==================== aes_block_responder
`config.mk`:
```
export PLATFORM = sky130hd
export DESIGN_NAME = aes_block_responder
export DESIGN_NICKNAME = d
export VERILOG_FILES = /design/src/rtl/aes_block_responder.sv
export SDC_FILE = /design/constraint.sdc
export NUM_CORES = 1
export LEC_CHECK = 0
export ABC_AREA = 1
export CAP_MARGIN = 20
export CORE_MARGIN = 8
export CORE_UTILIZATION = 45
export CTS_CLUSTER_DIAMETER = 150
export CTS_CLUSTER_SIZE = 40
export DETAILED_ROUTE_END_ITERATION = 7
export HOLD_SLACK_MARGIN = 0.15
export PLACE_DENSITY = 0.77
export SETUP_SLACK_MARGIN = 0.2
export SLEW_MARGIN = 10
export SYNTH_ARGS = -nofsm -noshare
export SYNTH_HDL_FRONTEND = slang
export SYNTH_SLANG_ARGS = --single-unit
```
`constraint.sdc`:
```
create_clock -name clk -period 4 [get_ports clk]
set_input_delay 0.6 -clock clk [delete_from_list [all_inputs] [get_ports clk]]
set_output_delay 0.6 -clock clk [all_outputs]
set_load 0.01 [all_outputs]
```
`src/rtl/aes_block_responder.sv`:
```
// aes_block_responder
//   Word/block converter between the Rx FIFO, the AES core and the Tx FIFO.
//   Collects WORDS words from the MCU (MSW first) into one cipher block and
//   launches the core. When the core returns its result, the block streams
//   the result words out to the Tx FIFO and then pulses data_done.
//
// Ports
//   clk, reset          : clock, synchronous active-high reset
//   read_fifo, rx_data  : MCU word offer; transfers on read_fifo & accepted
//   is_encrypt          : mode, sampled on word 0 of each block
//   accepted            : high while collecting words
//   core_start          : one-cycle core launch pulse
//   core_mode           : mode latched for the current block
//   core_block          : assembled input block
//   core_done           : core result strobe
//   core_result         : core output block
//   fullTx              : Tx FIFO full; stalls the drain
//   trans_req, tx_data  : Tx word offer; enqueued on trans_req & !fullTx
//   data_done           : one-cycle pulse after the last result word
//   status_bits         : current state encoding
module aes_block_responder #(
  parameter int WORD_W = 32,
  parameter int WORDS  = 4
) (
  input  logic                     clk,
  input  logic                     reset,
  input  logic                     read_fifo,
  input  logic [WORD_W-1:0]        rx_data,
  input  logic                     is_encrypt,
  output logic                     accepted,
  output logic                     core_start,
  output logic                     core_mode,
  output logic [WORD_W*WORDS-1:0]  core_block,
  input  logic                     core_done,
  input  logic [WORD_W*WORDS-1:0]  core_result,
  input  logic                     fullTx,
  output logic                     trans_req,
  output logic [WORD_W-1:0]        tx_data,
  output logic                     data_done,
  output logic [2:0]               status_bits
);
  localparam int BW = WORD_W * WORDS;
  localparam int CW = (WORDS > 1) ? $clog2(WORDS) : 1;

  typedef enum logic [2:0] {
    COLLECT   = 3'd0,
    START     = 3'd1,
    WAIT_CORE = 3'd2,
    DRAIN     = 3'd3,
    DONE      = 3'd4
  } state_t;

  state_t          r_state;
  logic [CW-1:0]   r_cnt;
  logic [BW-1:0]   r_block;
  logic [BW-1:0]   r_shift;
  logic            r_mode;
  logic            w_last;

  assign w_last = (r_cnt == CW'(WORDS - 1));

  always_ff @(posedge clk) begin
    if (reset) begin
      r_state <= COLLECT;
      r_cnt   <= '0;
      r_block <= '0;
      r_shift <= '0;
      r_mode  <= 1'b1;
    end else begin
      unique case (r_state)
        COLLECT: if (read_fifo) begin
          // Slot 0 is the most significant word of the block.
          for (int i = 0; i < WORDS; i++)
            if (r_cnt == CW'(i))
              r_block[(WORDS-1-i)*WORD_W +: WORD_W] <= rx_data;
          if (r_cnt == '0) r_mode <= is_encrypt;
          if (w_last) begin
            r_cnt   <= '0;
            r_state <= START;
          end else begin
            r_cnt <= r_cnt + 1'b1;
          end
        end
        START: r_state <= WAIT_CORE;
        WAIT_CORE: if (core_done) begin
          r_shift <= core_result;
          r_state <= DRAIN;
        end
        DRAIN: if (!fullTx) begin
          // Head word goes out; the next one moves into the top slot.
          r_shift <= {r_shift[BW-WORD_W-1:0], {WORD_W{1'b0}}};
          if (w_last) begin
            r_cnt   <= '0;
            r_state <= DONE;
          end else begin
            r_cnt <= r_cnt + 1'b1;
          end
        end
        DONE: r_state <= COLLECT;
        default: r_state <= COLLECT;
      endcase
    end
  end

  // Handshake outputs depend on the state register only.
  assign accepted    = (r_state == COLLECT);
  assign core_start  = (r_state == START);
  assign trans_req   = (r_state == DRAIN);
  assign data_done   = (r_state == DONE);
  assign status_bits = r_state;
  assign core_mode   = r_mode;
  assign core_block  = r_block;
  assign tx_data     = r_shift[BW-1 -: WORD_W];

endmodule

```
==================== axil_write_arbiter
$ cat config.mk
export PLATFORM = sky130hd
export DESIGN_NAME = axil_write_arbiter
export DESIGN_NICKNAME = d
export VERILOG_FILES = /design/src/rtl/axil_pkg.sv /design/src/rtl/rr_arbiter.sv /design/src/rtl/axil_write_arbiter.sv
export SDC_FILE = /design/constraint.sdc
export NUM_CORES = 1
export LEC_CHECK = 0
export CAP_MARGIN = 20
export CORE_AREA = 2 2 97 99
export DETAILED_ROUTE_END_ITERATION = 10
export DIE_AREA = 0 0 99 101
export HOLD_SLACK_MARGIN = 0.02
export PLACE_DENSITY = 0.9
export SLEW_MARGIN = 20
export SYNTH_ARGS = -nofsm -noshare
export SYNTH_HDL_FRONTEND = slang
export SYNTH_HIERARCHICAL = 1
export SYNTH_SLANG_ARGS = --single-unit
$ cat constraint.sdc
create_clock -name ACLK -period 2.9 [get_ports ACLK]
set_input_delay 0.58 -clock ACLK [delete_from_list [all_inputs] [get_ports ACLK]]
set_output_delay 0.58 -clock ACLK [all_outputs]
set_load 0.01 [all_outputs]
$ cat src/rtl/axil_pkg.sv
// Shared constants for the AXI4-Lite write arbiter: FSM state codes, BRESP codes and default widths.
package axil_pkg;

  localparam logic [1:0] IDLE  = 2'd0;
  localparam logic [1:0] ISSUE = 2'd1;
  localparam logic [1:0] RESP  = 2'd2;
  localparam logic [1:0] DONE  = 2'd3;

  localparam logic [1:0] RESP_OKAY   = 2'b00;
  localparam logic [1:0] RESP_SLVERR = 2'b10;

  localparam int DEF_NUM_REQ = 2;
  localparam int DEF_ADDR_W  = 32;
  localparam int DEF_DATA_W  = 32;

  // Width of a requester index; never below one bit so single-requester builds stay legal.
  function automatic int idxWidth(input int n);
    return (n > 1) ? $clog2(n) : 1;
  endfunction

endpackage

$ cat src/rtl/rr_arbiter.sv
// One-hot grant over NUM_REQ requests. With AXIL_WR_ARB_RR_EN defined the search starts at
// i_ptr and wraps; otherwise the lowest requesting index wins and no pointer input exists.
module rr_arbiter
  import axil_pkg::*;
#(
  parameter int NUM_REQ = DEF_NUM_REQ,
  parameter int IDX_W   = 1
) (
  input  logic [NUM_REQ-1:0] i_req,
`ifdef AXIL_WR_ARB_RR_EN
  input  logic [IDX_W-1:0]   i_ptr,
`endif
  output logic [NUM_REQ-1:0] o_grant,
  output logic [IDX_W-1:0]   o_idx,
  output logic               o_any
);

  // Visit candidates in priority order; the first requester reached takes the grant.
  always_comb begin
    int w_cand;
    o_grant = '0;
    o_idx   = '0;
    o_any   = 1'b0;
    w_cand  = 0;
    for (int k = 0; k < NUM_REQ; k++) begin
`ifdef AXIL_WR_ARB_RR_EN
      w_cand = (int'(i_ptr) + k) % NUM_REQ;
`else
      w_cand = k;
`endif
      for (int j = 0; j < NUM_REQ; j++) begin
        if (!o_any && (w_cand == j) && i_req[j]) begin
          o_grant[j] = 1'b1;
          o_idx      = IDX_W'(j);
          o_any      = 1'b1;
        end
      end
    end
  end

endmodule

$ cat src/rtl/axil_write_arbiter.sv
// Shares one AXI4-Lite write master port (AW/W/B) between NUM_REQ single-beat requesters.
// Define AXIL_WR_ARB_RR_EN for round-robin arbitration; the default build uses fixed priority.
module axil_write_arbiter
  import axil_pkg::*;
#(
  parameter int NUM_REQ = DEF_NUM_REQ,
  parameter int ADDR_W  = DEF_ADDR_W,
  parameter int DATA_W  = DEF_DATA_W
) (
  input  logic                            ACLK,
  input  logic                            ARESET,
  input  logic [NUM_REQ-1:0]              req_valid,
  output logic [NUM_REQ-1:0]              req_ready,
  input  logic [NUM_REQ*ADDR_W-1:0]       req_addr,
  input  logic [NUM_REQ*DATA_W-1:0]       req_data,
  input  logic [NUM_REQ*(DATA_W/8)-1:0]   req_strb,
  input  logic [NUM_REQ*3-1:0]            req_prot,
  output logic [NUM_REQ-1:0]              resp_valid,
  output logic [1:0]                      resp_code,
  output logic                            AWVALID,
  input  logic                            AWREADY,
  output logic [ADDR_W-1:0]               AWADDR,
  output logic [2:0]                      AWPROT,
  output logic                            WVALID,
  input  logic                            WREADY,
  output logic [DATA_W-1:0]               WDATA,
  output logic [DATA_W/8-1:0]             WSTRB,
  input  logic                            BVALID,
  output logic                            BREADY,
  input  logic [1:0]                      BRESP
);

  localparam int STRB_W = DATA_W / 8;
  localparam int IDX_W  = idxWidth(NUM_REQ);

  logic [1:0]          r_state;
  logic [IDX_W-1:0]    r_grantIdx;
  logic                r_awDone;
  logic                r_wDone;
  logic [1:0]          r_bresp;
  logic [ADDR_W-1:0]   r_awAddr;
  logic [2:0]          r_awProt;
  logic [DATA_W-1:0]   r_wData;
  logic [STRB_W-1:0]   r_wStrb;

  logic [NUM_REQ-1:0]  w_grant;
  logic [IDX_W-1:0]    w_idx;
  logic                w_any;
  logic [ADDR_W-1:0]   w_addr;
  logic [DATA_W-1:0]   w_data;
  logic [STRB_W-1:0]   w_strb;
  logic [2:0]          w_prot;

`ifdef AXIL_WR_ARB_RR_EN
  logic [IDX_W-1:0]    r_ptr;

  rr_arbiter #(.NUM_REQ(NUM_REQ), .IDX_W(IDX_W)) u_arb (
    .i_req   (req_valid),
    .i_ptr   (r_ptr),
    .o_grant (w_grant),
    .o_idx   (w_idx),
    .o_any   (w_any)
  );
`else
  rr_arbiter #(.NUM_REQ(NUM_REQ), .IDX_W(IDX_W)) u_arb (
    .i_req   (req_valid),
    .o_grant (w_grant),
    .o_idx   (w_idx),
    .o_any   (w_any)
  );
`endif

  // Winner's payload, selected by the one-hot grant.
  always_comb begin
    w_addr = '0;
    w_data = '0;
    w_strb = '0;
    w_prot = '0;
    for (int j = 0; j < NUM_REQ; j++) begin
      if (w_grant[j]) begin
        w_addr = req_addr[j*ADDR_W +: ADDR_W];
        w_data = req_data[j*DATA_W +: DATA_W];
        w_strb = req_strb[j*STRB_W +: STRB_W];
        w_prot = req_prot[j*3 +: 3];
      end
    end
  end

  always_ff @(posedge ACLK) begin
    if (ARESET) begin
      r_state    <= IDLE;
      r_grantIdx <= '0;
      r_awDone   <= 1'b0;
      r_wDone    <= 1'b0;
      r_bresp    <= RESP_OKAY;
      r_awAddr   <= '0;
      r_awProt   <= '0;
      r_wData    <= '0;
      r_wStrb    <= '0;
`ifdef AXIL_WR_ARB_RR_EN
      r_ptr      <= '0;
`endif
    end else begin
      case (r_state)
        IDLE: begin
          if (w_any) begin
            r_grantIdx <= w_idx;
            r_awAddr   <= w_addr;
            r_awProt   <= w_prot;
            r_wData    <= w_data;
            r_wStrb    <= w_strb;
            r_awDone   <= 1'b0;
            r_wDone    <= 1'b0;
            r_state    <= ISSUE;
`ifdef AXIL_WR_ARB_RR_EN
            if (int'(w_idx) == NUM_REQ - 1) r_ptr <= '0;
            else                            r_ptr <= w_idx + IDX_W'(1);
`endif
          end
        end
        ISSUE: begin
          // AW and W complete independently, possibly in the same cycle.
          if (AWVALID && AWREADY) r_awDone <= 1'b1;
          if (WVALID && WREADY)   r_wDone  <= 1'b1;
          if ((r_awDone || AWREADY) && (r_wDone || WREADY)) r_state <= RESP;
        end
        RESP: begin
          if (BVALID) begin
            r_bresp <= BRESP;
            r_state <= DONE;
          end
        end
        DONE:    r_state <= IDLE;
        default: r_state <= IDLE;
      endcase
    end
  end

  assign req_ready = (r_state == IDLE) ? w_grant : '0;
  assign AWVALID   = (r_state == ISSUE) && !r_awDone;
  assign WVALID    = (r_state == ISSUE) && !r_wDone;
  assign BREADY    = (r_state == RESP);
  assign AWADDR    = r_awAddr;
  assign AWPROT    = r_awProt;
  assign WDATA     = r_wData;
  assign WSTRB     = r_wStrb;
  assign resp_code = (r_state == DONE) ? r_bresp : RESP_OKAY;

  always_comb begin
    resp_valid = '0;
    for (int j = 0; j < NUM_REQ; j++) begin
      resp_valid[j] = (r_state == DONE) && (r_grantIdx == IDX_W'(j));
    end
  end

endmodule

==================== vend_ctrl
### src/rtl/vend_ctrl.sv
// Vending machine sequencer: coin credit, vend pulse, dime-first change payout.
// Optional refund-on-cancel path enabled by defining VEND_CANCEL_EN.
module vend_ctrl #(
  parameter int PRICE = 20
) (
  input  logic       clk_i,
  input  logic       rst_ni,
  input  logic       nickle_i,
  input  logic       dime_i,
  input  logic       quarter_i,
  input  logic       cancel_i,
  output logic [5:0] deposit_o,
  output logic [5:0] change_o,
  output logic       busy_o,
  output logic       soda_o,
  output logic       nickle_o,
  output logic       dime_o,
  output logic       reject_o
);

  localparam logic [5:0] PRICE_W = 6'(PRICE);

  typedef enum logic [1:0] {
    COLLECT = 2'd0,
    VEND    = 2'd1,
    CHANGE  = 2'd2
`ifdef VEND_CANCEL_EN
    , REFUND = 2'd3
`endif
  } state_t;

  state_t     state, state_nx;
  logic [5:0] deposit_nx, change_nx, coin_val, sum;
  logic       coin_any, cancel_take, paying_nx;

  assign coin_any = nickle_i | dime_i | quarter_i;

  // Nickel has priority over dime, dime over quarter; losers are dropped.
  always_comb begin
    coin_val = '0;
    if (nickle_i)       coin_val = 6'd5;
    else if (dime_i)    coin_val = 6'd10;
    else if (quarter_i) coin_val = 6'd25;
  end

`ifdef VEND_CANCEL_EN
  assign cancel_take = (state == COLLECT) && cancel_i && (deposit_o != '0);
`else
  logic unused_cancel;
  assign unused_cancel = cancel_i;
  assign cancel_take   = 1'b0;
`endif

  assign sum      = deposit_o + coin_val;
  assign reject_o = coin_any & (busy_o | cancel_take);

  always_comb begin
    state_nx   = state;
    deposit_nx = deposit_o;
    change_nx  = change_o;
    case (state)
      COLLECT: begin
        if (cancel_take) begin
          change_nx  = deposit_o;
          deposit_nx = '0;
`ifdef VEND_CANCEL_EN
          state_nx   = REFUND;
`endif
        end else if (coin_any) begin
          if (sum < PRICE_W) begin
            deposit_nx = sum;
          end else begin
            change_nx  = sum - PRICE_W;
            deposit_nx = '0;
            state_nx   = VEND;
          end
        end
      end
      VEND: state_nx = (change_o != '0) ? CHANGE : COLLECT;
`ifdef VEND_CANCEL_EN
      REFUND,
`endif
      CHANGE: begin
        change_nx = (change_o >= 6'd10) ? change_o - 6'd10 : change_o - 6'd5;
        if (change_nx == '0) state_nx = COLLECT;
      end
      default: state_nx = COLLECT;
    endcase
  end

`ifdef VEND_CANCEL_EN
  assign paying_nx = (state_nx == CHANGE) || (state_nx == REFUND);
`else
  assign paying_nx = (state_nx == CHANGE);
`endif

  // Moore outputs are registered by decoding the next state/change, so they
  // track the state and change_o registers exactly.
  always_ff @(posedge clk_i or negedge rst_ni) begin
    if (!rst_ni) begin
      state     <= COLLECT;
      deposit_o <= '0;
      change_o  <= '0;
      busy_o    <= 1'b0;
      soda_o    <= 1'b0;
      nickle_o  <= 1'b0;
      dime_o    <= 1'b0;
    end else begin
      state     <= state_nx;
      deposit_o <= deposit_nx;
      change_o  <= change_nx;
      busy_o    <= (state_nx != COLLECT);
      soda_o    <= (state_nx == VEND);
      dime_o    <= paying_nx && (change_nx >= 6'd10);
      nickle_o  <= paying_nx && (change_nx < 6'd10);
    end
  end

endmodule
### config.mk
export PLATFORM = sky130hd
export DESIGN_NAME = vend_ctrl
export DESIGN_NICKNAME = d
export VERILOG_FILES = /design/src/rtl/vend_ctrl.sv
export SDC_FILE = /design/constraint.sdc
export NUM_CORES = 1
export LEC_CHECK = 0
export CORE_MARGIN = 8
export CORE_UTILIZATION = 50
export CTS_BUF_LIST = sky130_fd_sc_hd__clkbuf_8 sky130_fd_sc_hd__clkbuf_16
export DETAILED_ROUTE_END_ITERATION = 8
export PLACE_DENSITY = 0.75
export SYNTH_ARGS = -nofsm -noshare
export SYNTH_HDL_FRONTEND = slang
export SYNTH_SLANG_ARGS = --single-unit
### constraint.sdc
create_clock -name clk_i -period 5.7 [get_ports clk_i]
set_input_delay 0.855 -clock clk_i [delete_from_list [all_inputs] [get_ports clk_i]]
set_output_delay 0.855 -clock clk_i [all_outputs]
set_load 0.01 [all_outputs]
==================== i2c_byte_master_flat
`config.mk`:
```
export PLATFORM = sky130hd
export DESIGN_NAME = i2c_byte_master_flat
export DESIGN_NICKNAME = d
export VERILOG_FILES = /design/src/rtl/i2c_byte_master_if.sv /design/src/rtl/i2c_byte_master.sv /design/src/flat_wrapper.sv
export SDC_FILE = /design/constraint.sdc
export NUM_CORES = 1
export LEC_CHECK = 0
export CORE_MARGIN = 4
export CORE_UTILIZATION = 60
export CTS_CLUSTER_SIZE = 30
export DETAILED_ROUTE_END_ITERATION = 16
export HOLD_SLACK_MARGIN = 0.1
export PLACE_DENSITY = 0.85
export REMOVE_ABC_BUFFERS = 1
export SLEW_MARGIN = 10
export SYNTH_ARGS = -nofsm -noshare
export SYNTH_HDL_FRONTEND = slang
export SYNTH_SLANG_ARGS = --single-unit
```
`constraint.sdc`:
```
create_clock -name clk -period 4.1 [get_ports clk]
set_clock_uncertainty 0.2 [all_clocks]
set_input_delay 0.82 -clock clk [delete_from_list [all_inputs] [get_ports clk]]
set_output_delay 0.82 -clock clk [all_outputs]
set_load 0.01 [all_outputs]
```
`src/rtl/i2c_byte_master_if.sv`:
```
`default_nettype none
// ============================================================================
// Module      : i2c_byte_master_if
// Description : Request/response handshake between the BMP180 controller and
//               the I2C byte engine, plus the open-drain pin controls.
// Revision    : 1.0 - initial release
// ============================================================================
interface i2c_byte_master_if;
  logic       start;
  logic       send;
  logic       receive;
  logic [7:0] datasend;
  logic       sended;
  logic [7:0] datareceive;
  logic       received;
  logic       isReady;
  logic       ackErr;
  logic       sda_in;
  logic       scl_oe;
  logic       sda_oe;

  // Byte engine side
  modport master (
    input  start, send, receive, datasend, sda_in,
    output sended, datareceive, received, isReady, ackErr, scl_oe, sda_oe
  );

  // Controller / board side
  modport slave (
    output start, send, receive, datasend, sda_in,
    input  sended, datareceive, received, isReady, ackErr, scl_oe, sda_oe
  );
endinterface
`default_nettype wire

```
`src/rtl/i2c_byte_master.sv`:
```
`default_nettype none
// ============================================================================
// Module      : i2c_byte_master
// Description : Single-master I2C byte engine. Generates START / repeated
//               START / STOP, shifts bytes out and in MSB first, and opens a
//               sended/received window after every byte so the controller can
//               choose the next action. SCL/SDA are open-drain enables.
// Revision    : 1.0 - initial release
// ============================================================================
module i2c_byte_master #(
  parameter int QDIV  = 125,  // clk cycles per SCL quarter period, >= 2
  parameter int TOG_W = 8     // quarter counter width, must hold QDIV-1
) (
  input  logic              clk,
  input  logic              reset,
  i2c_byte_master_if.master bus
);

  typedef enum logic [3:0] {
    S_IDLE     = 4'd0,
    S_START    = 4'd1,
    S_TX_BIT   = 4'd2,
    S_TX_ACK   = 4'd3,
    S_SEND_WIN = 4'd4,
    S_RSTART   = 4'd5,
    S_RX_BIT   = 4'd6,
    S_RECV_WIN = 4'd7,
    S_RX_ACK   = 4'd8,
    S_STOP     = 4'd9
  } state_t;

  localparam logic [TOG_W-1:0] c_qLast = TOG_W'(QDIV - 1);

  state_t           r_state;
  logic [TOG_W-1:0] r_qCnt;
  logic [1:0]       r_phase;
  logic [2:0]       r_bitCnt;
  logic [7:0]       r_shift;
  logic [7:0]       r_datareceive;
  logic             r_isAddr;      // byte in flight was loaded by START/Sr
  logic             r_rwBit;       // R/W bit of that address byte
  logic             r_ackErr;
  logic             r_ackBit;      // 1 = master ACKs the byte just read
  logic             r_sdaMeta;
  logic             r_sdaSync;
  logic             r_sclOe;
  logic             r_sdaOe;
  logic             r_sended;
  logic             r_received;
  logic             r_isReady;

  logic             w_tick;
  logic             w_lastQ;
  logic             w_bitSclLow;
  logic             w_sclOe;
  logic             w_sdaOe;

  assign w_tick      = (r_state != S_IDLE) && (r_qCnt == c_qLast);
  assign w_lastQ     = w_tick && (r_phase == 2'd3);
  // Bit cell: SCL low in q0 and q3, high in q1 and q2
  assign w_bitSclLow = (r_phase == 2'd0) || (r_phase == 2'd3);

  // Pin levels wanted for the current state/quarter (registered below)
  always_comb begin
    w_sclOe = 1'b0;
    w_sdaOe = 1'b0;
    case (r_state)
      S_IDLE: begin
        w_sclOe = 1'b0;
        w_sdaOe = 1'b0;
      end
      // SDA falls while SCL is high; SCL is pulled low in the second quarter
      // so the first data bit never changes SDA while SCL is still high.
      S_START: begin
        w_sclOe = (r_phase != 2'd0);
        w_sdaOe = 1'b1;
      end
      S_TX_BIT: begin
        w_sclOe = w_bitSclLow;
        w_sdaOe = ~r_shift[7];
      end
      S_TX_ACK, S_RX_BIT: begin
        w_sclOe = w_bitSclLow;
        w_sdaOe = 1'b0;
      end
      S_SEND_WIN, S_RECV_WIN: begin
        w_sclOe = 1'b1;
        w_sdaOe = 1'b0;
      end
      // Released SDA, SCL up, SDA down (Sr), SCL down
      S_RSTART: begin
        w_sclOe = w_bitSclLow;
        w_sdaOe = r_phase[1];
      end
      S_RX_ACK: begin
        w_sclOe = w_bitSclLow;
        w_sdaOe = r_ackBit;
      end
      // SDA low with SCL low, SCL up, then SDA released while SCL high (P)
      S_STOP: begin
        w_sclOe = (r_phase == 2'd0);
        w_sdaOe = ~r_phase[1];
      end
      default: begin
        w_sclOe = 1'b0;
        w_sdaOe = 1'b0;
      end
    endcase
  end

  // Sequencer: quarter timebase, bit/byte handling, windows and registered outputs
  always_ff @(posedge clk or negedge reset) begin
    if (!reset) begin
      r_state       <= S_IDLE;
      r_qCnt        <= '0;
      r_phase       <= 2'd0;
      r_bitCnt      <= 3'd0;
      r_shift       <= 8'h00;
      r_datareceive <= 8'h00;
      r_isAddr      <= 1'b0;
      r_rwBit       <= 1'b0;
      r_ackErr      <= 1'b0;
      r_ackBit      <= 1'b0;
      r_sdaMeta     <= 1'b1;
      r_sdaSync     <= 1'b1;
      r_sclOe       <= 1'b0;
      r_sdaOe       <= 1'b0;
      r_sended      <= 1'b0;
      r_received    <= 1'b0;
      r_isReady     <= 1'b0;
    end else begin
      r_sdaMeta  <= bus.sda_in;
      r_sdaSync  <= r_sdaMeta;
      r_sclOe    <= w_sclOe;
      r_sdaOe    <= w_sdaOe;
      r_sended   <= (r_state == S_SEND_WIN);
      r_received <= (r_state == S_RECV_WIN);
      r_isReady  <= (r_state == S_IDLE);

      if ((r_state == S_IDLE) || w_tick) r_qCnt <= '0;
      else                               r_qCnt <= r_qCnt + 1'b1;

      if (r_state == S_IDLE) r_phase <= 2'd0;
      else if (w_tick)       r_phase <= r_phase + 2'd1;

      case (r_state)
        S_IDLE: begin
          if (bus.start) begin
            r_shift  <= bus.datasend;
            r_isAddr <= 1'b1;
            r_rwBit  <= bus.datasend[0];
            r_ackErr <= 1'b0;
            r_state  <= S_START;
          end
        end

        S_START: begin
          if (w_tick && (r_phase == 2'd1)) begin
            r_phase  <= 2'd0;
            r_bitCnt <= 3'd0;
            r_state  <= S_TX_BIT;
          end
        end

        S_TX_BIT: begin
          if (w_lastQ) begin
            r_shift <= {r_shift[6:0], 1'b0};
            if (r_bitCnt == 3'd7) begin
              r_bitCnt <= 3'd0;
              r_state  <= S_TX_ACK;
            end else begin
              r_bitCnt <= r_bitCnt + 3'd1;
            end
          end
        end

        S_TX_ACK: begin
          if (w_tick && (r_phase == 2'd2) && r_sdaSync) r_ackErr <= 1'b1;
          if (w_lastQ) r_state <= S_SEND_WIN;
        end

        // After a NACK only a read following a read-address may continue
        S_SEND_WIN: begin
          if (w_lastQ) begin
            r_bitCnt <= 3'd0;
            if (r_ackErr) begin
              if (r_isAddr && r_rwBit && bus.receive) r_state <= S_RX_BIT;
              else                                    r_state <= S_STOP;
            end else if (bus.start) begin
              r_shift  <= bus.datasend;
              r_isAddr <= 1'b1;
              r_rwBit  <= bus.datasend[0];
              r_state  <= S_RSTART;
            end else if (bus.send) begin
              r_shift  <= bus.datasend;
              r_isAddr <= 1'b0;
              r_state  <= S_TX_BIT;
            end else if (bus.receive) begin
              r_state  <= S_RX_BIT;
            end else begin
              r_state  <= S_STOP;
            end
          end
        end

        S_RSTART: begin
          if (w_lastQ) begin
            r_bitCnt <= 3'd0;
            r_state  <= S_TX_BIT;
          end
        end

        S_RX_BIT: begin
          if (w_tick && (r_phase == 2'd2)) r_shift <= {r_shift[6:0], r_sdaSync};
          if (w_lastQ) begin
            if (r_bitCnt == 3'd7) begin
              r_bitCnt      <= 3'd0;
              r_datareceive <= r_shift;
              r_state       <= S_RECV_WIN;
            end else begin
              r_bitCnt <= r_bitCnt + 3'd1;
            end
          end
        end

        S_RECV_WIN: begin
          if (w_lastQ) begin
            r_ackBit <= bus.receive;
            r_state  <= S_RX_ACK;
          end
        end

        S_RX_ACK: begin
          if (w_lastQ) begin
            r_bitCnt <= 3'd0;
            r_state  <= r_ackBit ? S_RX_BIT : S_STOP;
          end
        end

        S_STOP: begin
          if (w_lastQ) r_state <= S_IDLE;
        end

        default: r_state <= S_IDLE;
      endcase
    end
  end

  assign bus.scl_oe      = r_sclOe;
  assign bus.sda_oe      = r_sdaOe;
  assign bus.sended      = r_sended;
  assign bus.received    = r_received;
  assign bus.isReady     = r_isReady;
  assign bus.ackErr      = r_ackErr;
  assign bus.datareceive = r_datareceive;

endmodule
`default_nettype wire

```
`src/flat_wrapper.sv`:
```
// flat-port wrapper written by rule: the top's interface ports become plain ports
module i2c_byte_master_flat 
#(
  parameter int QDIV  = 125,                                            
  parameter int TOG_W = 8                                               
)
  (clk, reset, bus_start, bus_send, bus_receive, bus_datasend, bus_sda_in, bus_sended, bus_datareceive, bus_received, bus_isReady, bus_ackErr, bus_scl_oe, bus_sda_oe);
  i2c_byte_master_if bus_i ();
  input  logic clk;
  input  logic reset;
  input wire logic [$bits(bus_i.start)-1:0] bus_start;
  input wire logic [$bits(bus_i.send)-1:0] bus_send;
  input wire logic [$bits(bus_i.receive)-1:0] bus_receive;
  input wire logic [$bits(bus_i.datasend)-1:0] bus_datasend;
  input wire logic [$bits(bus_i.sda_in)-1:0] bus_sda_in;
  output wire logic [$bits(bus_i.sended)-1:0] bus_sended;
  output wire logic [$bits(bus_i.datareceive)-1:0] bus_datareceive;
  output wire logic [$bits(bus_i.received)-1:0] bus_received;
  output wire logic [$bits(bus_i.isReady)-1:0] bus_isReady;
  output wire logic [$bits(bus_i.ackErr)-1:0] bus_ackErr;
  output wire logic [$bits(bus_i.scl_oe)-1:0] bus_scl_oe;
  output wire logic [$bits(bus_i.sda_oe)-1:0] bus_sda_oe;
  assign bus_i.start = bus_start;
  assign bus_i.send = bus_send;
  assign bus_i.receive = bus_receive;
  assign bus_i.datasend = bus_datasend;
  assign bus_i.sda_in = bus_sda_in;
  assign bus_sended = bus_i.sended;
  assign bus_datareceive = bus_i.datareceive;
  assign bus_received = bus_i.received;
  assign bus_isReady = bus_i.isReady;
  assign bus_ackErr = bus_i.ackErr;
  assign bus_scl_oe = bus_i.scl_oe;
  assign bus_sda_oe = bus_i.sda_oe;
  i2c_byte_master #(.QDIV(QDIV), .TOG_W(TOG_W)) u_core (.clk(clk), .reset(reset), .bus(bus_i));
endmodule
```
### Sizing map, axil_write_arbiter

Bar = 20 um.
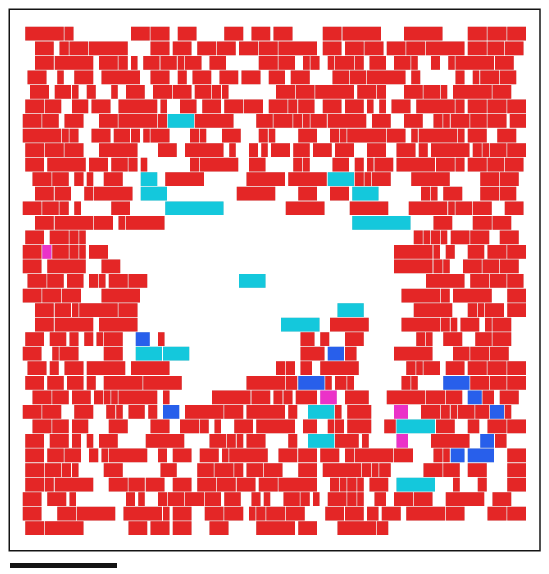
legend:
  blue:
    size: x3 and x4
    cells: 10
    share: 1.7%
    most_used: buf_4
  cyan:
    size: x6 and larger
    cells: 16
    share: 2.7%
    most_used: clkbuf_8
  magenta:
    size: x2
    cells: 4
    share: 0.67%
  red:
    size: x1 and smaller
    cells: 565
    share: 95%
    most_used: clkdlybuf4s50_1

==> deck_impl_summary.md, axil_write_arbiter <==
Physical Implementation Snapshot

Synth
  • Yosys adder share: under 10%
  • Largest logic family: simple AND/OR/NAND/NOR gates
  • Mux area share: 0.3000%
  • Top post-synthesis cells by count: 78 x dfxtp_1, 72 x nor2_1, 72 x nor3_1

Detailed routing
  • Post-route ant nets: 0
  • DR vias: 3838

Cells and area
  • Register area: ~1600 um^2
  • Multi-input gates: ~260
  • Non-clock buffer share: approximately two fifths
  • Final sequential cell count: approximately 78
  • Buffers, non-clock: 237

Worst setup path
  • Critical Path Sink: req_ready[1]

Final timing
  • Hold slack final: between 0.4 and 0.5 ns

Outcome
  • Outcome: completed

Pwr
  • Top power group: combinational logic
  • Psw: around 1.8 mW

Floorplanning
  • Die Size: between 9000 and 10000 um^2
  • IO Count: approximately 230

Place
  • GP Congestion: roughly 0.9

Global route
  • Grt ovf: 0

Min path
  • Worst hold path cell count: 2
-- axil_write_arbiter: worst min-delay path, cell delays in order (launching register included) --
cell and delay, ns:
dfxtp_1 0.32, nand2_1 0.05, a21oi_1 0.06
-- axil_write_arbiter: state kept, by name, summed over array words and instances, names as in the netlist --
register    cells
AWPROT          3
r_state         2
r_wDone         1
WDATA          32
r_awDone        1
r_bresp         2
r_grantIdx      1
WSTRB           4
AWADDR         32
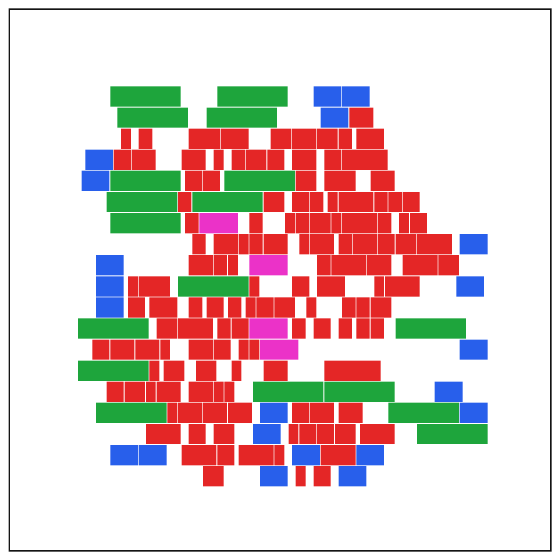
*Placement by cell class, vend_ctrl*
legend:
  blue:
    class: remaining buffers and delay cells
    cells: 21
    share_of_their_area: 13%
  red:
    class: remaining logic cells
    cells: 136
    share_of_their_area: 57%
  magenta:
    class: clock drivers and dummy loads
    cells: 4
    share_of_their_area: 3.3%
  green:
    class: sequential cells
    cells: 18
    share_of_their_area: 27%

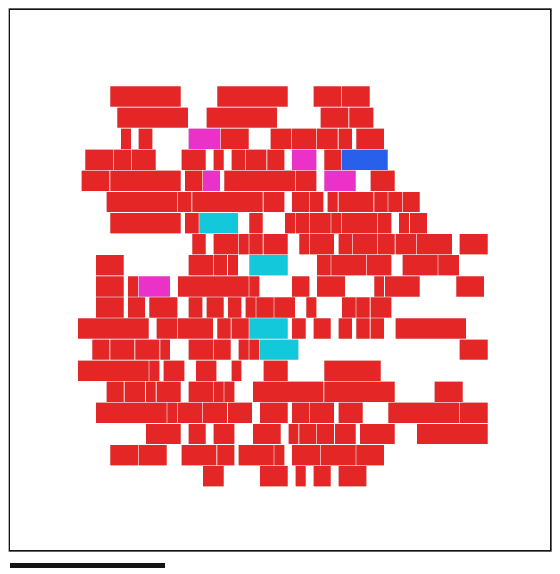
*Sizing map, vend_ctrl*
Bar = 20 um.
legend:
  red:
    size: x1 and smaller
    cells: 169
    share: 94%
    most_used: clkdlybuf4s50_1
  blue:
    size: x3 and x4
    cells: 1
    share: 0.56%
    most_used: nor3_4
  cyan:
    size: x6 and larger
    cells: 4
    share: 2.2%
    most_used: clkbuf_8
  magenta:
    size: x2
    cells: 5
    share: 2.8%
    most_used: mux2_2

==> deck_impl_summary.md, vend_ctrl <==
Physical Implementation Snapshot

Outcome
  • Outcome: completed

Clock tree
  • H-tree depth: 1

Synth
  • Syn avg cell area: 9.050 um^2
  • Post-Syn Area: 1439 um^2
  • AO/OA Area Share: a little under a quarter
  • YS warnings: 0
  • Mux area share: 4.435%

Floorplanning
  • Die Size: 4850 um^2
  • TAP cells: 31
  • Rows: 19

Worst setup path
  • Crit path max-delay family: adder cells
  • Worst setup startpoint: dime_i
  • Critical path's slowest cell: clkdlybuf4s50_1

Cells and area
  • Fillers: around 220
  • Nets: 199

Detailed routing
  • 1st-pass router iterations: 5

Pwr
  • Clk network pwr share: 9.7%
  • Clock Power: approximately 110 uW

Global route
  • Met2 global-route usage: between 20% and 30%
  • GRT busiest layer: met2
-- vend_ctrl: registers in the layout, summed over array words and instances, names as in the netlist --
| signal | flops |
|---|---|
| busy_o | 1 |
| change_o | 6 |
| deposit_o | 6 |
| dime_o | 1 |
| nickle_o | 1 |
| soda_o | 1 |
| state | 2 |
-- vend_ctrl: layer usage --
metal  part of all wire, %  wire [um]  vias to the layer above
met5                     0          0                        -
met4                   1.1         37                        0
met3                   5.8        189                        9
met2                    46       1507                       36
met1                    47       1544                      611
li1                      -          -                      637
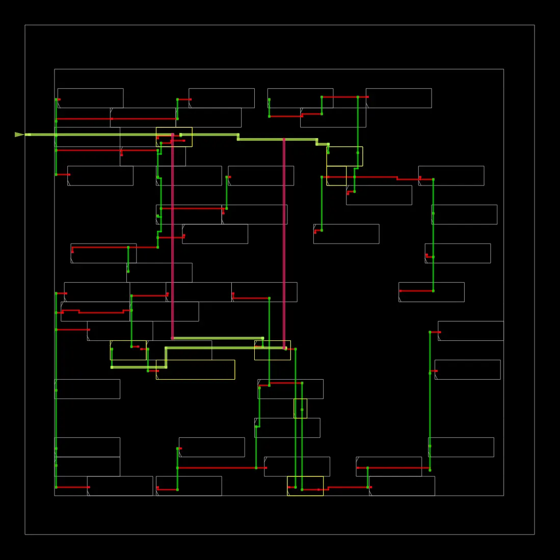
*Clock routing, i2c_byte_master_flat*
CTS Sinks: 44
clock buf count: 5
final sequential cell count: 44

==> deck_impl_summary.md, i2c_byte_master_flat <==
Physical Implementation Snapshot

Detailed routing
  • DRC Markers: 0
  • Routed wl met3: 303 um
  • Vias/cell: slightly below 6
  • Met2 WL: approximately 2.3 mm

Synth
  • Mux area share: 16.10%
  • Syn avg cell area: between 10 and 15 um^2
  • Largest cells by area: dfrtp_1 43%, mux2_2 14%, ha_1 4.1%, nand2_1 2.5%, nor2_1 2.3%
  • Distinct cells, synth: ~52
  • Largest logic family: simple AND/OR/NAND/NOR gates
  • Flops after synth: approximately 44
  • Synthesis area per yosys: between 2000 and 2500 um^2

Worst setup path
  • Crit path cell chain: or4_1 > nand2_1 > o22a_2 > a211oi_4 > mux2_2
  • R2R Setup Slk: roughly 1.4 ns
  • Reg2Reg Depth: 5
  • Crit path max-delay family: flip-flops
  • Crit path kind: flip-flop to flip-flop
  • CP Depth: 5
  • Reg-to-Reg End: u_core.r_shift[5]$_DFFE_PN0P_
  • Critical path arrival: 2.70 ns

Clock tree
  • Worst-case clock buffer depth: 2
  • Clock latency on the worst-skew pair: a little over 0.3 ns
  • TritonCTS clock tree: yes

Global route
  • First-pass GRT wire length: 8.211 mm
  • M3 GR Usage: under 10%
  • Initial antenna violation count: 0

Final timing
  • Period utilization: about 66%
  • Hold slack final: roughly 0.16 ns
  • Rel. slew slack: between 30 and 40%
  • Setup TNS: 0 ns

Pwr
  • Clk network pwr share: between 40% and 50%
  • Reg power frac: ~55%
  • P per Cell Area: approximately 290 nW/um^2
  • Clock Power: between 300 and 400 uW

Place
  • DP Wirelength: 3.324 mm

Floorplanning
  • FP Core Util: 64.10%

Job
  • Max cap viols: 0

Outcome
  • Outcome: completed
==> i2c_byte_master_flat: layout make-up <==
type                       count  area (um^2)
sequential                    44         1104
clock inverter                 3        42.54
multi-input combinational    159         1216
tap                           48        60.06
fill                         271        984.7
inverter                       8        30.03
clock buffer                   5        68.82
timing repair buffer          27        265.3
==> i2c_byte_master_flat: per-stage QoR <==
step	area [um^2]	instances	util, %
after global routing	2786	294	73.89
after global placement	2675	286	70.94
after CTS	2786	294	73.89
final	2786	294	73.89
after floorplan	2350	211	-
after detailed placement	2675	286	70.94
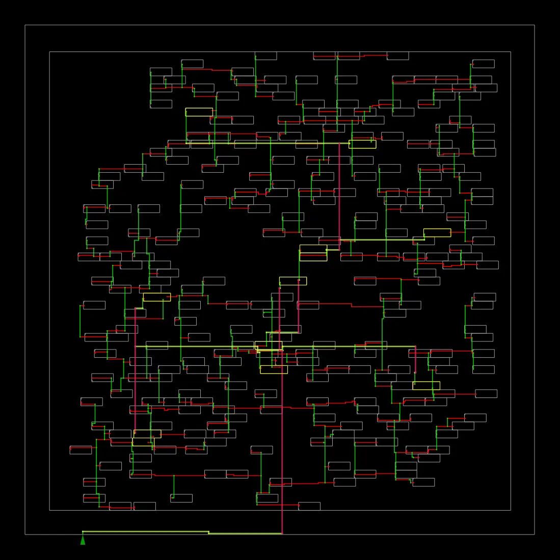
*Clock routing, aes_block_responder*
clock buf count: 11
clk_skew: 0.02451 ns
Clock Power: 1.34 mW

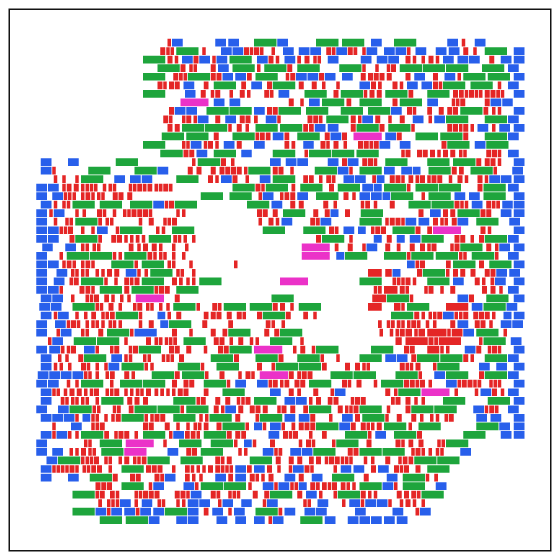
*Placement by cell class, aes_block_responder*
legend:
  magenta:
    class: clock drivers and dummy loads
    cells: 12
    share_of_their_area: 2.1%
  blue:
    class: remaining buffers and delay cells
    cells: 351
    share_of_their_area: 25%
  red:
    class: remaining logic cells
    cells: 1121
    share_of_their_area: 35%
  green:
    class: sequential cells
    cells: 262
    share_of_their_area: 38%
Finished Cell Area: 14370 um^2
flop share of the area: 36.49%
core box area: 24180 um^2

==> deck_impl_summary.md, aes_block_responder <==
Physical Implementation Snapshot

Worst setup path
  • Reg2Reg Depth: 5
  • CP Depth: 3
  • Crit path buf inv count: 1
  • Crit path kind: flip-flop to primary output
  • Startpoint Class: flip-flop
  • Critical path arrival: around 2.2 ns
  • Max incr delay on CP: approximately 0.62 ns
  • Required @ worst endpoint: between 3 and 4 ns

Cells and area
  • Final Non-Filler Cells: about 2100
  • Top cells excl fill/tap: 339 x nand2_1, 332 x clkdlybuf4s50_1, 262 x dfxtp_1
  • Layout cells sized above 1: under 10%

Outcome
  • Outcome: completed

Min path
  • HP Class: flip-flop to flip-flop
  • Beginning of the worst hold path: r_shift[45]$_SDFFE_PP0P_

Final timing
  • Final Hold Violating Endpoints: 0
  • Minimum clock period: ~2.8 ns

Pwr
  • Psw: about 2.7 mW
  • P per Cell Area: 519.1 nW/um^2
  • Switching Share: a little over a third
  • Cell-internal power: ~4.8 mW

Synth
  • Top area contributor share: a little under half
  • Yosys adder share: 0.4555%
  • Mux area share: 0%
  • Top post-synthesis cells by count: 339 x nand2_1, 262 x dfxtp_1, 195 x a21oi_1
  • AO/OA Area Share: approximately 18%
  • Xor/xnor share: 0%
  • Largest cells by area: dfxtp_1 48%, nand2_1 12%, a21oi_1 8.9%, o21ai_0 8.2%, nor2_1 5.6%
  • Flops after synth: 262
  • Yosys top cell by instances: nand2_1

Detailed routing
  • Top routing layer used: met4
  • DR vias: 10497
  • Post-route ant nets: 0

Place
  • PortBufs: 333
  • Placed cells: 2058

Floorplanning
  • Die Size: 29670 um^2

Global route
  • Grt ovf: 0
  • First-pass GRT wire length: 52.11 mm

Clock tree
  • Worst-case clock buffer depth: 3
  • Worst-path clk slew: around 0.15 ns
  • # Post-CTS Setup Buffers: 0

Job
  • Max cap viols: 0
aes_block_responder: layout make-up:
type,instances,area (um^2),area share (%)
flip-flops and latches,262,5245,36.49
multi-input cells,1009,4526,31.48
repair buffers,351,3478,24.20
inverters,112,421.7,2.933
well taps,324,405.4,2.820
clock buffers,11,275.3,1.915
clock inverters,1,20.02,0.1393
diodes,1,2.502,0.01741
aes_block_responder: per-stage QoR:
step	util, %	power [mW]
3_5_place_dp	58.22	6.191
3_3_place_gp	58.22	6.121
4_1_cts	59.44	7.490
5_1_grt	59.44	7.925
2_1_floorplan	-	5.191
6_report	59.45	7.461

==> gallery <==
Register map, names as in the netlist.
image #1
Bar = 20 um. Other sequential cells in the stronger gray, the rest of the logic in the fainter gray.
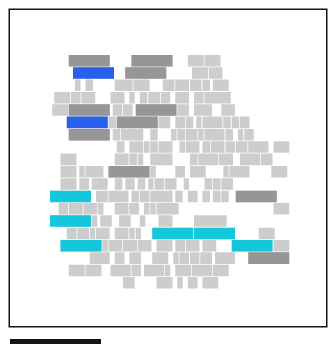
image #2
Bar = 20 um. Other sequential cells in the stronger gray, the rest of the logic in the fainter gray.
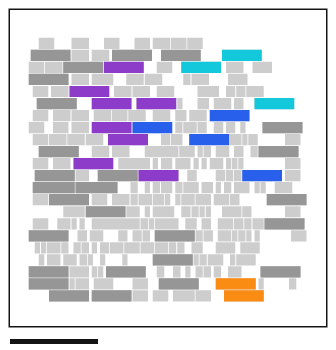
image #3
Bar = 50 um. Other sequential cells in the stronger gray, the rest of the logic in the fainter gray.
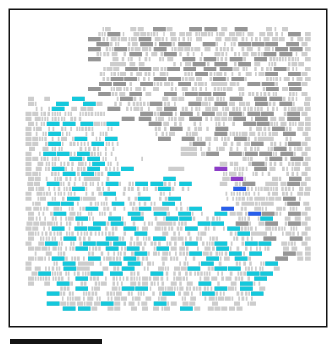
image #4
Bar = 20 um. Other sequential cells in the stronger gray, the rest of the logic in the fainter gray.
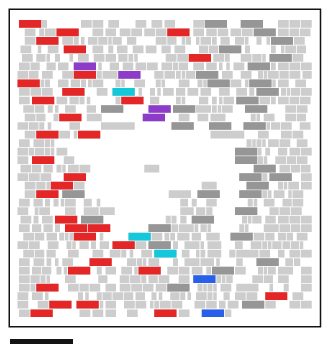
- fewest sequential cells: image #1
- fewest cells: image #1
i2c_byte_master_flat is image #2.
axil_write_arbiter is image #4.
vend_ctrl is image #1.
aes_block_responder is image #3.


==================== instr_encoder
==> config.mk <==
export PLATFORM = sky130hd
export DESIGN_NAME = instr_encoder
export DESIGN_NICKNAME = d
export VERILOG_FILES = /design/src/rtl/ariane_pkg.sv /design/src/rtl/instr_enc_fifo.sv /design/src/rtl/instr_encoder.sv
export SDC_FILE = /design/constraint.sdc
export NUM_CORES = 1
export LEC_CHECK = 0
export CORE_ASPECT_RATIO = 0.8
export CORE_MARGIN = 2
export CORE_UTILIZATION = 55
export CTS_BUF_LIST = sky130_fd_sc_hd__clkbuf_8
export CTS_CLUSTER_SIZE = 8
export DETAILED_ROUTE_END_ITERATION = 12
export GPL_ROUTABILITY_DRIVEN = 0
export GPL_TIMING_DRIVEN = 0
export PLACE_DENSITY = 0.9
export SYNTH_ARGS = -nofsm -noshare
export SYNTH_HDL_FRONTEND = slang
export SYNTH_HIERARCHICAL = 1
export SYNTH_SLANG_ARGS = --single-unit
==> constraint.sdc <==
create_clock -name clk_i -period 5.1 [get_ports clk_i]
set_input_delay 0.765 -clock clk_i [delete_from_list [all_inputs] [get_ports clk_i]]
set_output_delay 0.765 -clock clk_i [all_outputs]
set_load 0.01 [all_outputs]
==> src/rtl/ariane_pkg.sv <==
// Encoding table shared by the instruction encoder and the decoder assertions:
// maps each fu_op onto opcode/funct fields and an instruction format.
package ariane_pkg;

    localparam logic [6:0]  OPCODE_OP    = 7'b0110011;
    localparam logic [6:0]  OPCODE_LOAD  = 7'b0000011;
    localparam logic [6:0]  OPCODE_STORE = 7'b0100011;
    localparam logic [31:0] INSTR_NOP    = 32'h0000_0013;

    typedef enum logic [5:0] {
        ADD, SUB, SLL, SLTS, SLTU, XORL, SRL, SRA, ORL, ANDL,
        MUL, MULH, MULHSU, MULHU, DIV, DIVU, REM, REMU,
        LB, LH, LW, LD, LBU, LHU, LWU,
        SB, SH, SW, SD,
        ADDW, SUBW, BEQ, BNE, JAL, FLE, FLT, FEQ, CSR_WRITE
    } fu_op;

    typedef enum logic [1:0] {RTYPE, ITYPE, STYPE, ILLEGAL} enc_kind_t;

    typedef struct packed {
        enc_kind_t  kind;
        logic [6:0] opcode;
        logic [2:0] funct3;
        logic [6:0] funct7;
    } enc_fields_t;

    function automatic enc_fields_t get_enc_fields(input fu_op op);
        enc_fields_t f;
        f = '{kind: ILLEGAL, opcode: 7'b0, funct3: 3'b0, funct7: 7'b0};
        case (op)
            ADD, SUB, SLL, SLTS, SLTU, XORL, SRL, SRA, ORL, ANDL: begin
                f.kind   = RTYPE;
                f.opcode = OPCODE_OP;
                f.funct7 = (op == SUB || op == SRA) ? 7'h20 : 7'h00;
            end
            MUL, MULH, MULHSU, MULHU, DIV, DIVU, REM, REMU: begin
                f.kind   = RTYPE;
                f.opcode = OPCODE_OP;
                f.funct7 = 7'h01;
            end
            LB, LH, LW, LD, LBU, LHU, LWU: begin
                f.kind   = ITYPE;
                f.opcode = OPCODE_LOAD;
            end
            SB, SH, SW, SD: begin
                f.kind   = STYPE;
                f.opcode = OPCODE_STORE;
            end
            default: ;
        endcase
        // funct3 lines up across the R, M, load and store groups by position
        case (op)
            SLL, MULH, LH, SH:       f.funct3 = 3'd1;
            SLTS, MULHSU, LW, SW:    f.funct3 = 3'd2;
            SLTU, MULHU, LD, SD:     f.funct3 = 3'd3;
            XORL, DIV, LBU:          f.funct3 = 3'd4;
            SRL, SRA, DIVU, LHU:     f.funct3 = 3'd5;
            ORL, REM, LWU:           f.funct3 = 3'd6;
            ANDL, REMU:              f.funct3 = 3'd7;
            default:                 f.funct3 = 3'd0;
        endcase
        return f;
    endfunction

    function automatic logic [31:0] encode_word(input enc_fields_t f,
                                                input logic [4:0] rs1,
                                                input logic [4:0] rs2,
                                                input logic [4:0] rd,
                                                input logic [11:0] imm);
        logic [31:0] word;
        case (f.kind)
            RTYPE:   word = {f.funct7, rs2, rs1, f.funct3, rd, f.opcode};
            ITYPE:   word = {imm, rs1, f.funct3, rd, f.opcode};
            STYPE:   word = {imm[11:5], rs2, rs1, f.funct3, imm[4:0], f.opcode};
            default: word = INSTR_NOP;
        endcase
        return word;
    endfunction

endpackage

==> src/rtl/instr_enc_fifo.sv <==
// Generic DEPTH x WIDTH FIFO with synchronous flush; head is read combinationally.
module instr_enc_fifo #(
    parameter  int unsigned DEPTH = 2,
    parameter  int unsigned WIDTH = 32,
    localparam int unsigned AW    = $clog2(DEPTH),
    localparam int unsigned CW    = AW + 1
) (
    input  logic             clk_i,
    input  logic             rst_ni,
    input  logic             flush_i,
    input  logic             push_i,
    input  logic [WIDTH-1:0] data_i,
    input  logic             pop_i,
    output logic [WIDTH-1:0] data_o,
    output logic             full_o,
    output logic             empty_o,
    output logic [CW-1:0]    count_o
);

    logic [WIDTH-1:0] r_mem [DEPTH];
    logic [AW-1:0]    r_wr_ptr;
    logic [AW-1:0]    r_rd_ptr;
    logic [CW-1:0]    r_count;
    logic             w_push;
    logic             w_pop;

    assign full_o  = (r_count == CW'(DEPTH));
    assign empty_o = (r_count == '0);
    assign count_o = r_count;
    assign w_pop   = pop_i && !empty_o && !flush_i;
    assign w_push  = push_i && (!full_o || w_pop) && !flush_i;

    always_ff @(posedge clk_i or negedge rst_ni) begin
        if (!rst_ni) begin
            r_wr_ptr <= '0;
            r_rd_ptr <= '0;
            r_count  <= '0;
        end else if (flush_i) begin
            r_wr_ptr <= '0;
            r_rd_ptr <= '0;
            r_count  <= '0;
        end else begin
            if (w_push) r_wr_ptr <= r_wr_ptr + AW'(1);
            if (w_pop)  r_rd_ptr <= r_rd_ptr + AW'(1);
            case ({w_push, w_pop})
                2'b10:   r_count <= r_count + CW'(1);
                2'b01:   r_count <= r_count - CW'(1);
                default: ;
            endcase
        end
    end

    // Storage carries no reset; emptiness is tracked by r_count alone.
    always_ff @(posedge clk_i) begin
        if (w_push) r_mem[r_wr_ptr] <= data_i;
    end

    assign data_o = r_mem[r_rd_ptr];

endmodule

==> src/rtl/instr_encoder.sv <==
// Two-stage RISC-V instruction encoder: registered encode stage feeding an output FIFO,
// with push/error statistics and a one-cycle error pulse for unsupported ops.
module instr_encoder
    import ariane_pkg::*;
#(
    parameter int unsigned DEPTH = 2,
    parameter int unsigned CNT_W = 16
) (
    input  logic             clk_i,
    input  logic             rst_ni,
    input  logic             flush_i,
    input  logic             req_valid_i,
    output logic             req_ready_o,
    input  fu_op             req_op_i,
    input  logic [4:0]       req_rs1_i,
    input  logic [4:0]       req_rs2_i,
    input  logic [4:0]       req_rd_i,
    input  logic [11:0]      req_imm_i,
    output logic             instr_valid_o,
    input  logic             instr_ready_i,
    output logic [31:0]      instr_o,
    output logic             err_o,
    output logic [CNT_W-1:0] enc_cnt_o,
    output logic [CNT_W-1:0] err_cnt_o
);

    localparam int unsigned CW = $clog2(DEPTH) + 1;

    enc_fields_t      w_fields;
    logic             w_legal;
    logic [31:0]      w_word;
    logic [CW-1:0]    w_count;
    logic [CW-1:0]    w_occ;
    logic             w_full;
    logic             w_empty;
    logic [31:0]      w_head;
    logic             w_accept;
    logic             w_push;
    logic             w_pop;

    logic             r_s1_valid;
    logic [31:0]      r_s1_word;
    logic             r_err;
    logic [CNT_W-1:0] r_enc_cnt;
    logic [CNT_W-1:0] r_err_cnt;

    assign w_fields = get_enc_fields(req_op_i);
    assign w_legal  = (w_fields.kind != ILLEGAL);
    assign w_word   = encode_word(w_fields, req_rs1_i, req_rs2_i, req_rd_i, req_imm_i);

    // Stage 1 counts as occupancy so a registered word always finds a free FIFO slot.
    assign w_occ       = w_count + CW'(r_s1_valid);
    assign req_ready_o = (w_occ < CW'(DEPTH));
    assign w_accept    = req_valid_i && req_ready_o && !flush_i;
    assign w_pop       = instr_ready_i && !w_empty;
    assign w_push      = r_s1_valid && !flush_i && (!w_full || w_pop);

    always_ff @(posedge clk_i or negedge rst_ni) begin
        if (!rst_ni) begin
            r_s1_valid <= 1'b0;
            r_s1_word  <= INSTR_NOP;
            r_err      <= 1'b0;
            r_enc_cnt  <= '0;
            r_err_cnt  <= '0;
        end else begin
            r_err <= w_accept && !w_legal;
            if (flush_i) begin
                r_s1_valid <= 1'b0;
            end else if (w_accept) begin
                r_s1_valid <= w_legal;
                r_s1_word  <= w_word;
            end else if (w_push) begin
                r_s1_valid <= 1'b0;
            end
            if (w_push) r_enc_cnt <= r_enc_cnt + CNT_W'(1);
            if (w_accept && !w_legal && !(&r_err_cnt)) r_err_cnt <= r_err_cnt + CNT_W'(1);
        end
    end

    instr_enc_fifo #(
        .DEPTH (DEPTH),
        .WIDTH (32)
    ) u_fifo (
        .clk_i   (clk_i),
        .rst_ni  (rst_ni),
        .flush_i (flush_i),
        .push_i  (w_push),
        .data_i  (r_s1_word),
        .pop_i   (w_pop),
        .data_o  (w_head),
        .full_o  (w_full),
        .empty_o (w_empty),
        .count_o (w_count)
    );

    assign instr_valid_o = !w_empty;
    assign instr_o       = w_empty ? INSTR_NOP : w_head;
    assign err_o         = r_err;
    assign enc_cnt_o     = r_enc_cnt;
    assign err_cnt_o     = r_err_cnt;

endmodule

==================== opll_bus_writer_flat
--- config.mk ---
export PLATFORM = sky130hd
export DESIGN_NAME = opll_bus_writer_flat
export DESIGN_NICKNAME = d
export VERILOG_FILES = /design/src/rtl/opll_bus_pkg.sv /design/src/rtl/opll_bus_writer_if.sv /design/src/rtl/opll_bus_fifo.sv /design/src/rtl/opll_bus_writer.sv /design/src/flat_wrapper.sv
export SDC_FILE = /design/constraint.sdc
export NUM_CORES = 1
export LEC_CHECK = 0
export ABC_AREA = 1
export CORE_MARGIN = 5
export CORE_UTILIZATION = 30
export DETAILED_ROUTE_END_ITERATION = 8
export GPL_TIMING_DRIVEN = 0
export PLACE_DENSITY = 0.64
export SLEW_MARGIN = 20
export SYNTH_ARGS = -nofsm -noshare
export SYNTH_HDL_FRONTEND = slang
export SYNTH_SLANG_ARGS = --single-unit
export TNS_END_PERCENT = 30
--- constraint.sdc ---
create_clock -name clk -period 1.46 [get_ports clk]
set_input_delay 0.219 -clock clk [delete_from_list [all_inputs] [get_ports clk]]
set_output_delay 0.219 -clock clk [all_outputs]
set_load 0.05 [all_outputs]
--- src/rtl/opll_bus_pkg.sv ---
// rtl/opll_bus_pkg.sv - shared types and default timing for the OPLL bus writer
//
// Contents:
//   bus_state_e   : writer FSM states, in bus-cycle order
//   opll_req_t    : one register-write request {addr, data}
//   DEF_*         : default strobe/wait timing in phiM clock cycles

package opll_bus_pkg;

    typedef enum logic [2:0] {
        ST_IDLE,
        ST_ADDR_SETUP,
        ST_ADDR_STROBE,
        ST_ADDR_WAIT,
        ST_DATA_SETUP,
        ST_DATA_STROBE,
        ST_DATA_WAIT
    } bus_state_e;

    typedef struct packed {
        logic [7:0] addr;
        logic [7:0] data;
    } opll_req_t;

    localparam int DEF_ADDR_WAIT  = 12;
    localparam int DEF_DATA_WAIT  = 84;
    localparam int DEF_STROBE_LEN = 2;

endpackage

--- src/rtl/opll_bus_writer_if.sv ---
// rtl/opll_bus_writer_if.sv - request handshake and OPLL chip bus bundle
//
// Signals:
//   i_req_valid / o_req_ready        : request handshake (accept on valid & ready)
//   i_reg_addr / i_reg_data          : register address and data of the request
//   o_D, o_A0, o_CS_n, o_WR_n        : OPLL chip bus pins
//   o_busy                           : writer busy or request buffered
// Modports:
//   master : request source / bus observer
//   slave  : the bus writer

interface opll_bus_writer_if;

    logic       i_req_valid;
    logic       o_req_ready;
    logic [7:0] i_reg_addr;
    logic [7:0] i_reg_data;
    logic [7:0] o_D;
    logic       o_A0;
    logic       o_CS_n;
    logic       o_WR_n;
    logic       o_busy;

    modport master (
        output i_req_valid, i_reg_addr, i_reg_data,
        input  o_req_ready, o_D, o_A0, o_CS_n, o_WR_n, o_busy
    );

    modport slave (
        input  i_req_valid, i_reg_addr, i_reg_data,
        output o_req_ready, o_D, o_A0, o_CS_n, o_WR_n, o_busy
    );

endinterface

--- src/rtl/opll_bus_fifo.sv ---
// rtl/opll_bus_fifo.sv - small request FIFO in front of the OPLL bus writer
//
// Parameters: DEPTH - number of buffered requests
// Ports:
//   clk, rst_n          : clock, asynchronous active-low reset
//   push_i, wdata_i     : write side (ignored while full)
//   pop_i, rdata_o      : read side, rdata_o shows the head entry (ignored while empty)
//   full_o, empty_o     : occupancy flags

module opll_bus_fifo
    import opll_bus_pkg::*;
#(
    parameter int DEPTH = 4
) (
    input  logic      clk,
    input  logic      rst_n,
    input  logic      push_i,
    input  opll_req_t wdata_i,
    input  logic      pop_i,
    output opll_req_t rdata_o,
    output logic      full_o,
    output logic      empty_o
);

    localparam int              AW        = (DEPTH > 1) ? $clog2(DEPTH) : 1;
    localparam logic [AW:0]     DEPTH_CNT = (AW + 1)'(DEPTH);
    localparam logic [AW-1:0]   LAST_IDX  = AW'(DEPTH - 1);

    opll_req_t       mem_q [DEPTH];
    logic [AW-1:0]   wptr_q;
    logic [AW-1:0]   rptr_q;
    logic [AW:0]     cnt_q;
    logic            do_push;
    logic            do_pop;

    assign full_o  = (cnt_q == DEPTH_CNT);
    assign empty_o = (cnt_q == '0);
    assign do_push = push_i && !full_o;
    assign do_pop  = pop_i && !empty_o;
    assign rdata_o = mem_q[rptr_q];

    always_ff @(posedge clk or negedge rst_n) begin
        if (!rst_n) begin
            wptr_q <= '0;
            rptr_q <= '0;
            cnt_q  <= '0;
        end else begin
            if (do_push) begin
                wptr_q <= (wptr_q == LAST_IDX) ? '0 : wptr_q + 1'b1;
            end
            if (do_pop) begin
                rptr_q <= (rptr_q == LAST_IDX) ? '0 : rptr_q + 1'b1;
            end
            case ({do_push, do_pop})
                2'b10:   cnt_q <= cnt_q + 1'b1;
                2'b01:   cnt_q <= cnt_q - 1'b1;
                default: cnt_q <= cnt_q;
            endcase
        end
    end

    // Payload storage needs no reset; entries are only read once written.
    always_ff @(posedge clk) begin
        if (do_push) begin
            mem_q[wptr_q] <= wdata_i;
        end
    end

endmodule

--- src/rtl/opll_bus_writer.sv ---
// rtl/opll_bus_writer.sv - sequences OPLL register writes onto the chip bus
//
// Turns each {addr, data} request into an address phase and a data phase,
// each being SETUP (1 cycle) -> STROBE (STROBE_LEN cycles, CS_n/WR_n low)
// -> WAIT (ADDR_WAIT / DATA_WAIT cycles).
// Build option: OPLL_BUS_WRITER_FIFO_EN adds a 4-entry request FIFO.
//
// Parameters: ADDR_WAIT, DATA_WAIT, STROBE_LEN (clk cycles)
// Ports:
//   clk    : OPLL phiM master clock
//   rst_n  : asynchronous active-low reset
//   bus    : opll_bus_writer_if.slave (request handshake + chip bus pins)

module opll_bus_writer
    import opll_bus_pkg::*;
#(
    parameter int ADDR_WAIT  = DEF_ADDR_WAIT,
    parameter int DATA_WAIT  = DEF_DATA_WAIT,
    parameter int STROBE_LEN = DEF_STROBE_LEN
) (
    input  logic                clk,
    input  logic                rst_n,
    opll_bus_writer_if.slave    bus
);

    localparam logic [7:0] STROBE_CNT = 8'(STROBE_LEN);
    localparam logic [7:0] AWAIT_CNT  = 8'(ADDR_WAIT);
    localparam logic [7:0] DWAIT_CNT  = 8'(DATA_WAIT);

    bus_state_e  state_q;
    logic [7:0]  cnt_q;
    logic [7:0]  d_q;
    logic        a0_q;
    logic        cs_n_q;
    logic        wr_n_q;
    logic [7:0]  data_q;

    logic        last_cycle;
    logic        slot_free;
    logic        start;
    opll_req_t   start_req;
    logic        buf_nonempty;

    // The final DATA_WAIT cycle counts as free so a waiting request goes
    // straight into ADDR_SETUP without an idle cycle in between.
    assign last_cycle = (state_q == ST_DATA_WAIT) && (cnt_q == 8'd1);
    assign slot_free  = (state_q == ST_IDLE) || last_cycle;

`ifdef OPLL_BUS_WRITER_FIFO_EN
    opll_req_t fifo_wdata;
    opll_req_t fifo_rdata;
    logic      fifo_full;
    logic      fifo_empty;

    assign fifo_wdata = '{addr: bus.i_reg_addr, data: bus.i_reg_data};

    opll_bus_fifo #(
        .DEPTH   (4)
    ) u_fifo (
        .clk     (clk),
        .rst_n   (rst_n),
        .push_i  (bus.i_req_valid && !fifo_full),
        .wdata_i (fifo_wdata),
        .pop_i   (start),
        .rdata_o (fifo_rdata),
        .full_o  (fifo_full),
        .empty_o (fifo_empty)
    );

    assign bus.o_req_ready = !fifo_full;
    assign start           = slot_free && !fifo_empty;
    assign start_req       = fifo_rdata;
    assign buf_nonempty    = !fifo_empty;
`else
    assign bus.o_req_ready = slot_free;
    assign start           = slot_free && bus.i_req_valid;
    assign start_req       = '{addr: bus.i_reg_addr, data: bus.i_reg_data};
    assign buf_nonempty    = 1'b0;
`endif

    assign bus.o_D    = d_q;
    assign bus.o_A0   = a0_q;
    assign bus.o_CS_n = cs_n_q;
    assign bus.o_WR_n = wr_n_q;
    assign bus.o_busy = (state_q != ST_IDLE) || buf_nonempty;

    // D/A0 are loaded only on entry to a SETUP state, so they cannot move
    // while a strobe is low.
    always_ff @(posedge clk or negedge rst_n) begin
        if (!rst_n) begin
            state_q <= ST_IDLE;
            cnt_q   <= 8'd0;
            d_q     <= 8'h00;
            a0_q    <= 1'b0;
            cs_n_q  <= 1'b1;
            wr_n_q  <= 1'b1;
            data_q  <= 8'h00;
        end else begin
            case (state_q)
                ST_IDLE: begin
                    if (start) begin
                        state_q <= ST_ADDR_SETUP;
                        d_q     <= start_req.addr;
                        a0_q    <= 1'b0;
                        data_q  <= start_req.data;
                    end
                end
                ST_ADDR_SETUP: begin
                    state_q <= ST_ADDR_STROBE;
                    cnt_q   <= STROBE_CNT;
                    cs_n_q  <= 1'b0;
                    wr_n_q  <= 1'b0;
                end
                ST_ADDR_STROBE: begin
                    if (cnt_q == 8'd1) begin
                        state_q <= ST_ADDR_WAIT;
                        cnt_q   <= AWAIT_CNT;
                        cs_n_q  <= 1'b1;
                        wr_n_q  <= 1'b1;
                    end else begin
                        cnt_q   <= cnt_q - 8'd1;
                    end
                end
                ST_ADDR_WAIT: begin
                    if (cnt_q == 8'd1) begin
                        state_q <= ST_DATA_SETUP;
                        cnt_q   <= 8'd0;
                        d_q     <= data_q;
                        a0_q    <= 1'b1;
                    end else begin
                        cnt_q   <= cnt_q - 8'd1;
                    end
                end
                ST_DATA_SETUP: begin
                    state_q <= ST_DATA_STROBE;
                    cnt_q   <= STROBE_CNT;
                    cs_n_q  <= 1'b0;
                    wr_n_q  <= 1'b0;
                end
                ST_DATA_STROBE: begin
                    if (cnt_q == 8'd1) begin
                        state_q <= ST_DATA_WAIT;
                        cnt_q   <= DWAIT_CNT;
                        cs_n_q  <= 1'b1;
                        wr_n_q  <= 1'b1;
                    end else begin
                        cnt_q   <= cnt_q - 8'd1;
                    end
                end
                ST_DATA_WAIT: begin
                    if (cnt_q == 8'd1) begin
                        cnt_q <= 8'd0;
                        if (start) begin
                            state_q <= ST_ADDR_SETUP;
                            d_q     <= start_req.addr;
                            a0_q    <= 1'b0;
                            data_q  <= start_req.data;
                        end else begin
                            state_q <= ST_IDLE;
                        end
                    end else begin
                        cnt_q <= cnt_q - 8'd1;
                    end
                end
                default: begin
                    state_q <= ST_IDLE;
                    cnt_q   <= 8'd0;
                    cs_n_q  <= 1'b1;
                    wr_n_q  <= 1'b1;
                end
            endcase
        end
    end

endmodule

--- src/flat_wrapper.sv ---
// flat-port wrapper written by rule: the top's interface ports become plain ports
module opll_bus_writer_flat import opll_bus_pkg::*;
#(
    parameter int ADDR_WAIT  = DEF_ADDR_WAIT,
    parameter int DATA_WAIT  = DEF_DATA_WAIT,
    parameter int STROBE_LEN = DEF_STROBE_LEN
)
  (clk, rst_n, bus_i_req_valid, bus_i_reg_addr, bus_i_reg_data, bus_o_req_ready, bus_o_D, bus_o_A0, bus_o_CS_n, bus_o_WR_n, bus_o_busy);
  opll_bus_writer_if bus_i ();
  input  logic clk;
  input  logic rst_n;
  input wire logic [$bits(bus_i.i_req_valid)-1:0] bus_i_req_valid;
  input wire logic [$bits(bus_i.i_reg_addr)-1:0] bus_i_reg_addr;
  input wire logic [$bits(bus_i.i_reg_data)-1:0] bus_i_reg_data;
  output wire logic [$bits(bus_i.o_req_ready)-1:0] bus_o_req_ready;
  output wire logic [$bits(bus_i.o_D)-1:0] bus_o_D;
  output wire logic [$bits(bus_i.o_A0)-1:0] bus_o_A0;
  output wire logic [$bits(bus_i.o_CS_n)-1:0] bus_o_CS_n;
  output wire logic [$bits(bus_i.o_WR_n)-1:0] bus_o_WR_n;
  output wire logic [$bits(bus_i.o_busy)-1:0] bus_o_busy;
  assign bus_i.i_req_valid = bus_i_req_valid;
  assign bus_i.i_reg_addr = bus_i_reg_addr;
  assign bus_i.i_reg_data = bus_i_reg_data;
  assign bus_o_req_ready = bus_i.o_req_ready;
  assign bus_o_D = bus_i.o_D;
  assign bus_o_A0 = bus_i.o_A0;
  assign bus_o_CS_n = bus_i.o_CS_n;
  assign bus_o_WR_n = bus_i.o_WR_n;
  assign bus_o_busy = bus_i.o_busy;
  opll_bus_writer #(.ADDR_WAIT(ADDR_WAIT), .DATA_WAIT(DATA_WAIT), .STROBE_LEN(STROBE_LEN)) u_core (.clk(clk), .rst_n(rst_n), .bus(bus_i));
endmodule
==================== pwm_bank_flat
[config.mk]
export PLATFORM = sky130hd
export DESIGN_NAME = pwm_bank_flat
export DESIGN_NICKNAME = d
export VERILOG_FILES = /design/src/rtl/pwm_bank_if.sv /design/src/rtl/pwm_bank.sv /design/src/flat_wrapper.sv
export SDC_FILE = /design/constraint.sdc
export NUM_CORES = 1
export LEC_CHECK = 0
export ABC_AREA = 1
export CAP_MARGIN = 20
export CORE_MARGIN = 1.5
export CORE_UTILIZATION = 30
export DETAILED_ROUTE_END_ITERATION = 7
export PLACE_DENSITY = 0.44
export SLEW_MARGIN = 5
export SYNTH_ARGS = -nofsm -noshare
export SYNTH_HDL_FRONTEND = slang
export SYNTH_SLANG_ARGS = --single-unit
export TNS_END_PERCENT = 1
[constraint.sdc]
create_clock -name clk -period 2.1 [get_ports clk]
set_input_delay 0.42 -clock clk [delete_from_list [all_inputs] [get_ports clk]]
set_output_delay 0.42 -clock clk [all_outputs]
set_load 0.02 [all_outputs]
[src/rtl/pwm_bank_if.sv]
// Control/status bundle for pwm_bank: the master drives configuration and duty
// writes, the slave (the PWM bank) returns outputs and buffering status.
interface pwm_bank_if #(
    parameter int CHANNELS   = 2,
    parameter int WIDTH      = 8,
    parameter int PRESCALE_W = 16,
    parameter int CH_W       = (CHANNELS > 1) ? $clog2(CHANNELS) : 1
);
    logic                  enable;
    logic [PRESCALE_W-1:0] prescale;
    logic                  wr_en;
    logic [CH_W-1:0]       wr_ch;
    logic [WIDTH-1:0]      wr_duty;
    logic [CHANNELS-1:0]   pwm_out;
    logic [CHANNELS-1:0]   pending;
    logic                  period_tick;

    modport master (
        output enable, prescale, wr_en, wr_ch, wr_duty,
        input  pwm_out, pending, period_tick
    );

    modport slave (
        input  enable, prescale, wr_en, wr_ch, wr_duty,
        output pwm_out, pending, period_tick
    );
endinterface

[src/rtl/pwm_bank.sv]
// Multi-channel PWM generator: shared prescaler and period counter, per-channel
// double-buffered duty registers that switch over only at the period wrap.
module pwm_bank #(
    parameter int CHANNELS   = 2,
    parameter int WIDTH      = 8,
    parameter int PRESCALE_W = 16,
    parameter int CH_W       = (CHANNELS > 1) ? $clog2(CHANNELS) : 1
) (
    input  logic         clk,
    input  logic         rst_n,
    pwm_bank_if.slave    bus
);
    logic [PRESCALE_W-1:0] pre_cnt;
    logic [WIDTH-1:0]      cnt;
    logic [WIDTH-1:0]      shadow [CHANNELS];
    logic [WIDTH-1:0]      active [CHANNELS];
    logic [CHANNELS-1:0]   pending_q;
    logic [CHANNELS-1:0]   pwm_q;
    logic                  period_tick_q;
    logic                  tick;
    logic                  boundary;

    // >= rather than == so a prescale lowered below pre_cnt ticks at once instead of wrapping.
    assign tick     = bus.enable && (pre_cnt >= bus.prescale);
    assign boundary = tick && (cnt == {WIDTH{1'b1}});

    always_ff @(posedge clk or negedge rst_n) begin
        if (!rst_n) begin
            pre_cnt <= '0;
            cnt     <= '0;
        end else if (!bus.enable) begin
            pre_cnt <= '0;
            cnt     <= '0;
        end else if (tick) begin
            pre_cnt <= '0;
            cnt     <= cnt + WIDTH'(1);
        end else begin
            pre_cnt <= pre_cnt + PRESCALE_W'(1);
        end
    end

    always_ff @(posedge clk or negedge rst_n) begin
        if (!rst_n) begin
            period_tick_q <= 1'b0;
        end else begin
            period_tick_q <= boundary;
        end
    end

    // The boundary transfer is written first so a same-cycle write lands in the shadow after the old value moves over.
    always_ff @(posedge clk or negedge rst_n) begin
        if (!rst_n) begin
            for (int c = 0; c < CHANNELS; c++) begin
                shadow[c] <= '0;
                active[c] <= '0;
            end
            pending_q <= '0;
        end else begin
            for (int c = 0; c < CHANNELS; c++) begin
                if (boundary && pending_q[c]) begin
                    active[c]    <= shadow[c];
                    pending_q[c] <= 1'b0;
                end
                if (bus.wr_en && (bus.wr_ch == CH_W'(c))) begin
                    shadow[c] <= bus.wr_duty;
                    if (bus.enable) begin
                        pending_q[c] <= 1'b1;
                    end else begin
                        active[c]    <= bus.wr_duty;
                        pending_q[c] <= 1'b0;
                    end
                end
            end
        end
    end

    always_ff @(posedge clk or negedge rst_n) begin
        if (!rst_n) begin
            pwm_q <= '0;
        end else begin
            for (int c = 0; c < CHANNELS; c++) begin
                pwm_q[c] <= bus.enable && (cnt < active[c]);
            end
        end
    end

    assign bus.pwm_out     = pwm_q;
    assign bus.pending     = pending_q;
    assign bus.period_tick = period_tick_q;
endmodule
[src/flat_wrapper.sv]
// flat-port wrapper written by rule: the top's interface ports become plain ports
module pwm_bank_flat 
#(
    parameter int CHANNELS   = 2,
    parameter int WIDTH      = 8,
    parameter int PRESCALE_W = 16,
    parameter int CH_W       = (CHANNELS > 1) ? $clog2(CHANNELS) : 1
)
  (clk, rst_n, bus_enable, bus_prescale, bus_wr_en, bus_wr_ch, bus_wr_duty, bus_pwm_out, bus_pending, bus_period_tick);
  pwm_bank_if #(.CHANNELS(CHANNELS), .WIDTH(WIDTH), .PRESCALE_W(PRESCALE_W), .CH_W(CH_W)) bus_i ();
  input  logic clk;
  input  logic rst_n;
  input wire logic [$bits(bus_i.enable)-1:0] bus_enable;
  input wire logic [$bits(bus_i.prescale)-1:0] bus_prescale;
  input wire logic [$bits(bus_i.wr_en)-1:0] bus_wr_en;
  input wire logic [$bits(bus_i.wr_ch)-1:0] bus_wr_ch;
  input wire logic [$bits(bus_i.wr_duty)-1:0] bus_wr_duty;
  output wire logic [$bits(bus_i.pwm_out)-1:0] bus_pwm_out;
  output wire logic [$bits(bus_i.pending)-1:0] bus_pending;
  output wire logic [$bits(bus_i.period_tick)-1:0] bus_period_tick;
  assign bus_i.enable = bus_enable;
  assign bus_i.prescale = bus_prescale;
  assign bus_i.wr_en = bus_wr_en;
  assign bus_i.wr_ch = bus_wr_ch;
  assign bus_i.wr_duty = bus_wr_duty;
  assign bus_pwm_out = bus_i.pwm_out;
  assign bus_pending = bus_i.pending;
  assign bus_period_tick = bus_i.period_tick;
  pwm_bank #(.CHANNELS(CHANNELS), .WIDTH(WIDTH), .PRESCALE_W(PRESCALE_W), .CH_W(CH_W)) u_core (.clk(clk), .rst_n(rst_n), .bus(bus_i));
endmodule
==================== wait_state_memory
$ cat src/rtl/wait_state_memory.sv
// -----------------------------------------------------------------------------
// wait_state_memory
//
// Single-port synchronous RAM behind a request/acknowledge handshake. Each
// accepted request is stretched by WAIT_CYCLES wait states before the access
// completes with a one-cycle ack pulse. Out-of-range addresses and requests
// that assert both strobes are rejected with err during the ack cycle.
//
// Parameters:
//   DATA_W       word width in bits
//   ADDR_W       address width in bits
//   DEPTH        implemented words, 1 <= DEPTH <= 2**ADDR_W
//   WAIT_CYCLES  wait states per access, 0..15
//
// Ports:
//   clk      rising-edge clock
//   rst      asynchronous active-high reset (array contents are kept)
//   w, r     write / read strobes, sampled only while ready=1
//   address  word address, captured when a request is accepted
//   dataIn   write data, captured when a request is accepted
//   dataOut  registered read data, holds the last successful read
//   ready    idle and able to accept a request
//   ack      one-cycle completion pulse
//   err      request rejected; meaningful only while ack=1
// -----------------------------------------------------------------------------
module wait_state_memory #(
  parameter int DATA_W      = 8,
  parameter int ADDR_W      = 4,
  parameter int DEPTH       = 16,
  parameter int WAIT_CYCLES = 1
) (
  input  logic              clk,
  input  logic              rst,
  input  logic              w,
  input  logic              r,
  input  logic [ADDR_W-1:0] address,
  input  logic [DATA_W-1:0] dataIn,
  output logic [DATA_W-1:0] dataOut,
  output logic              ready,
  output logic              ack,
  output logic              err
);

  typedef enum logic [1:0] {
    S_IDLE = 2'd0,
    S_WAIT = 2'd1,
    S_RESP = 2'd2
  } state_t;

  localparam logic [3:0]      CNT_INIT = (WAIT_CYCLES > 0) ? 4'(WAIT_CYCLES - 1) : 4'd0;
  localparam logic [ADDR_W:0] DEPTH_L  = (ADDR_W + 1)'(DEPTH);

  state_t              state, next_state;
  logic [3:0]          cnt;
  logic [ADDR_W-1:0]   addr_q;
  logic [DATA_W-1:0]   data_q;
  logic                cmd_w_q, cmd_r_q;
  logic                err_q;

  logic                accept, enter_resp;
  logic [ADDR_W-1:0]   acc_addr;
  logic [DATA_W-1:0]   acc_data;
  logic                acc_w, acc_r, acc_bad;
  logic                do_write, do_read;

  logic [DATA_W-1:0]   mem [DEPTH];

  // NOTE: every signal assigned in an always_comb gets a default first, so no
  // path through the case can leave it unassigned and infer a latch.
  always_comb begin
    next_state = state;
    accept     = 1'b0;
    enter_resp = 1'b0;
    unique case (state)
      S_IDLE: begin
        if (w || r) begin
          accept = 1'b1;
          if (WAIT_CYCLES == 0) begin
            next_state = S_RESP;
            enter_resp = 1'b1;
          end else begin
            next_state = S_WAIT;
          end
        end
      end
      S_WAIT: begin
        if (cnt == 4'd0) begin
          next_state = S_RESP;
          enter_resp = 1'b1;
        end
      end
      S_RESP:  next_state = S_IDLE;
      default: next_state = S_IDLE;
    endcase
  end

  // With zero wait states the access happens on the acceptance edge itself,
  // before the latches hold the request, so the live inputs are used then.
  always_comb begin
    acc_addr = accept ? address : addr_q;
    acc_data = accept ? dataIn  : data_q;
    acc_w    = accept ? w       : cmd_w_q;
    acc_r    = accept ? r       : cmd_r_q;
  end

  assign acc_bad  = ({1'b0, acc_addr} >= DEPTH_L) || (acc_w && acc_r);
  assign do_write = enter_resp && !acc_bad && acc_w;
  assign do_read  = enter_resp && !acc_bad && acc_r;

  // NOTE: sequential state uses non-blocking assignments so every register
  // samples pre-edge values, independent of statement order.
  always_ff @(posedge clk or posedge rst) begin
    if (rst) begin
      state   <= S_IDLE;
      cnt     <= 4'd0;
      addr_q  <= '0;
      data_q  <= '0;
      cmd_w_q <= 1'b0;
      cmd_r_q <= 1'b0;
      err_q   <= 1'b0;
      dataOut <= '0;
    end else begin
      state <= next_state;
      if (accept) begin
        addr_q  <= address;
        data_q  <= dataIn;
        cmd_w_q <= w;
        cmd_r_q <= r;
        cnt     <= CNT_INIT;
      end else if (state == S_WAIT && cnt != 4'd0) begin
        cnt <= cnt - 4'd1;
      end
      if (enter_resp) err_q <= acc_bad;
      if (do_read)    dataOut <= mem[acc_addr];
    end
  end

  // NOTE: the array has no reset so it maps onto plain RAM; rst only gates the
  // write strobe so an aborted access never reaches the array.
  always_ff @(posedge clk) begin
    if (do_write && !rst) mem[acc_addr] <= acc_data;
  end

  assign ready = (state == S_IDLE);
  assign ack   = (state == S_RESP);
  assign err   = (state == S_RESP) && err_q;

endmodule

$ cat config.mk
export PLATFORM = sky130hd
export DESIGN_NAME = wait_state_memory
export DESIGN_NICKNAME = d
export VERILOG_FILES = /design/src/rtl/wait_state_memory.sv
export SDC_FILE = /design/constraint.sdc
export NUM_CORES = 1
export LEC_CHECK = 0
export CAP_MARGIN = 15
export CORE_ASPECT_RATIO = 0.9
export CORE_MARGIN = 2
export CORE_UTILIZATION = 40
export CTS_BUF_LIST = sky130_fd_sc_hd__clkbuf_2
export DETAILED_ROUTE_END_ITERATION = 10
export RECOVER_POWER = 25
export REMOVE_ABC_BUFFERS = 1
export SLEW_MARGIN = 30
export SYNTH_ARGS = -nofsm -noshare
export SYNTH_HDL_FRONTEND = slang
export SYNTH_SLANG_ARGS = --single-unit
$ cat constraint.sdc
create_clock -name clk -period 3.1 [get_ports clk]
set_input_delay 0.465 -clock clk [delete_from_list [all_inputs] [get_ports clk]]
set_output_delay 0.465 -clock clk [all_outputs]
set_load 0.02 [all_outputs]

==> notes/layouts.md <==
Pictures saved along the way, in no particular order.

Sizing map.
picture 1
Bar = 20 um.
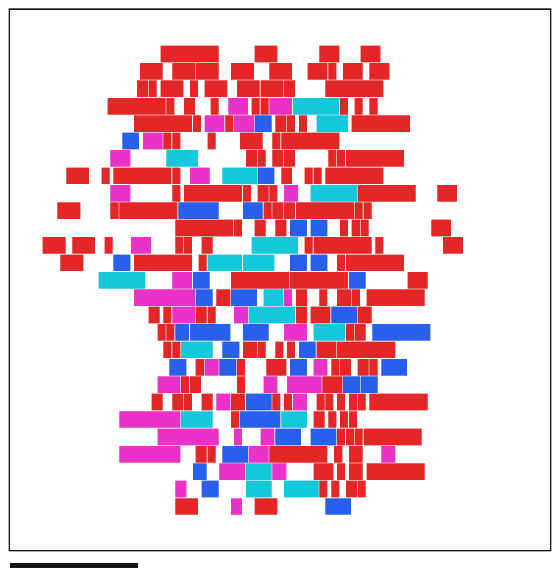
picture 2
Bar = 20 um.
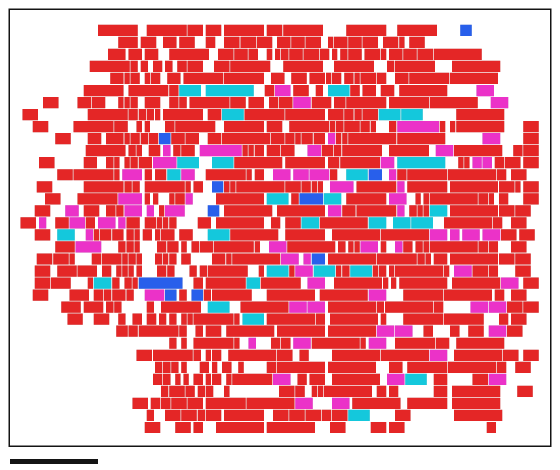
picture 3
Bar = 20 um.
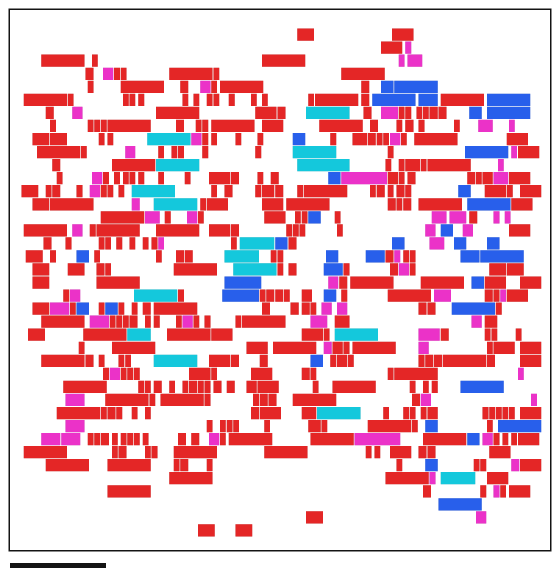
picture 4
Bar = 50 um.
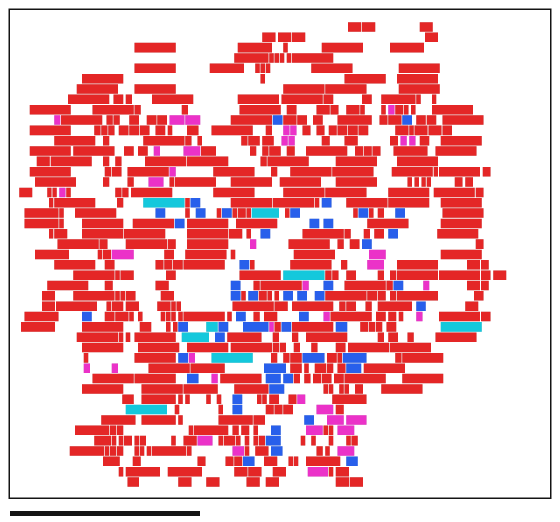
| picture | from |
|---|---|
| picture 2 | instr_encoder |
| picture 1 | opll_bus_writer_flat |
| picture 4 | wait_state_memory |
| picture 3 | pwm_bank_flat |
- smallest die: picture 1
- fewest cells: picture 1

Key to picture 2:
legend:
  cyan:
    size: x6 and larger
    cells: 29
    share: 4.4%
    most_used: clkbuf_8
  blue:
    size: x3 and x4
    cells: 10
    share: 1.5%
  red:
    size: x1 and smaller
    cells: 547
    share: 84%
    most_used: clkdlybuf4s50_1
  magenta:
    size: x2
    cells: 69
    share: 11%
    most_used: mux2_2

### Clock distribution, pwm_bank_flat

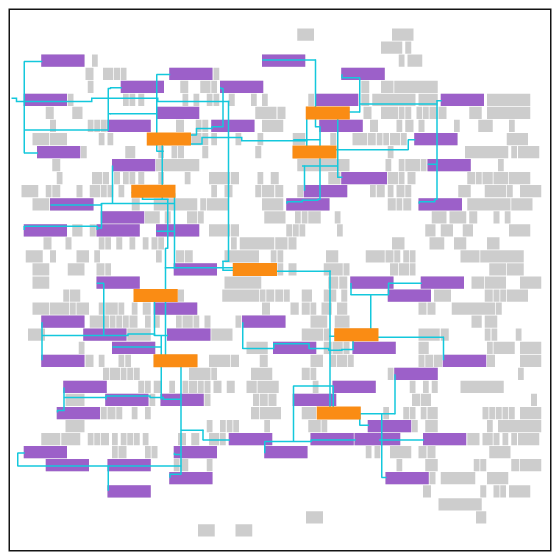
legend:
  purple:
    item: flip-flops
    count: 61
  orange:
    item: clock-net drivers
    count: 9
  cyan:
    item: clock wires
    length: 984 um
routed clock nets: 10
Clock Power: 1.47 mW
clock latency on the worst-skew pair: 0.33 ns
Clk network pwr share: 45.2%
clk_skew: 0.005468 ns

==> deck_impl_summary.md, pwm_bank_flat <==
Physical Implementation Snapshot

Synth
  • Mapped Nets: a little over 500
  • Synth Seq Share: roughly 42%
  • Xor/xnor share: less than 1%

Pwr
  • Seq power: ~1.3 mW
  • Cell-internal power: between 2 and 2.5 mW
  • VDD IR max: about 0.00032 V

Cells and area
  • Clock buf count: 12
  • Finished Cell Area: around 4800 um^2
  • Final sequential cell count: between 60 and 70
  • Fillers: between 1000 and 1500
  • Non-clock buffer share: 12.91%
  • Top cell category: logic gates
  • Multi-input gates: approximately 300
  • N_diodes: 0

Worst setup path
  • Startpoint Class: flip-flop
  • Required @ worst endpoint: 2.32 ns
  • Reg-to-Reg End: u_core.active[8]$_DFF_PN0_
  • Critical path arrival: ~2.2 ns
  • Worst setup startpoint: u_core.pre_cnt[9]$_DFF_PN0_
  • Critical path's slowest cell: dfrtp_2

Floorplanning
  • TAP cells: 143

Clock tree
  • Worst-case clock buffer depth: 2
  • # Post-CTS Setup Buffers: 1
  • TritonCTS Buffers: 9

Outcome
  • Outcome: completed

Final timing
  • Period utilization: between 90% and 100%
  • Count of final max-slew check failures: 0
  • Setup violators final: 0
  • Rel. slew slack: between 70% and 80%

Global route
  • Grt ovf: 0

Detailed routing
  • Post-route ant nets: 0
  • Post-DR wirelength/cell: 13.07 um
  • Final WL: 8.598 mm
-- pwm_bank_flat: synthesized netlist by cell type, drive strengths merged --
library cell	number	area share [%]
dfrtp	61	42
nor2	72	8.8
nor4	1	0.17
ha	32	11
o21a	1	0.21
a211oi	1	0.21
o22ai	2	0.35
buf	6	1.1
a21oi	25	3.6
inv	76	7.9
xor2	4	0.97
nand4	7	2.2
o31ai	1	0.21
nor3	9	1.4
clkbuf	1	0.10
nand3	13	2.1
nand2	95	10
mux2	6	1.9
clkinv	1	0.10
o21ai	34	4.8
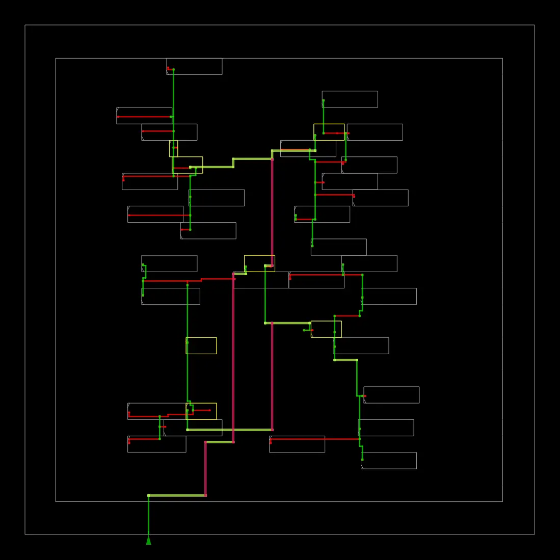
*Clock routing, opll_bus_writer_flat*
clock buf count: 7
final sequential cell count: 29
clk_skew: 0.006575 ns
clock latency on the worst-skew pair: 0.28 ns
CTS Sinks: 29

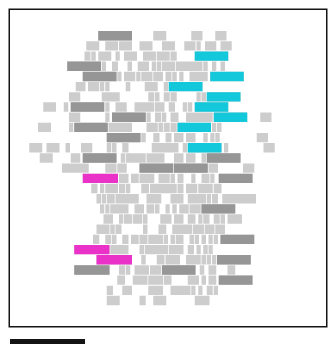
*Register map, names as in the netlist, opll_bus_writer_flat*
Bar = 20 um. Other sequential cells in the stronger gray, the rest of the logic in the fainter gray.
legend:
  magenta:
    signal: `u_core.state_q`
    sequential_cells: 3
  cyan:
    signal: `u_core.bus.o_D`
    sequential_cells: 8
not colored: 18
Final Core Density: 45.27%
flop share of the area: 29.67%
Seq power: 1.42 mW

==> deck_impl_summary.md, opll_bus_writer_flat <==
Physical Implementation Snapshot

Outcome
  • Outcome: complete, but fails checks
  • Failing checks: setup timing

Clock tree
  • # Post-CTS Setup Buffers: 6
  • PostCTS Resize Cnt: around 45

Global route
  • M3 GR Usage: 2.846%
  • Initial antenna violation count: 0
  • First-pass GRT wire length: between 6 and 7 mm

Cells and area
  • Buffers, non-clock: between 50 and 60
  • Top cell category: logic gates
  • Layout cells sized above 1: between 30% and 40%
  • Non-clock buffer share: approximately 22%
  • Logic share of the area: a little under two fifths
  • Invs w/o clock: 24
  • Final Non-Filler Cells: 333

Synth
  • Top area contributor share: 42.20%
  • Xor/xnor share: 2.110%
  • Yosys adder share: under 10%
  • Largest logic family: simple AND/OR/NAND/NOR gates
  • Synthesis area per yosys: 1660 um^2
  • Synth Seq Share: a little over two fifths

Floorplanning
  • TAP cells: 72
  • Chip width: 84.40 um
  • FP Core Util: just over 30%
  • IO Count: 32

Worst setup path
  • Worst setup startpoint: u_core.cnt_q[2]$_DFFE_PN0P_
  • Crit path cell chain: nor2_4 > nand2_4 > nor2_4 > nand2_2 > nand2_2 > buf_8
  • Critical path capture point type: primary output
  • Reg-to-Reg End: u_core.state_q[2]$_DFFE_PN0P_
  • R2R Setup Slk: -0.03 ns

Final timing
  • Final worst slack: -0.09803 ns
  • Count of final max-slew check failures: 0
  • Unrepaired setup endpoints after global routing: true
  • Setup TNS: -0.1664 ns
  • Setup violators final: 4

Place
  • Placement Cell Area: 2058 um^2
  • Placed cells: ~300
  • DP Wirelength: 2.798 mm

Min path
  • Worst hold path cell count: 2

Detailed routing
  • DR vias: approximately 1500
  • Post-DR wirelength/cell: approximately 12 um

Job
  • Max cap viols: 0
==> opll_bus_writer_flat: routing by layer <==
metal / part of all wire [%] / wire [um]
met1: 44 / 1787
met4: 1.8 / 71
met2: 51 / 2059
met5: 0 / 0
met3: 2.9 / 119
==> opll_bus_writer_flat: critical path: cells and delay by family, from the launching register on <==
kind | cells | cell delay (ns)
simple gates | 5 | 0.49
flops | 1 | 0.42
buf+inv | 1 | 0.14
==> opll_bus_writer_flat: report_power, final <==
part           internal (mW)  leakage [nW]  total, mW  switching (mW)
clock network          0.373        0.0443      0.668           0.295
registers               1.20         0.361       1.42           0.228
logic                   1.54         0.807       4.01            2.47
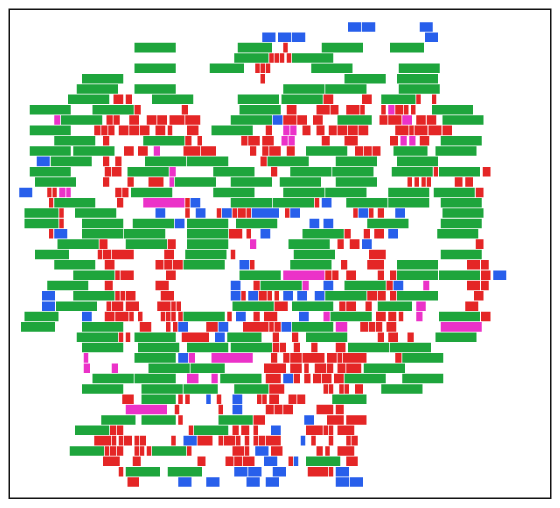
*Placement by cell class, wait_state_memory*
legend:
  magenta:
    class: clock drivers and dummy loads
    cells: 32
    share_of_their_area: 3.9%
  red:
    class: remaining logic cells
    cells: 323
    share_of_their_area: 27%
  blue:
    class: remaining buffers and delay cells
    cells: 67
    share_of_their_area: 7.6%
  green:
    class: sequential cells
    cells: 157
    share_of_their_area: 61%
Finished Cell Area: 7751 um^2
flop share of the area: 58.95%
Rows: 45
core box area: 16830 um^2

==> deck_impl_summary.md, wait_state_memory <==
Physical Implementation Snapshot

Pwr
  • Top power group: combinational logic
  • Reg power frac: about 40%
  • Combinational share of power: a little over two fifths
  • Power Combinational: 3.11 mW

Detailed routing
  • Post-route ant nets: 0
  • Post-DR wirelength/cell: about 21 um

Synth
  • Ys cells: roughly 510
  • AO/OA Area Share: 14.14%
  • Synth Seq Share: around two thirds
  • Yosys top cell by instances: edfxtp_1
  • Top_reg_cell synth: edfxtp_1

Cells and area
  • Clock buf count: 20
  • Commonest Layout Cell: edfxtp_1
  • Clock network area share: between 3 and 4%
  • Layout cells sized above 1: between 10% and 20%

Clock tree
  • Worst-path clk slew: 0.22 ns
  • H-tree depth: 4
  • Root Buffer: clkbuf_2
  • CTS Sinks: 157

Outcome
  • Outcome: completed

Worst setup path
  • CP Depth: 8
  • Critical path capture point type: flip-flop
  • R2r startpoint: state[0]$_DFFE_PP0P_
  • Startpoint Class: flip-flop

Global route
  • GRT busiest layer: met2

Place
  • PortBufs: 26
[wait_state_memory: stage by stage]
stage / power [mW] / TNS [ns]
4_1_cts: 7.442 / 0
3_3_place_gp: 6.089 / -0.007361
5_1_grt: 7.830 / 0
3_5_place_dp: 6.139 / -0.06640
6_report: 7.403 / 0
2_1_floorplan: 4.840 / 0
[wait_state_memory: sequential cells by signal, summed over array words and instances (netlist names)]
register  flops
dataOut       8
cmd_r_q       1
state         2
addr_q        4
data_q        8
cmd_w_q       1
cnt           4
mem         128
err_q         1
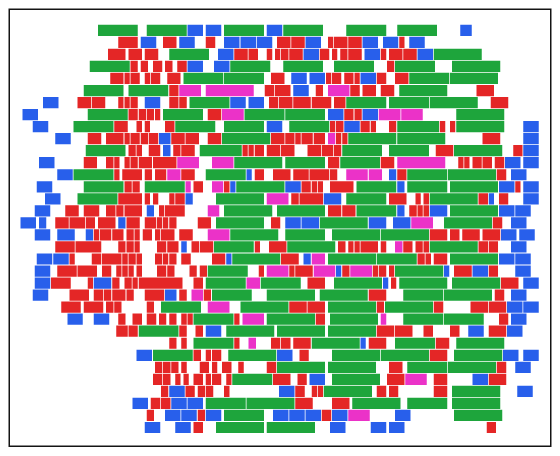
*Placement by cell class, instr_encoder*
legend:
  blue:
    class: remaining buffers and delay cells
    cells: 131
    share_of_their_area: 16%
  magenta:
    class: clock drivers and dummy loads
    cells: 32
    share_of_their_area: 5.1%
  green:
    class: sequential cells
    cells: 130
    share_of_their_area: 47%
  red:
    class: remaining logic cells
    cells: 362
    share_of_their_area: 32%

==> deck_impl_summary.md, instr_encoder <==
Physical Implementation Snapshot

Outcome
  • Outcome: completed

Global route
  • GRT Total Usage: roughly 25%
  • First-pass GRT wire length: 22.91 mm

Synth
  • Distinct cells, synth: around 64
  • Synth Seq Share: approximately three fifths
  • Ys cells: 510
  • Post-Syn Area: approximately 6100 um^2
  • Syn avg cell area: 12.02 um^2

Job
  • Tool Warnings: 32

Floorplanning
  • Die Ht: between 90 and 100 um
  • Rows: 34

Cells and area
  • Top cell category: sequential cells
  • Max FFs per register: around 64

Pwr
  • Psw: 611.2 uW
  • Combinational share of power: 13.3%
  • Seq power: ~1.2 mW
  • Post-layout total power: 2.388 mW

Worst setup path
  • Startpoint Class: flip-flop
  • Worst-path fanout max: 10
  • R2r startpoint: u_fifo/count_o[0]$_DFFE_PN0P_

Clock tree
  • Root Buffer: clkbuf_8
  • Clock latency on the worst-skew pair: approximately 0.43 ns

Final timing
  • Count of final max-slew check failures: 0
instr_encoder: critical path: stages (launching register included):
cell             delay [ns]
dfrtp_1                0.48
nor2_1                 0.61
clkbuf_1               0.37
or2_2                  0.20
clkdlybuf4s50_1        0.53
instr_encoder: metal layers:
metal / track usage, % / vias to the layer above / share of wire [%]
li1: - / 2088 / -
met1: 31.11 / 2172 / 41
met2: 41.64 / 188 / 50
met3: 5.961 / 28 / 7.0
met4: 8.311 / 0 / 1.8
met5: 0 / - / 0


==> notes/layouts.md <==
Pictures saved along the way, in no particular order.

Clock distribution.
(a)
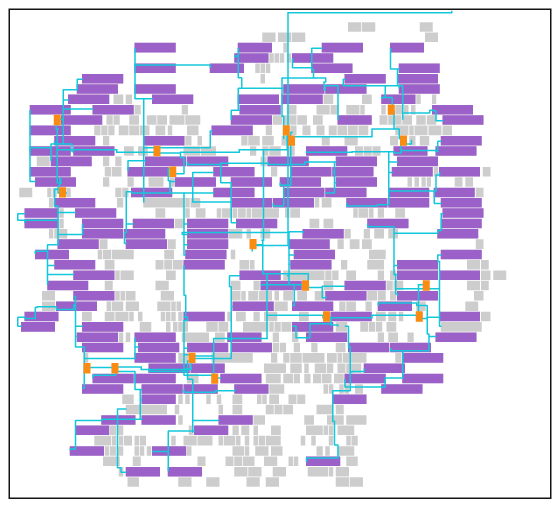
(b)
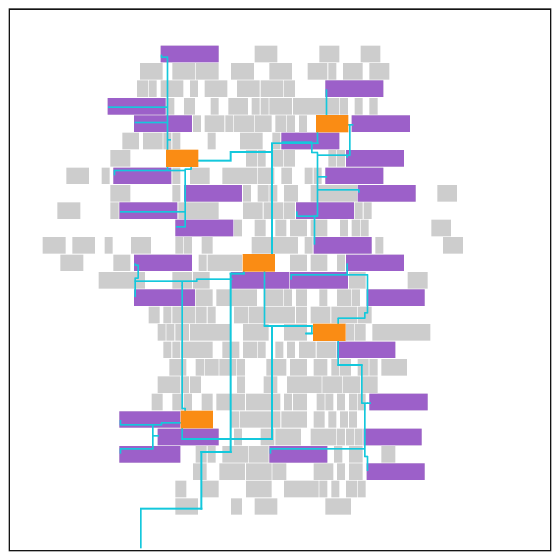
(c)
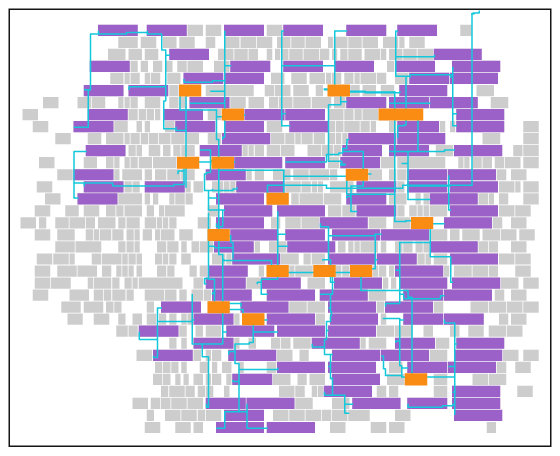
(d)
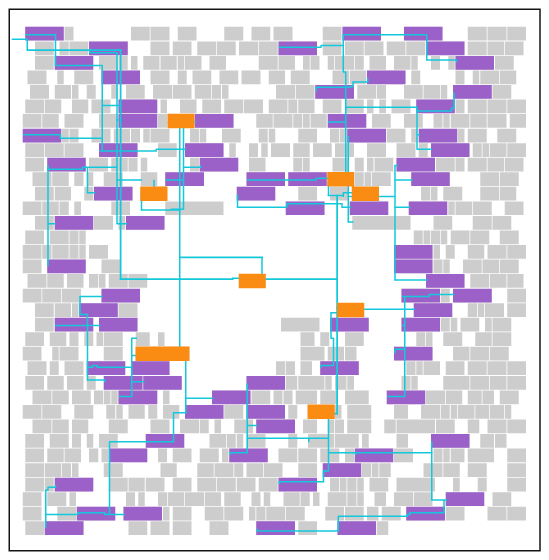
(e)
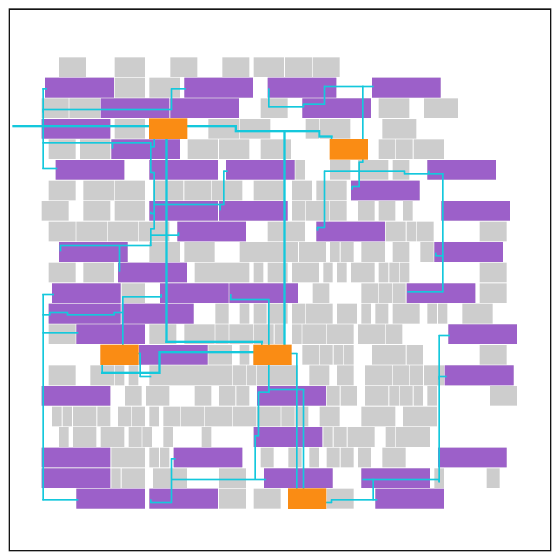
(f)
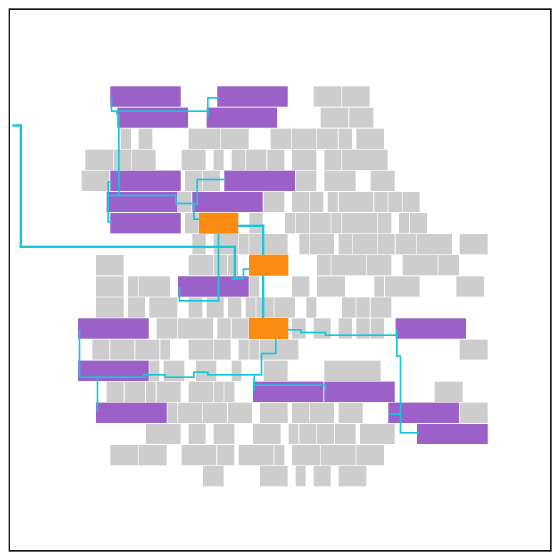
| from | picture |
|---|---|
| opll_bus_writer_flat | (b) |
| vend_ctrl | (f) |
| axil_write_arbiter | (d) |
| instr_encoder | (c) |
| i2c_byte_master_flat | (e) |
| wait_state_memory | (a) |

Key to (c):
legend:
  purple:
    item: flip-flops
    count: 130
  cyan:
    item: clock wires
    length: 1330 um
  orange:
    item: clock-net drivers
    count: 17
routed clock nets: 18


==> layout pictures side by side <==
Clock routing.
panel A
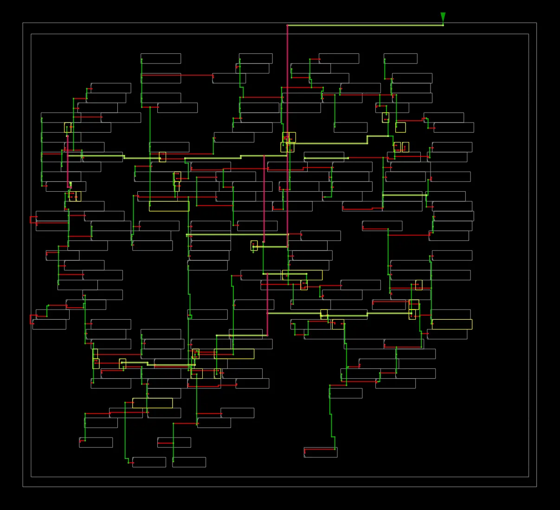
panel B
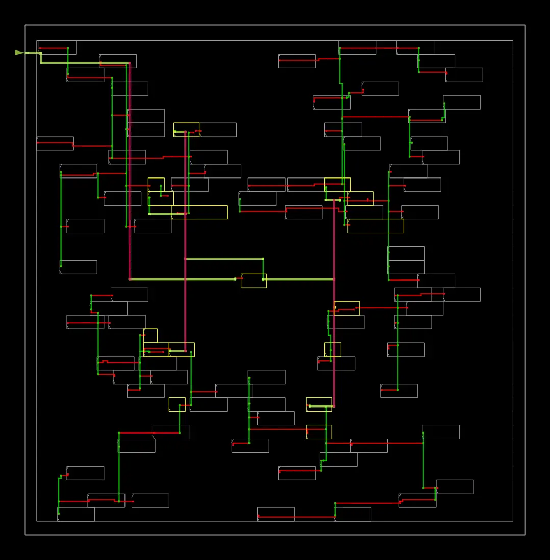
panel C
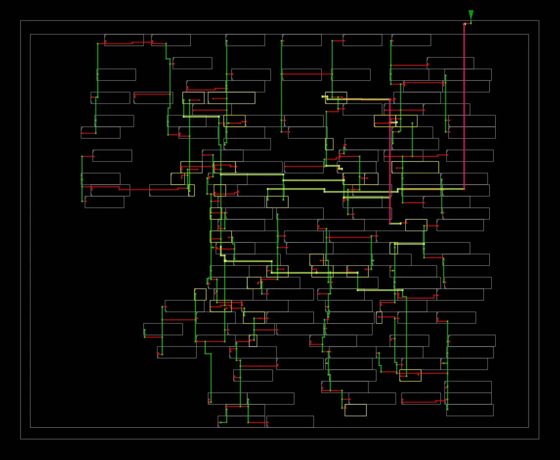
panel D
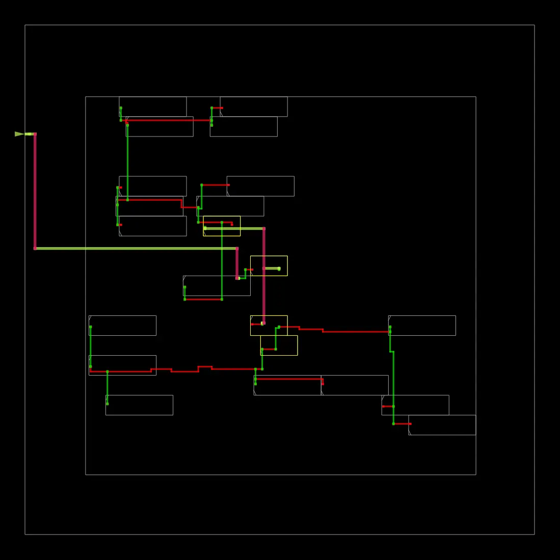
panel E
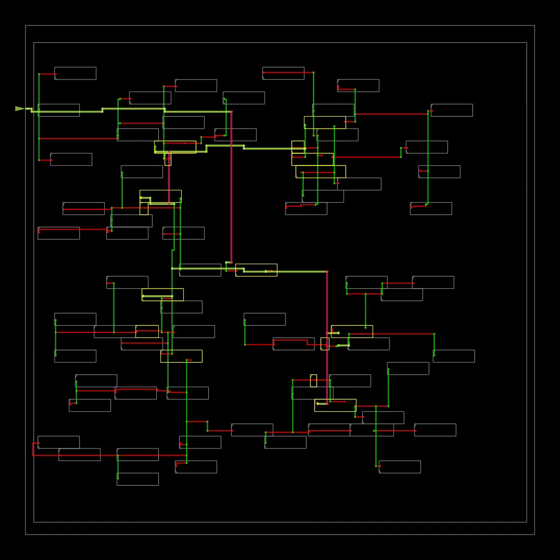
| from | picture |
|---|---|
| axil_write_arbiter | panel B |
| vend_ctrl | panel D |
| pwm_bank_flat | panel E |
| wait_state_memory | panel A |
| instr_encoder | panel C |
- fewest clock buffers: panel D

Power is estimated from default activity; no workload was simulated.
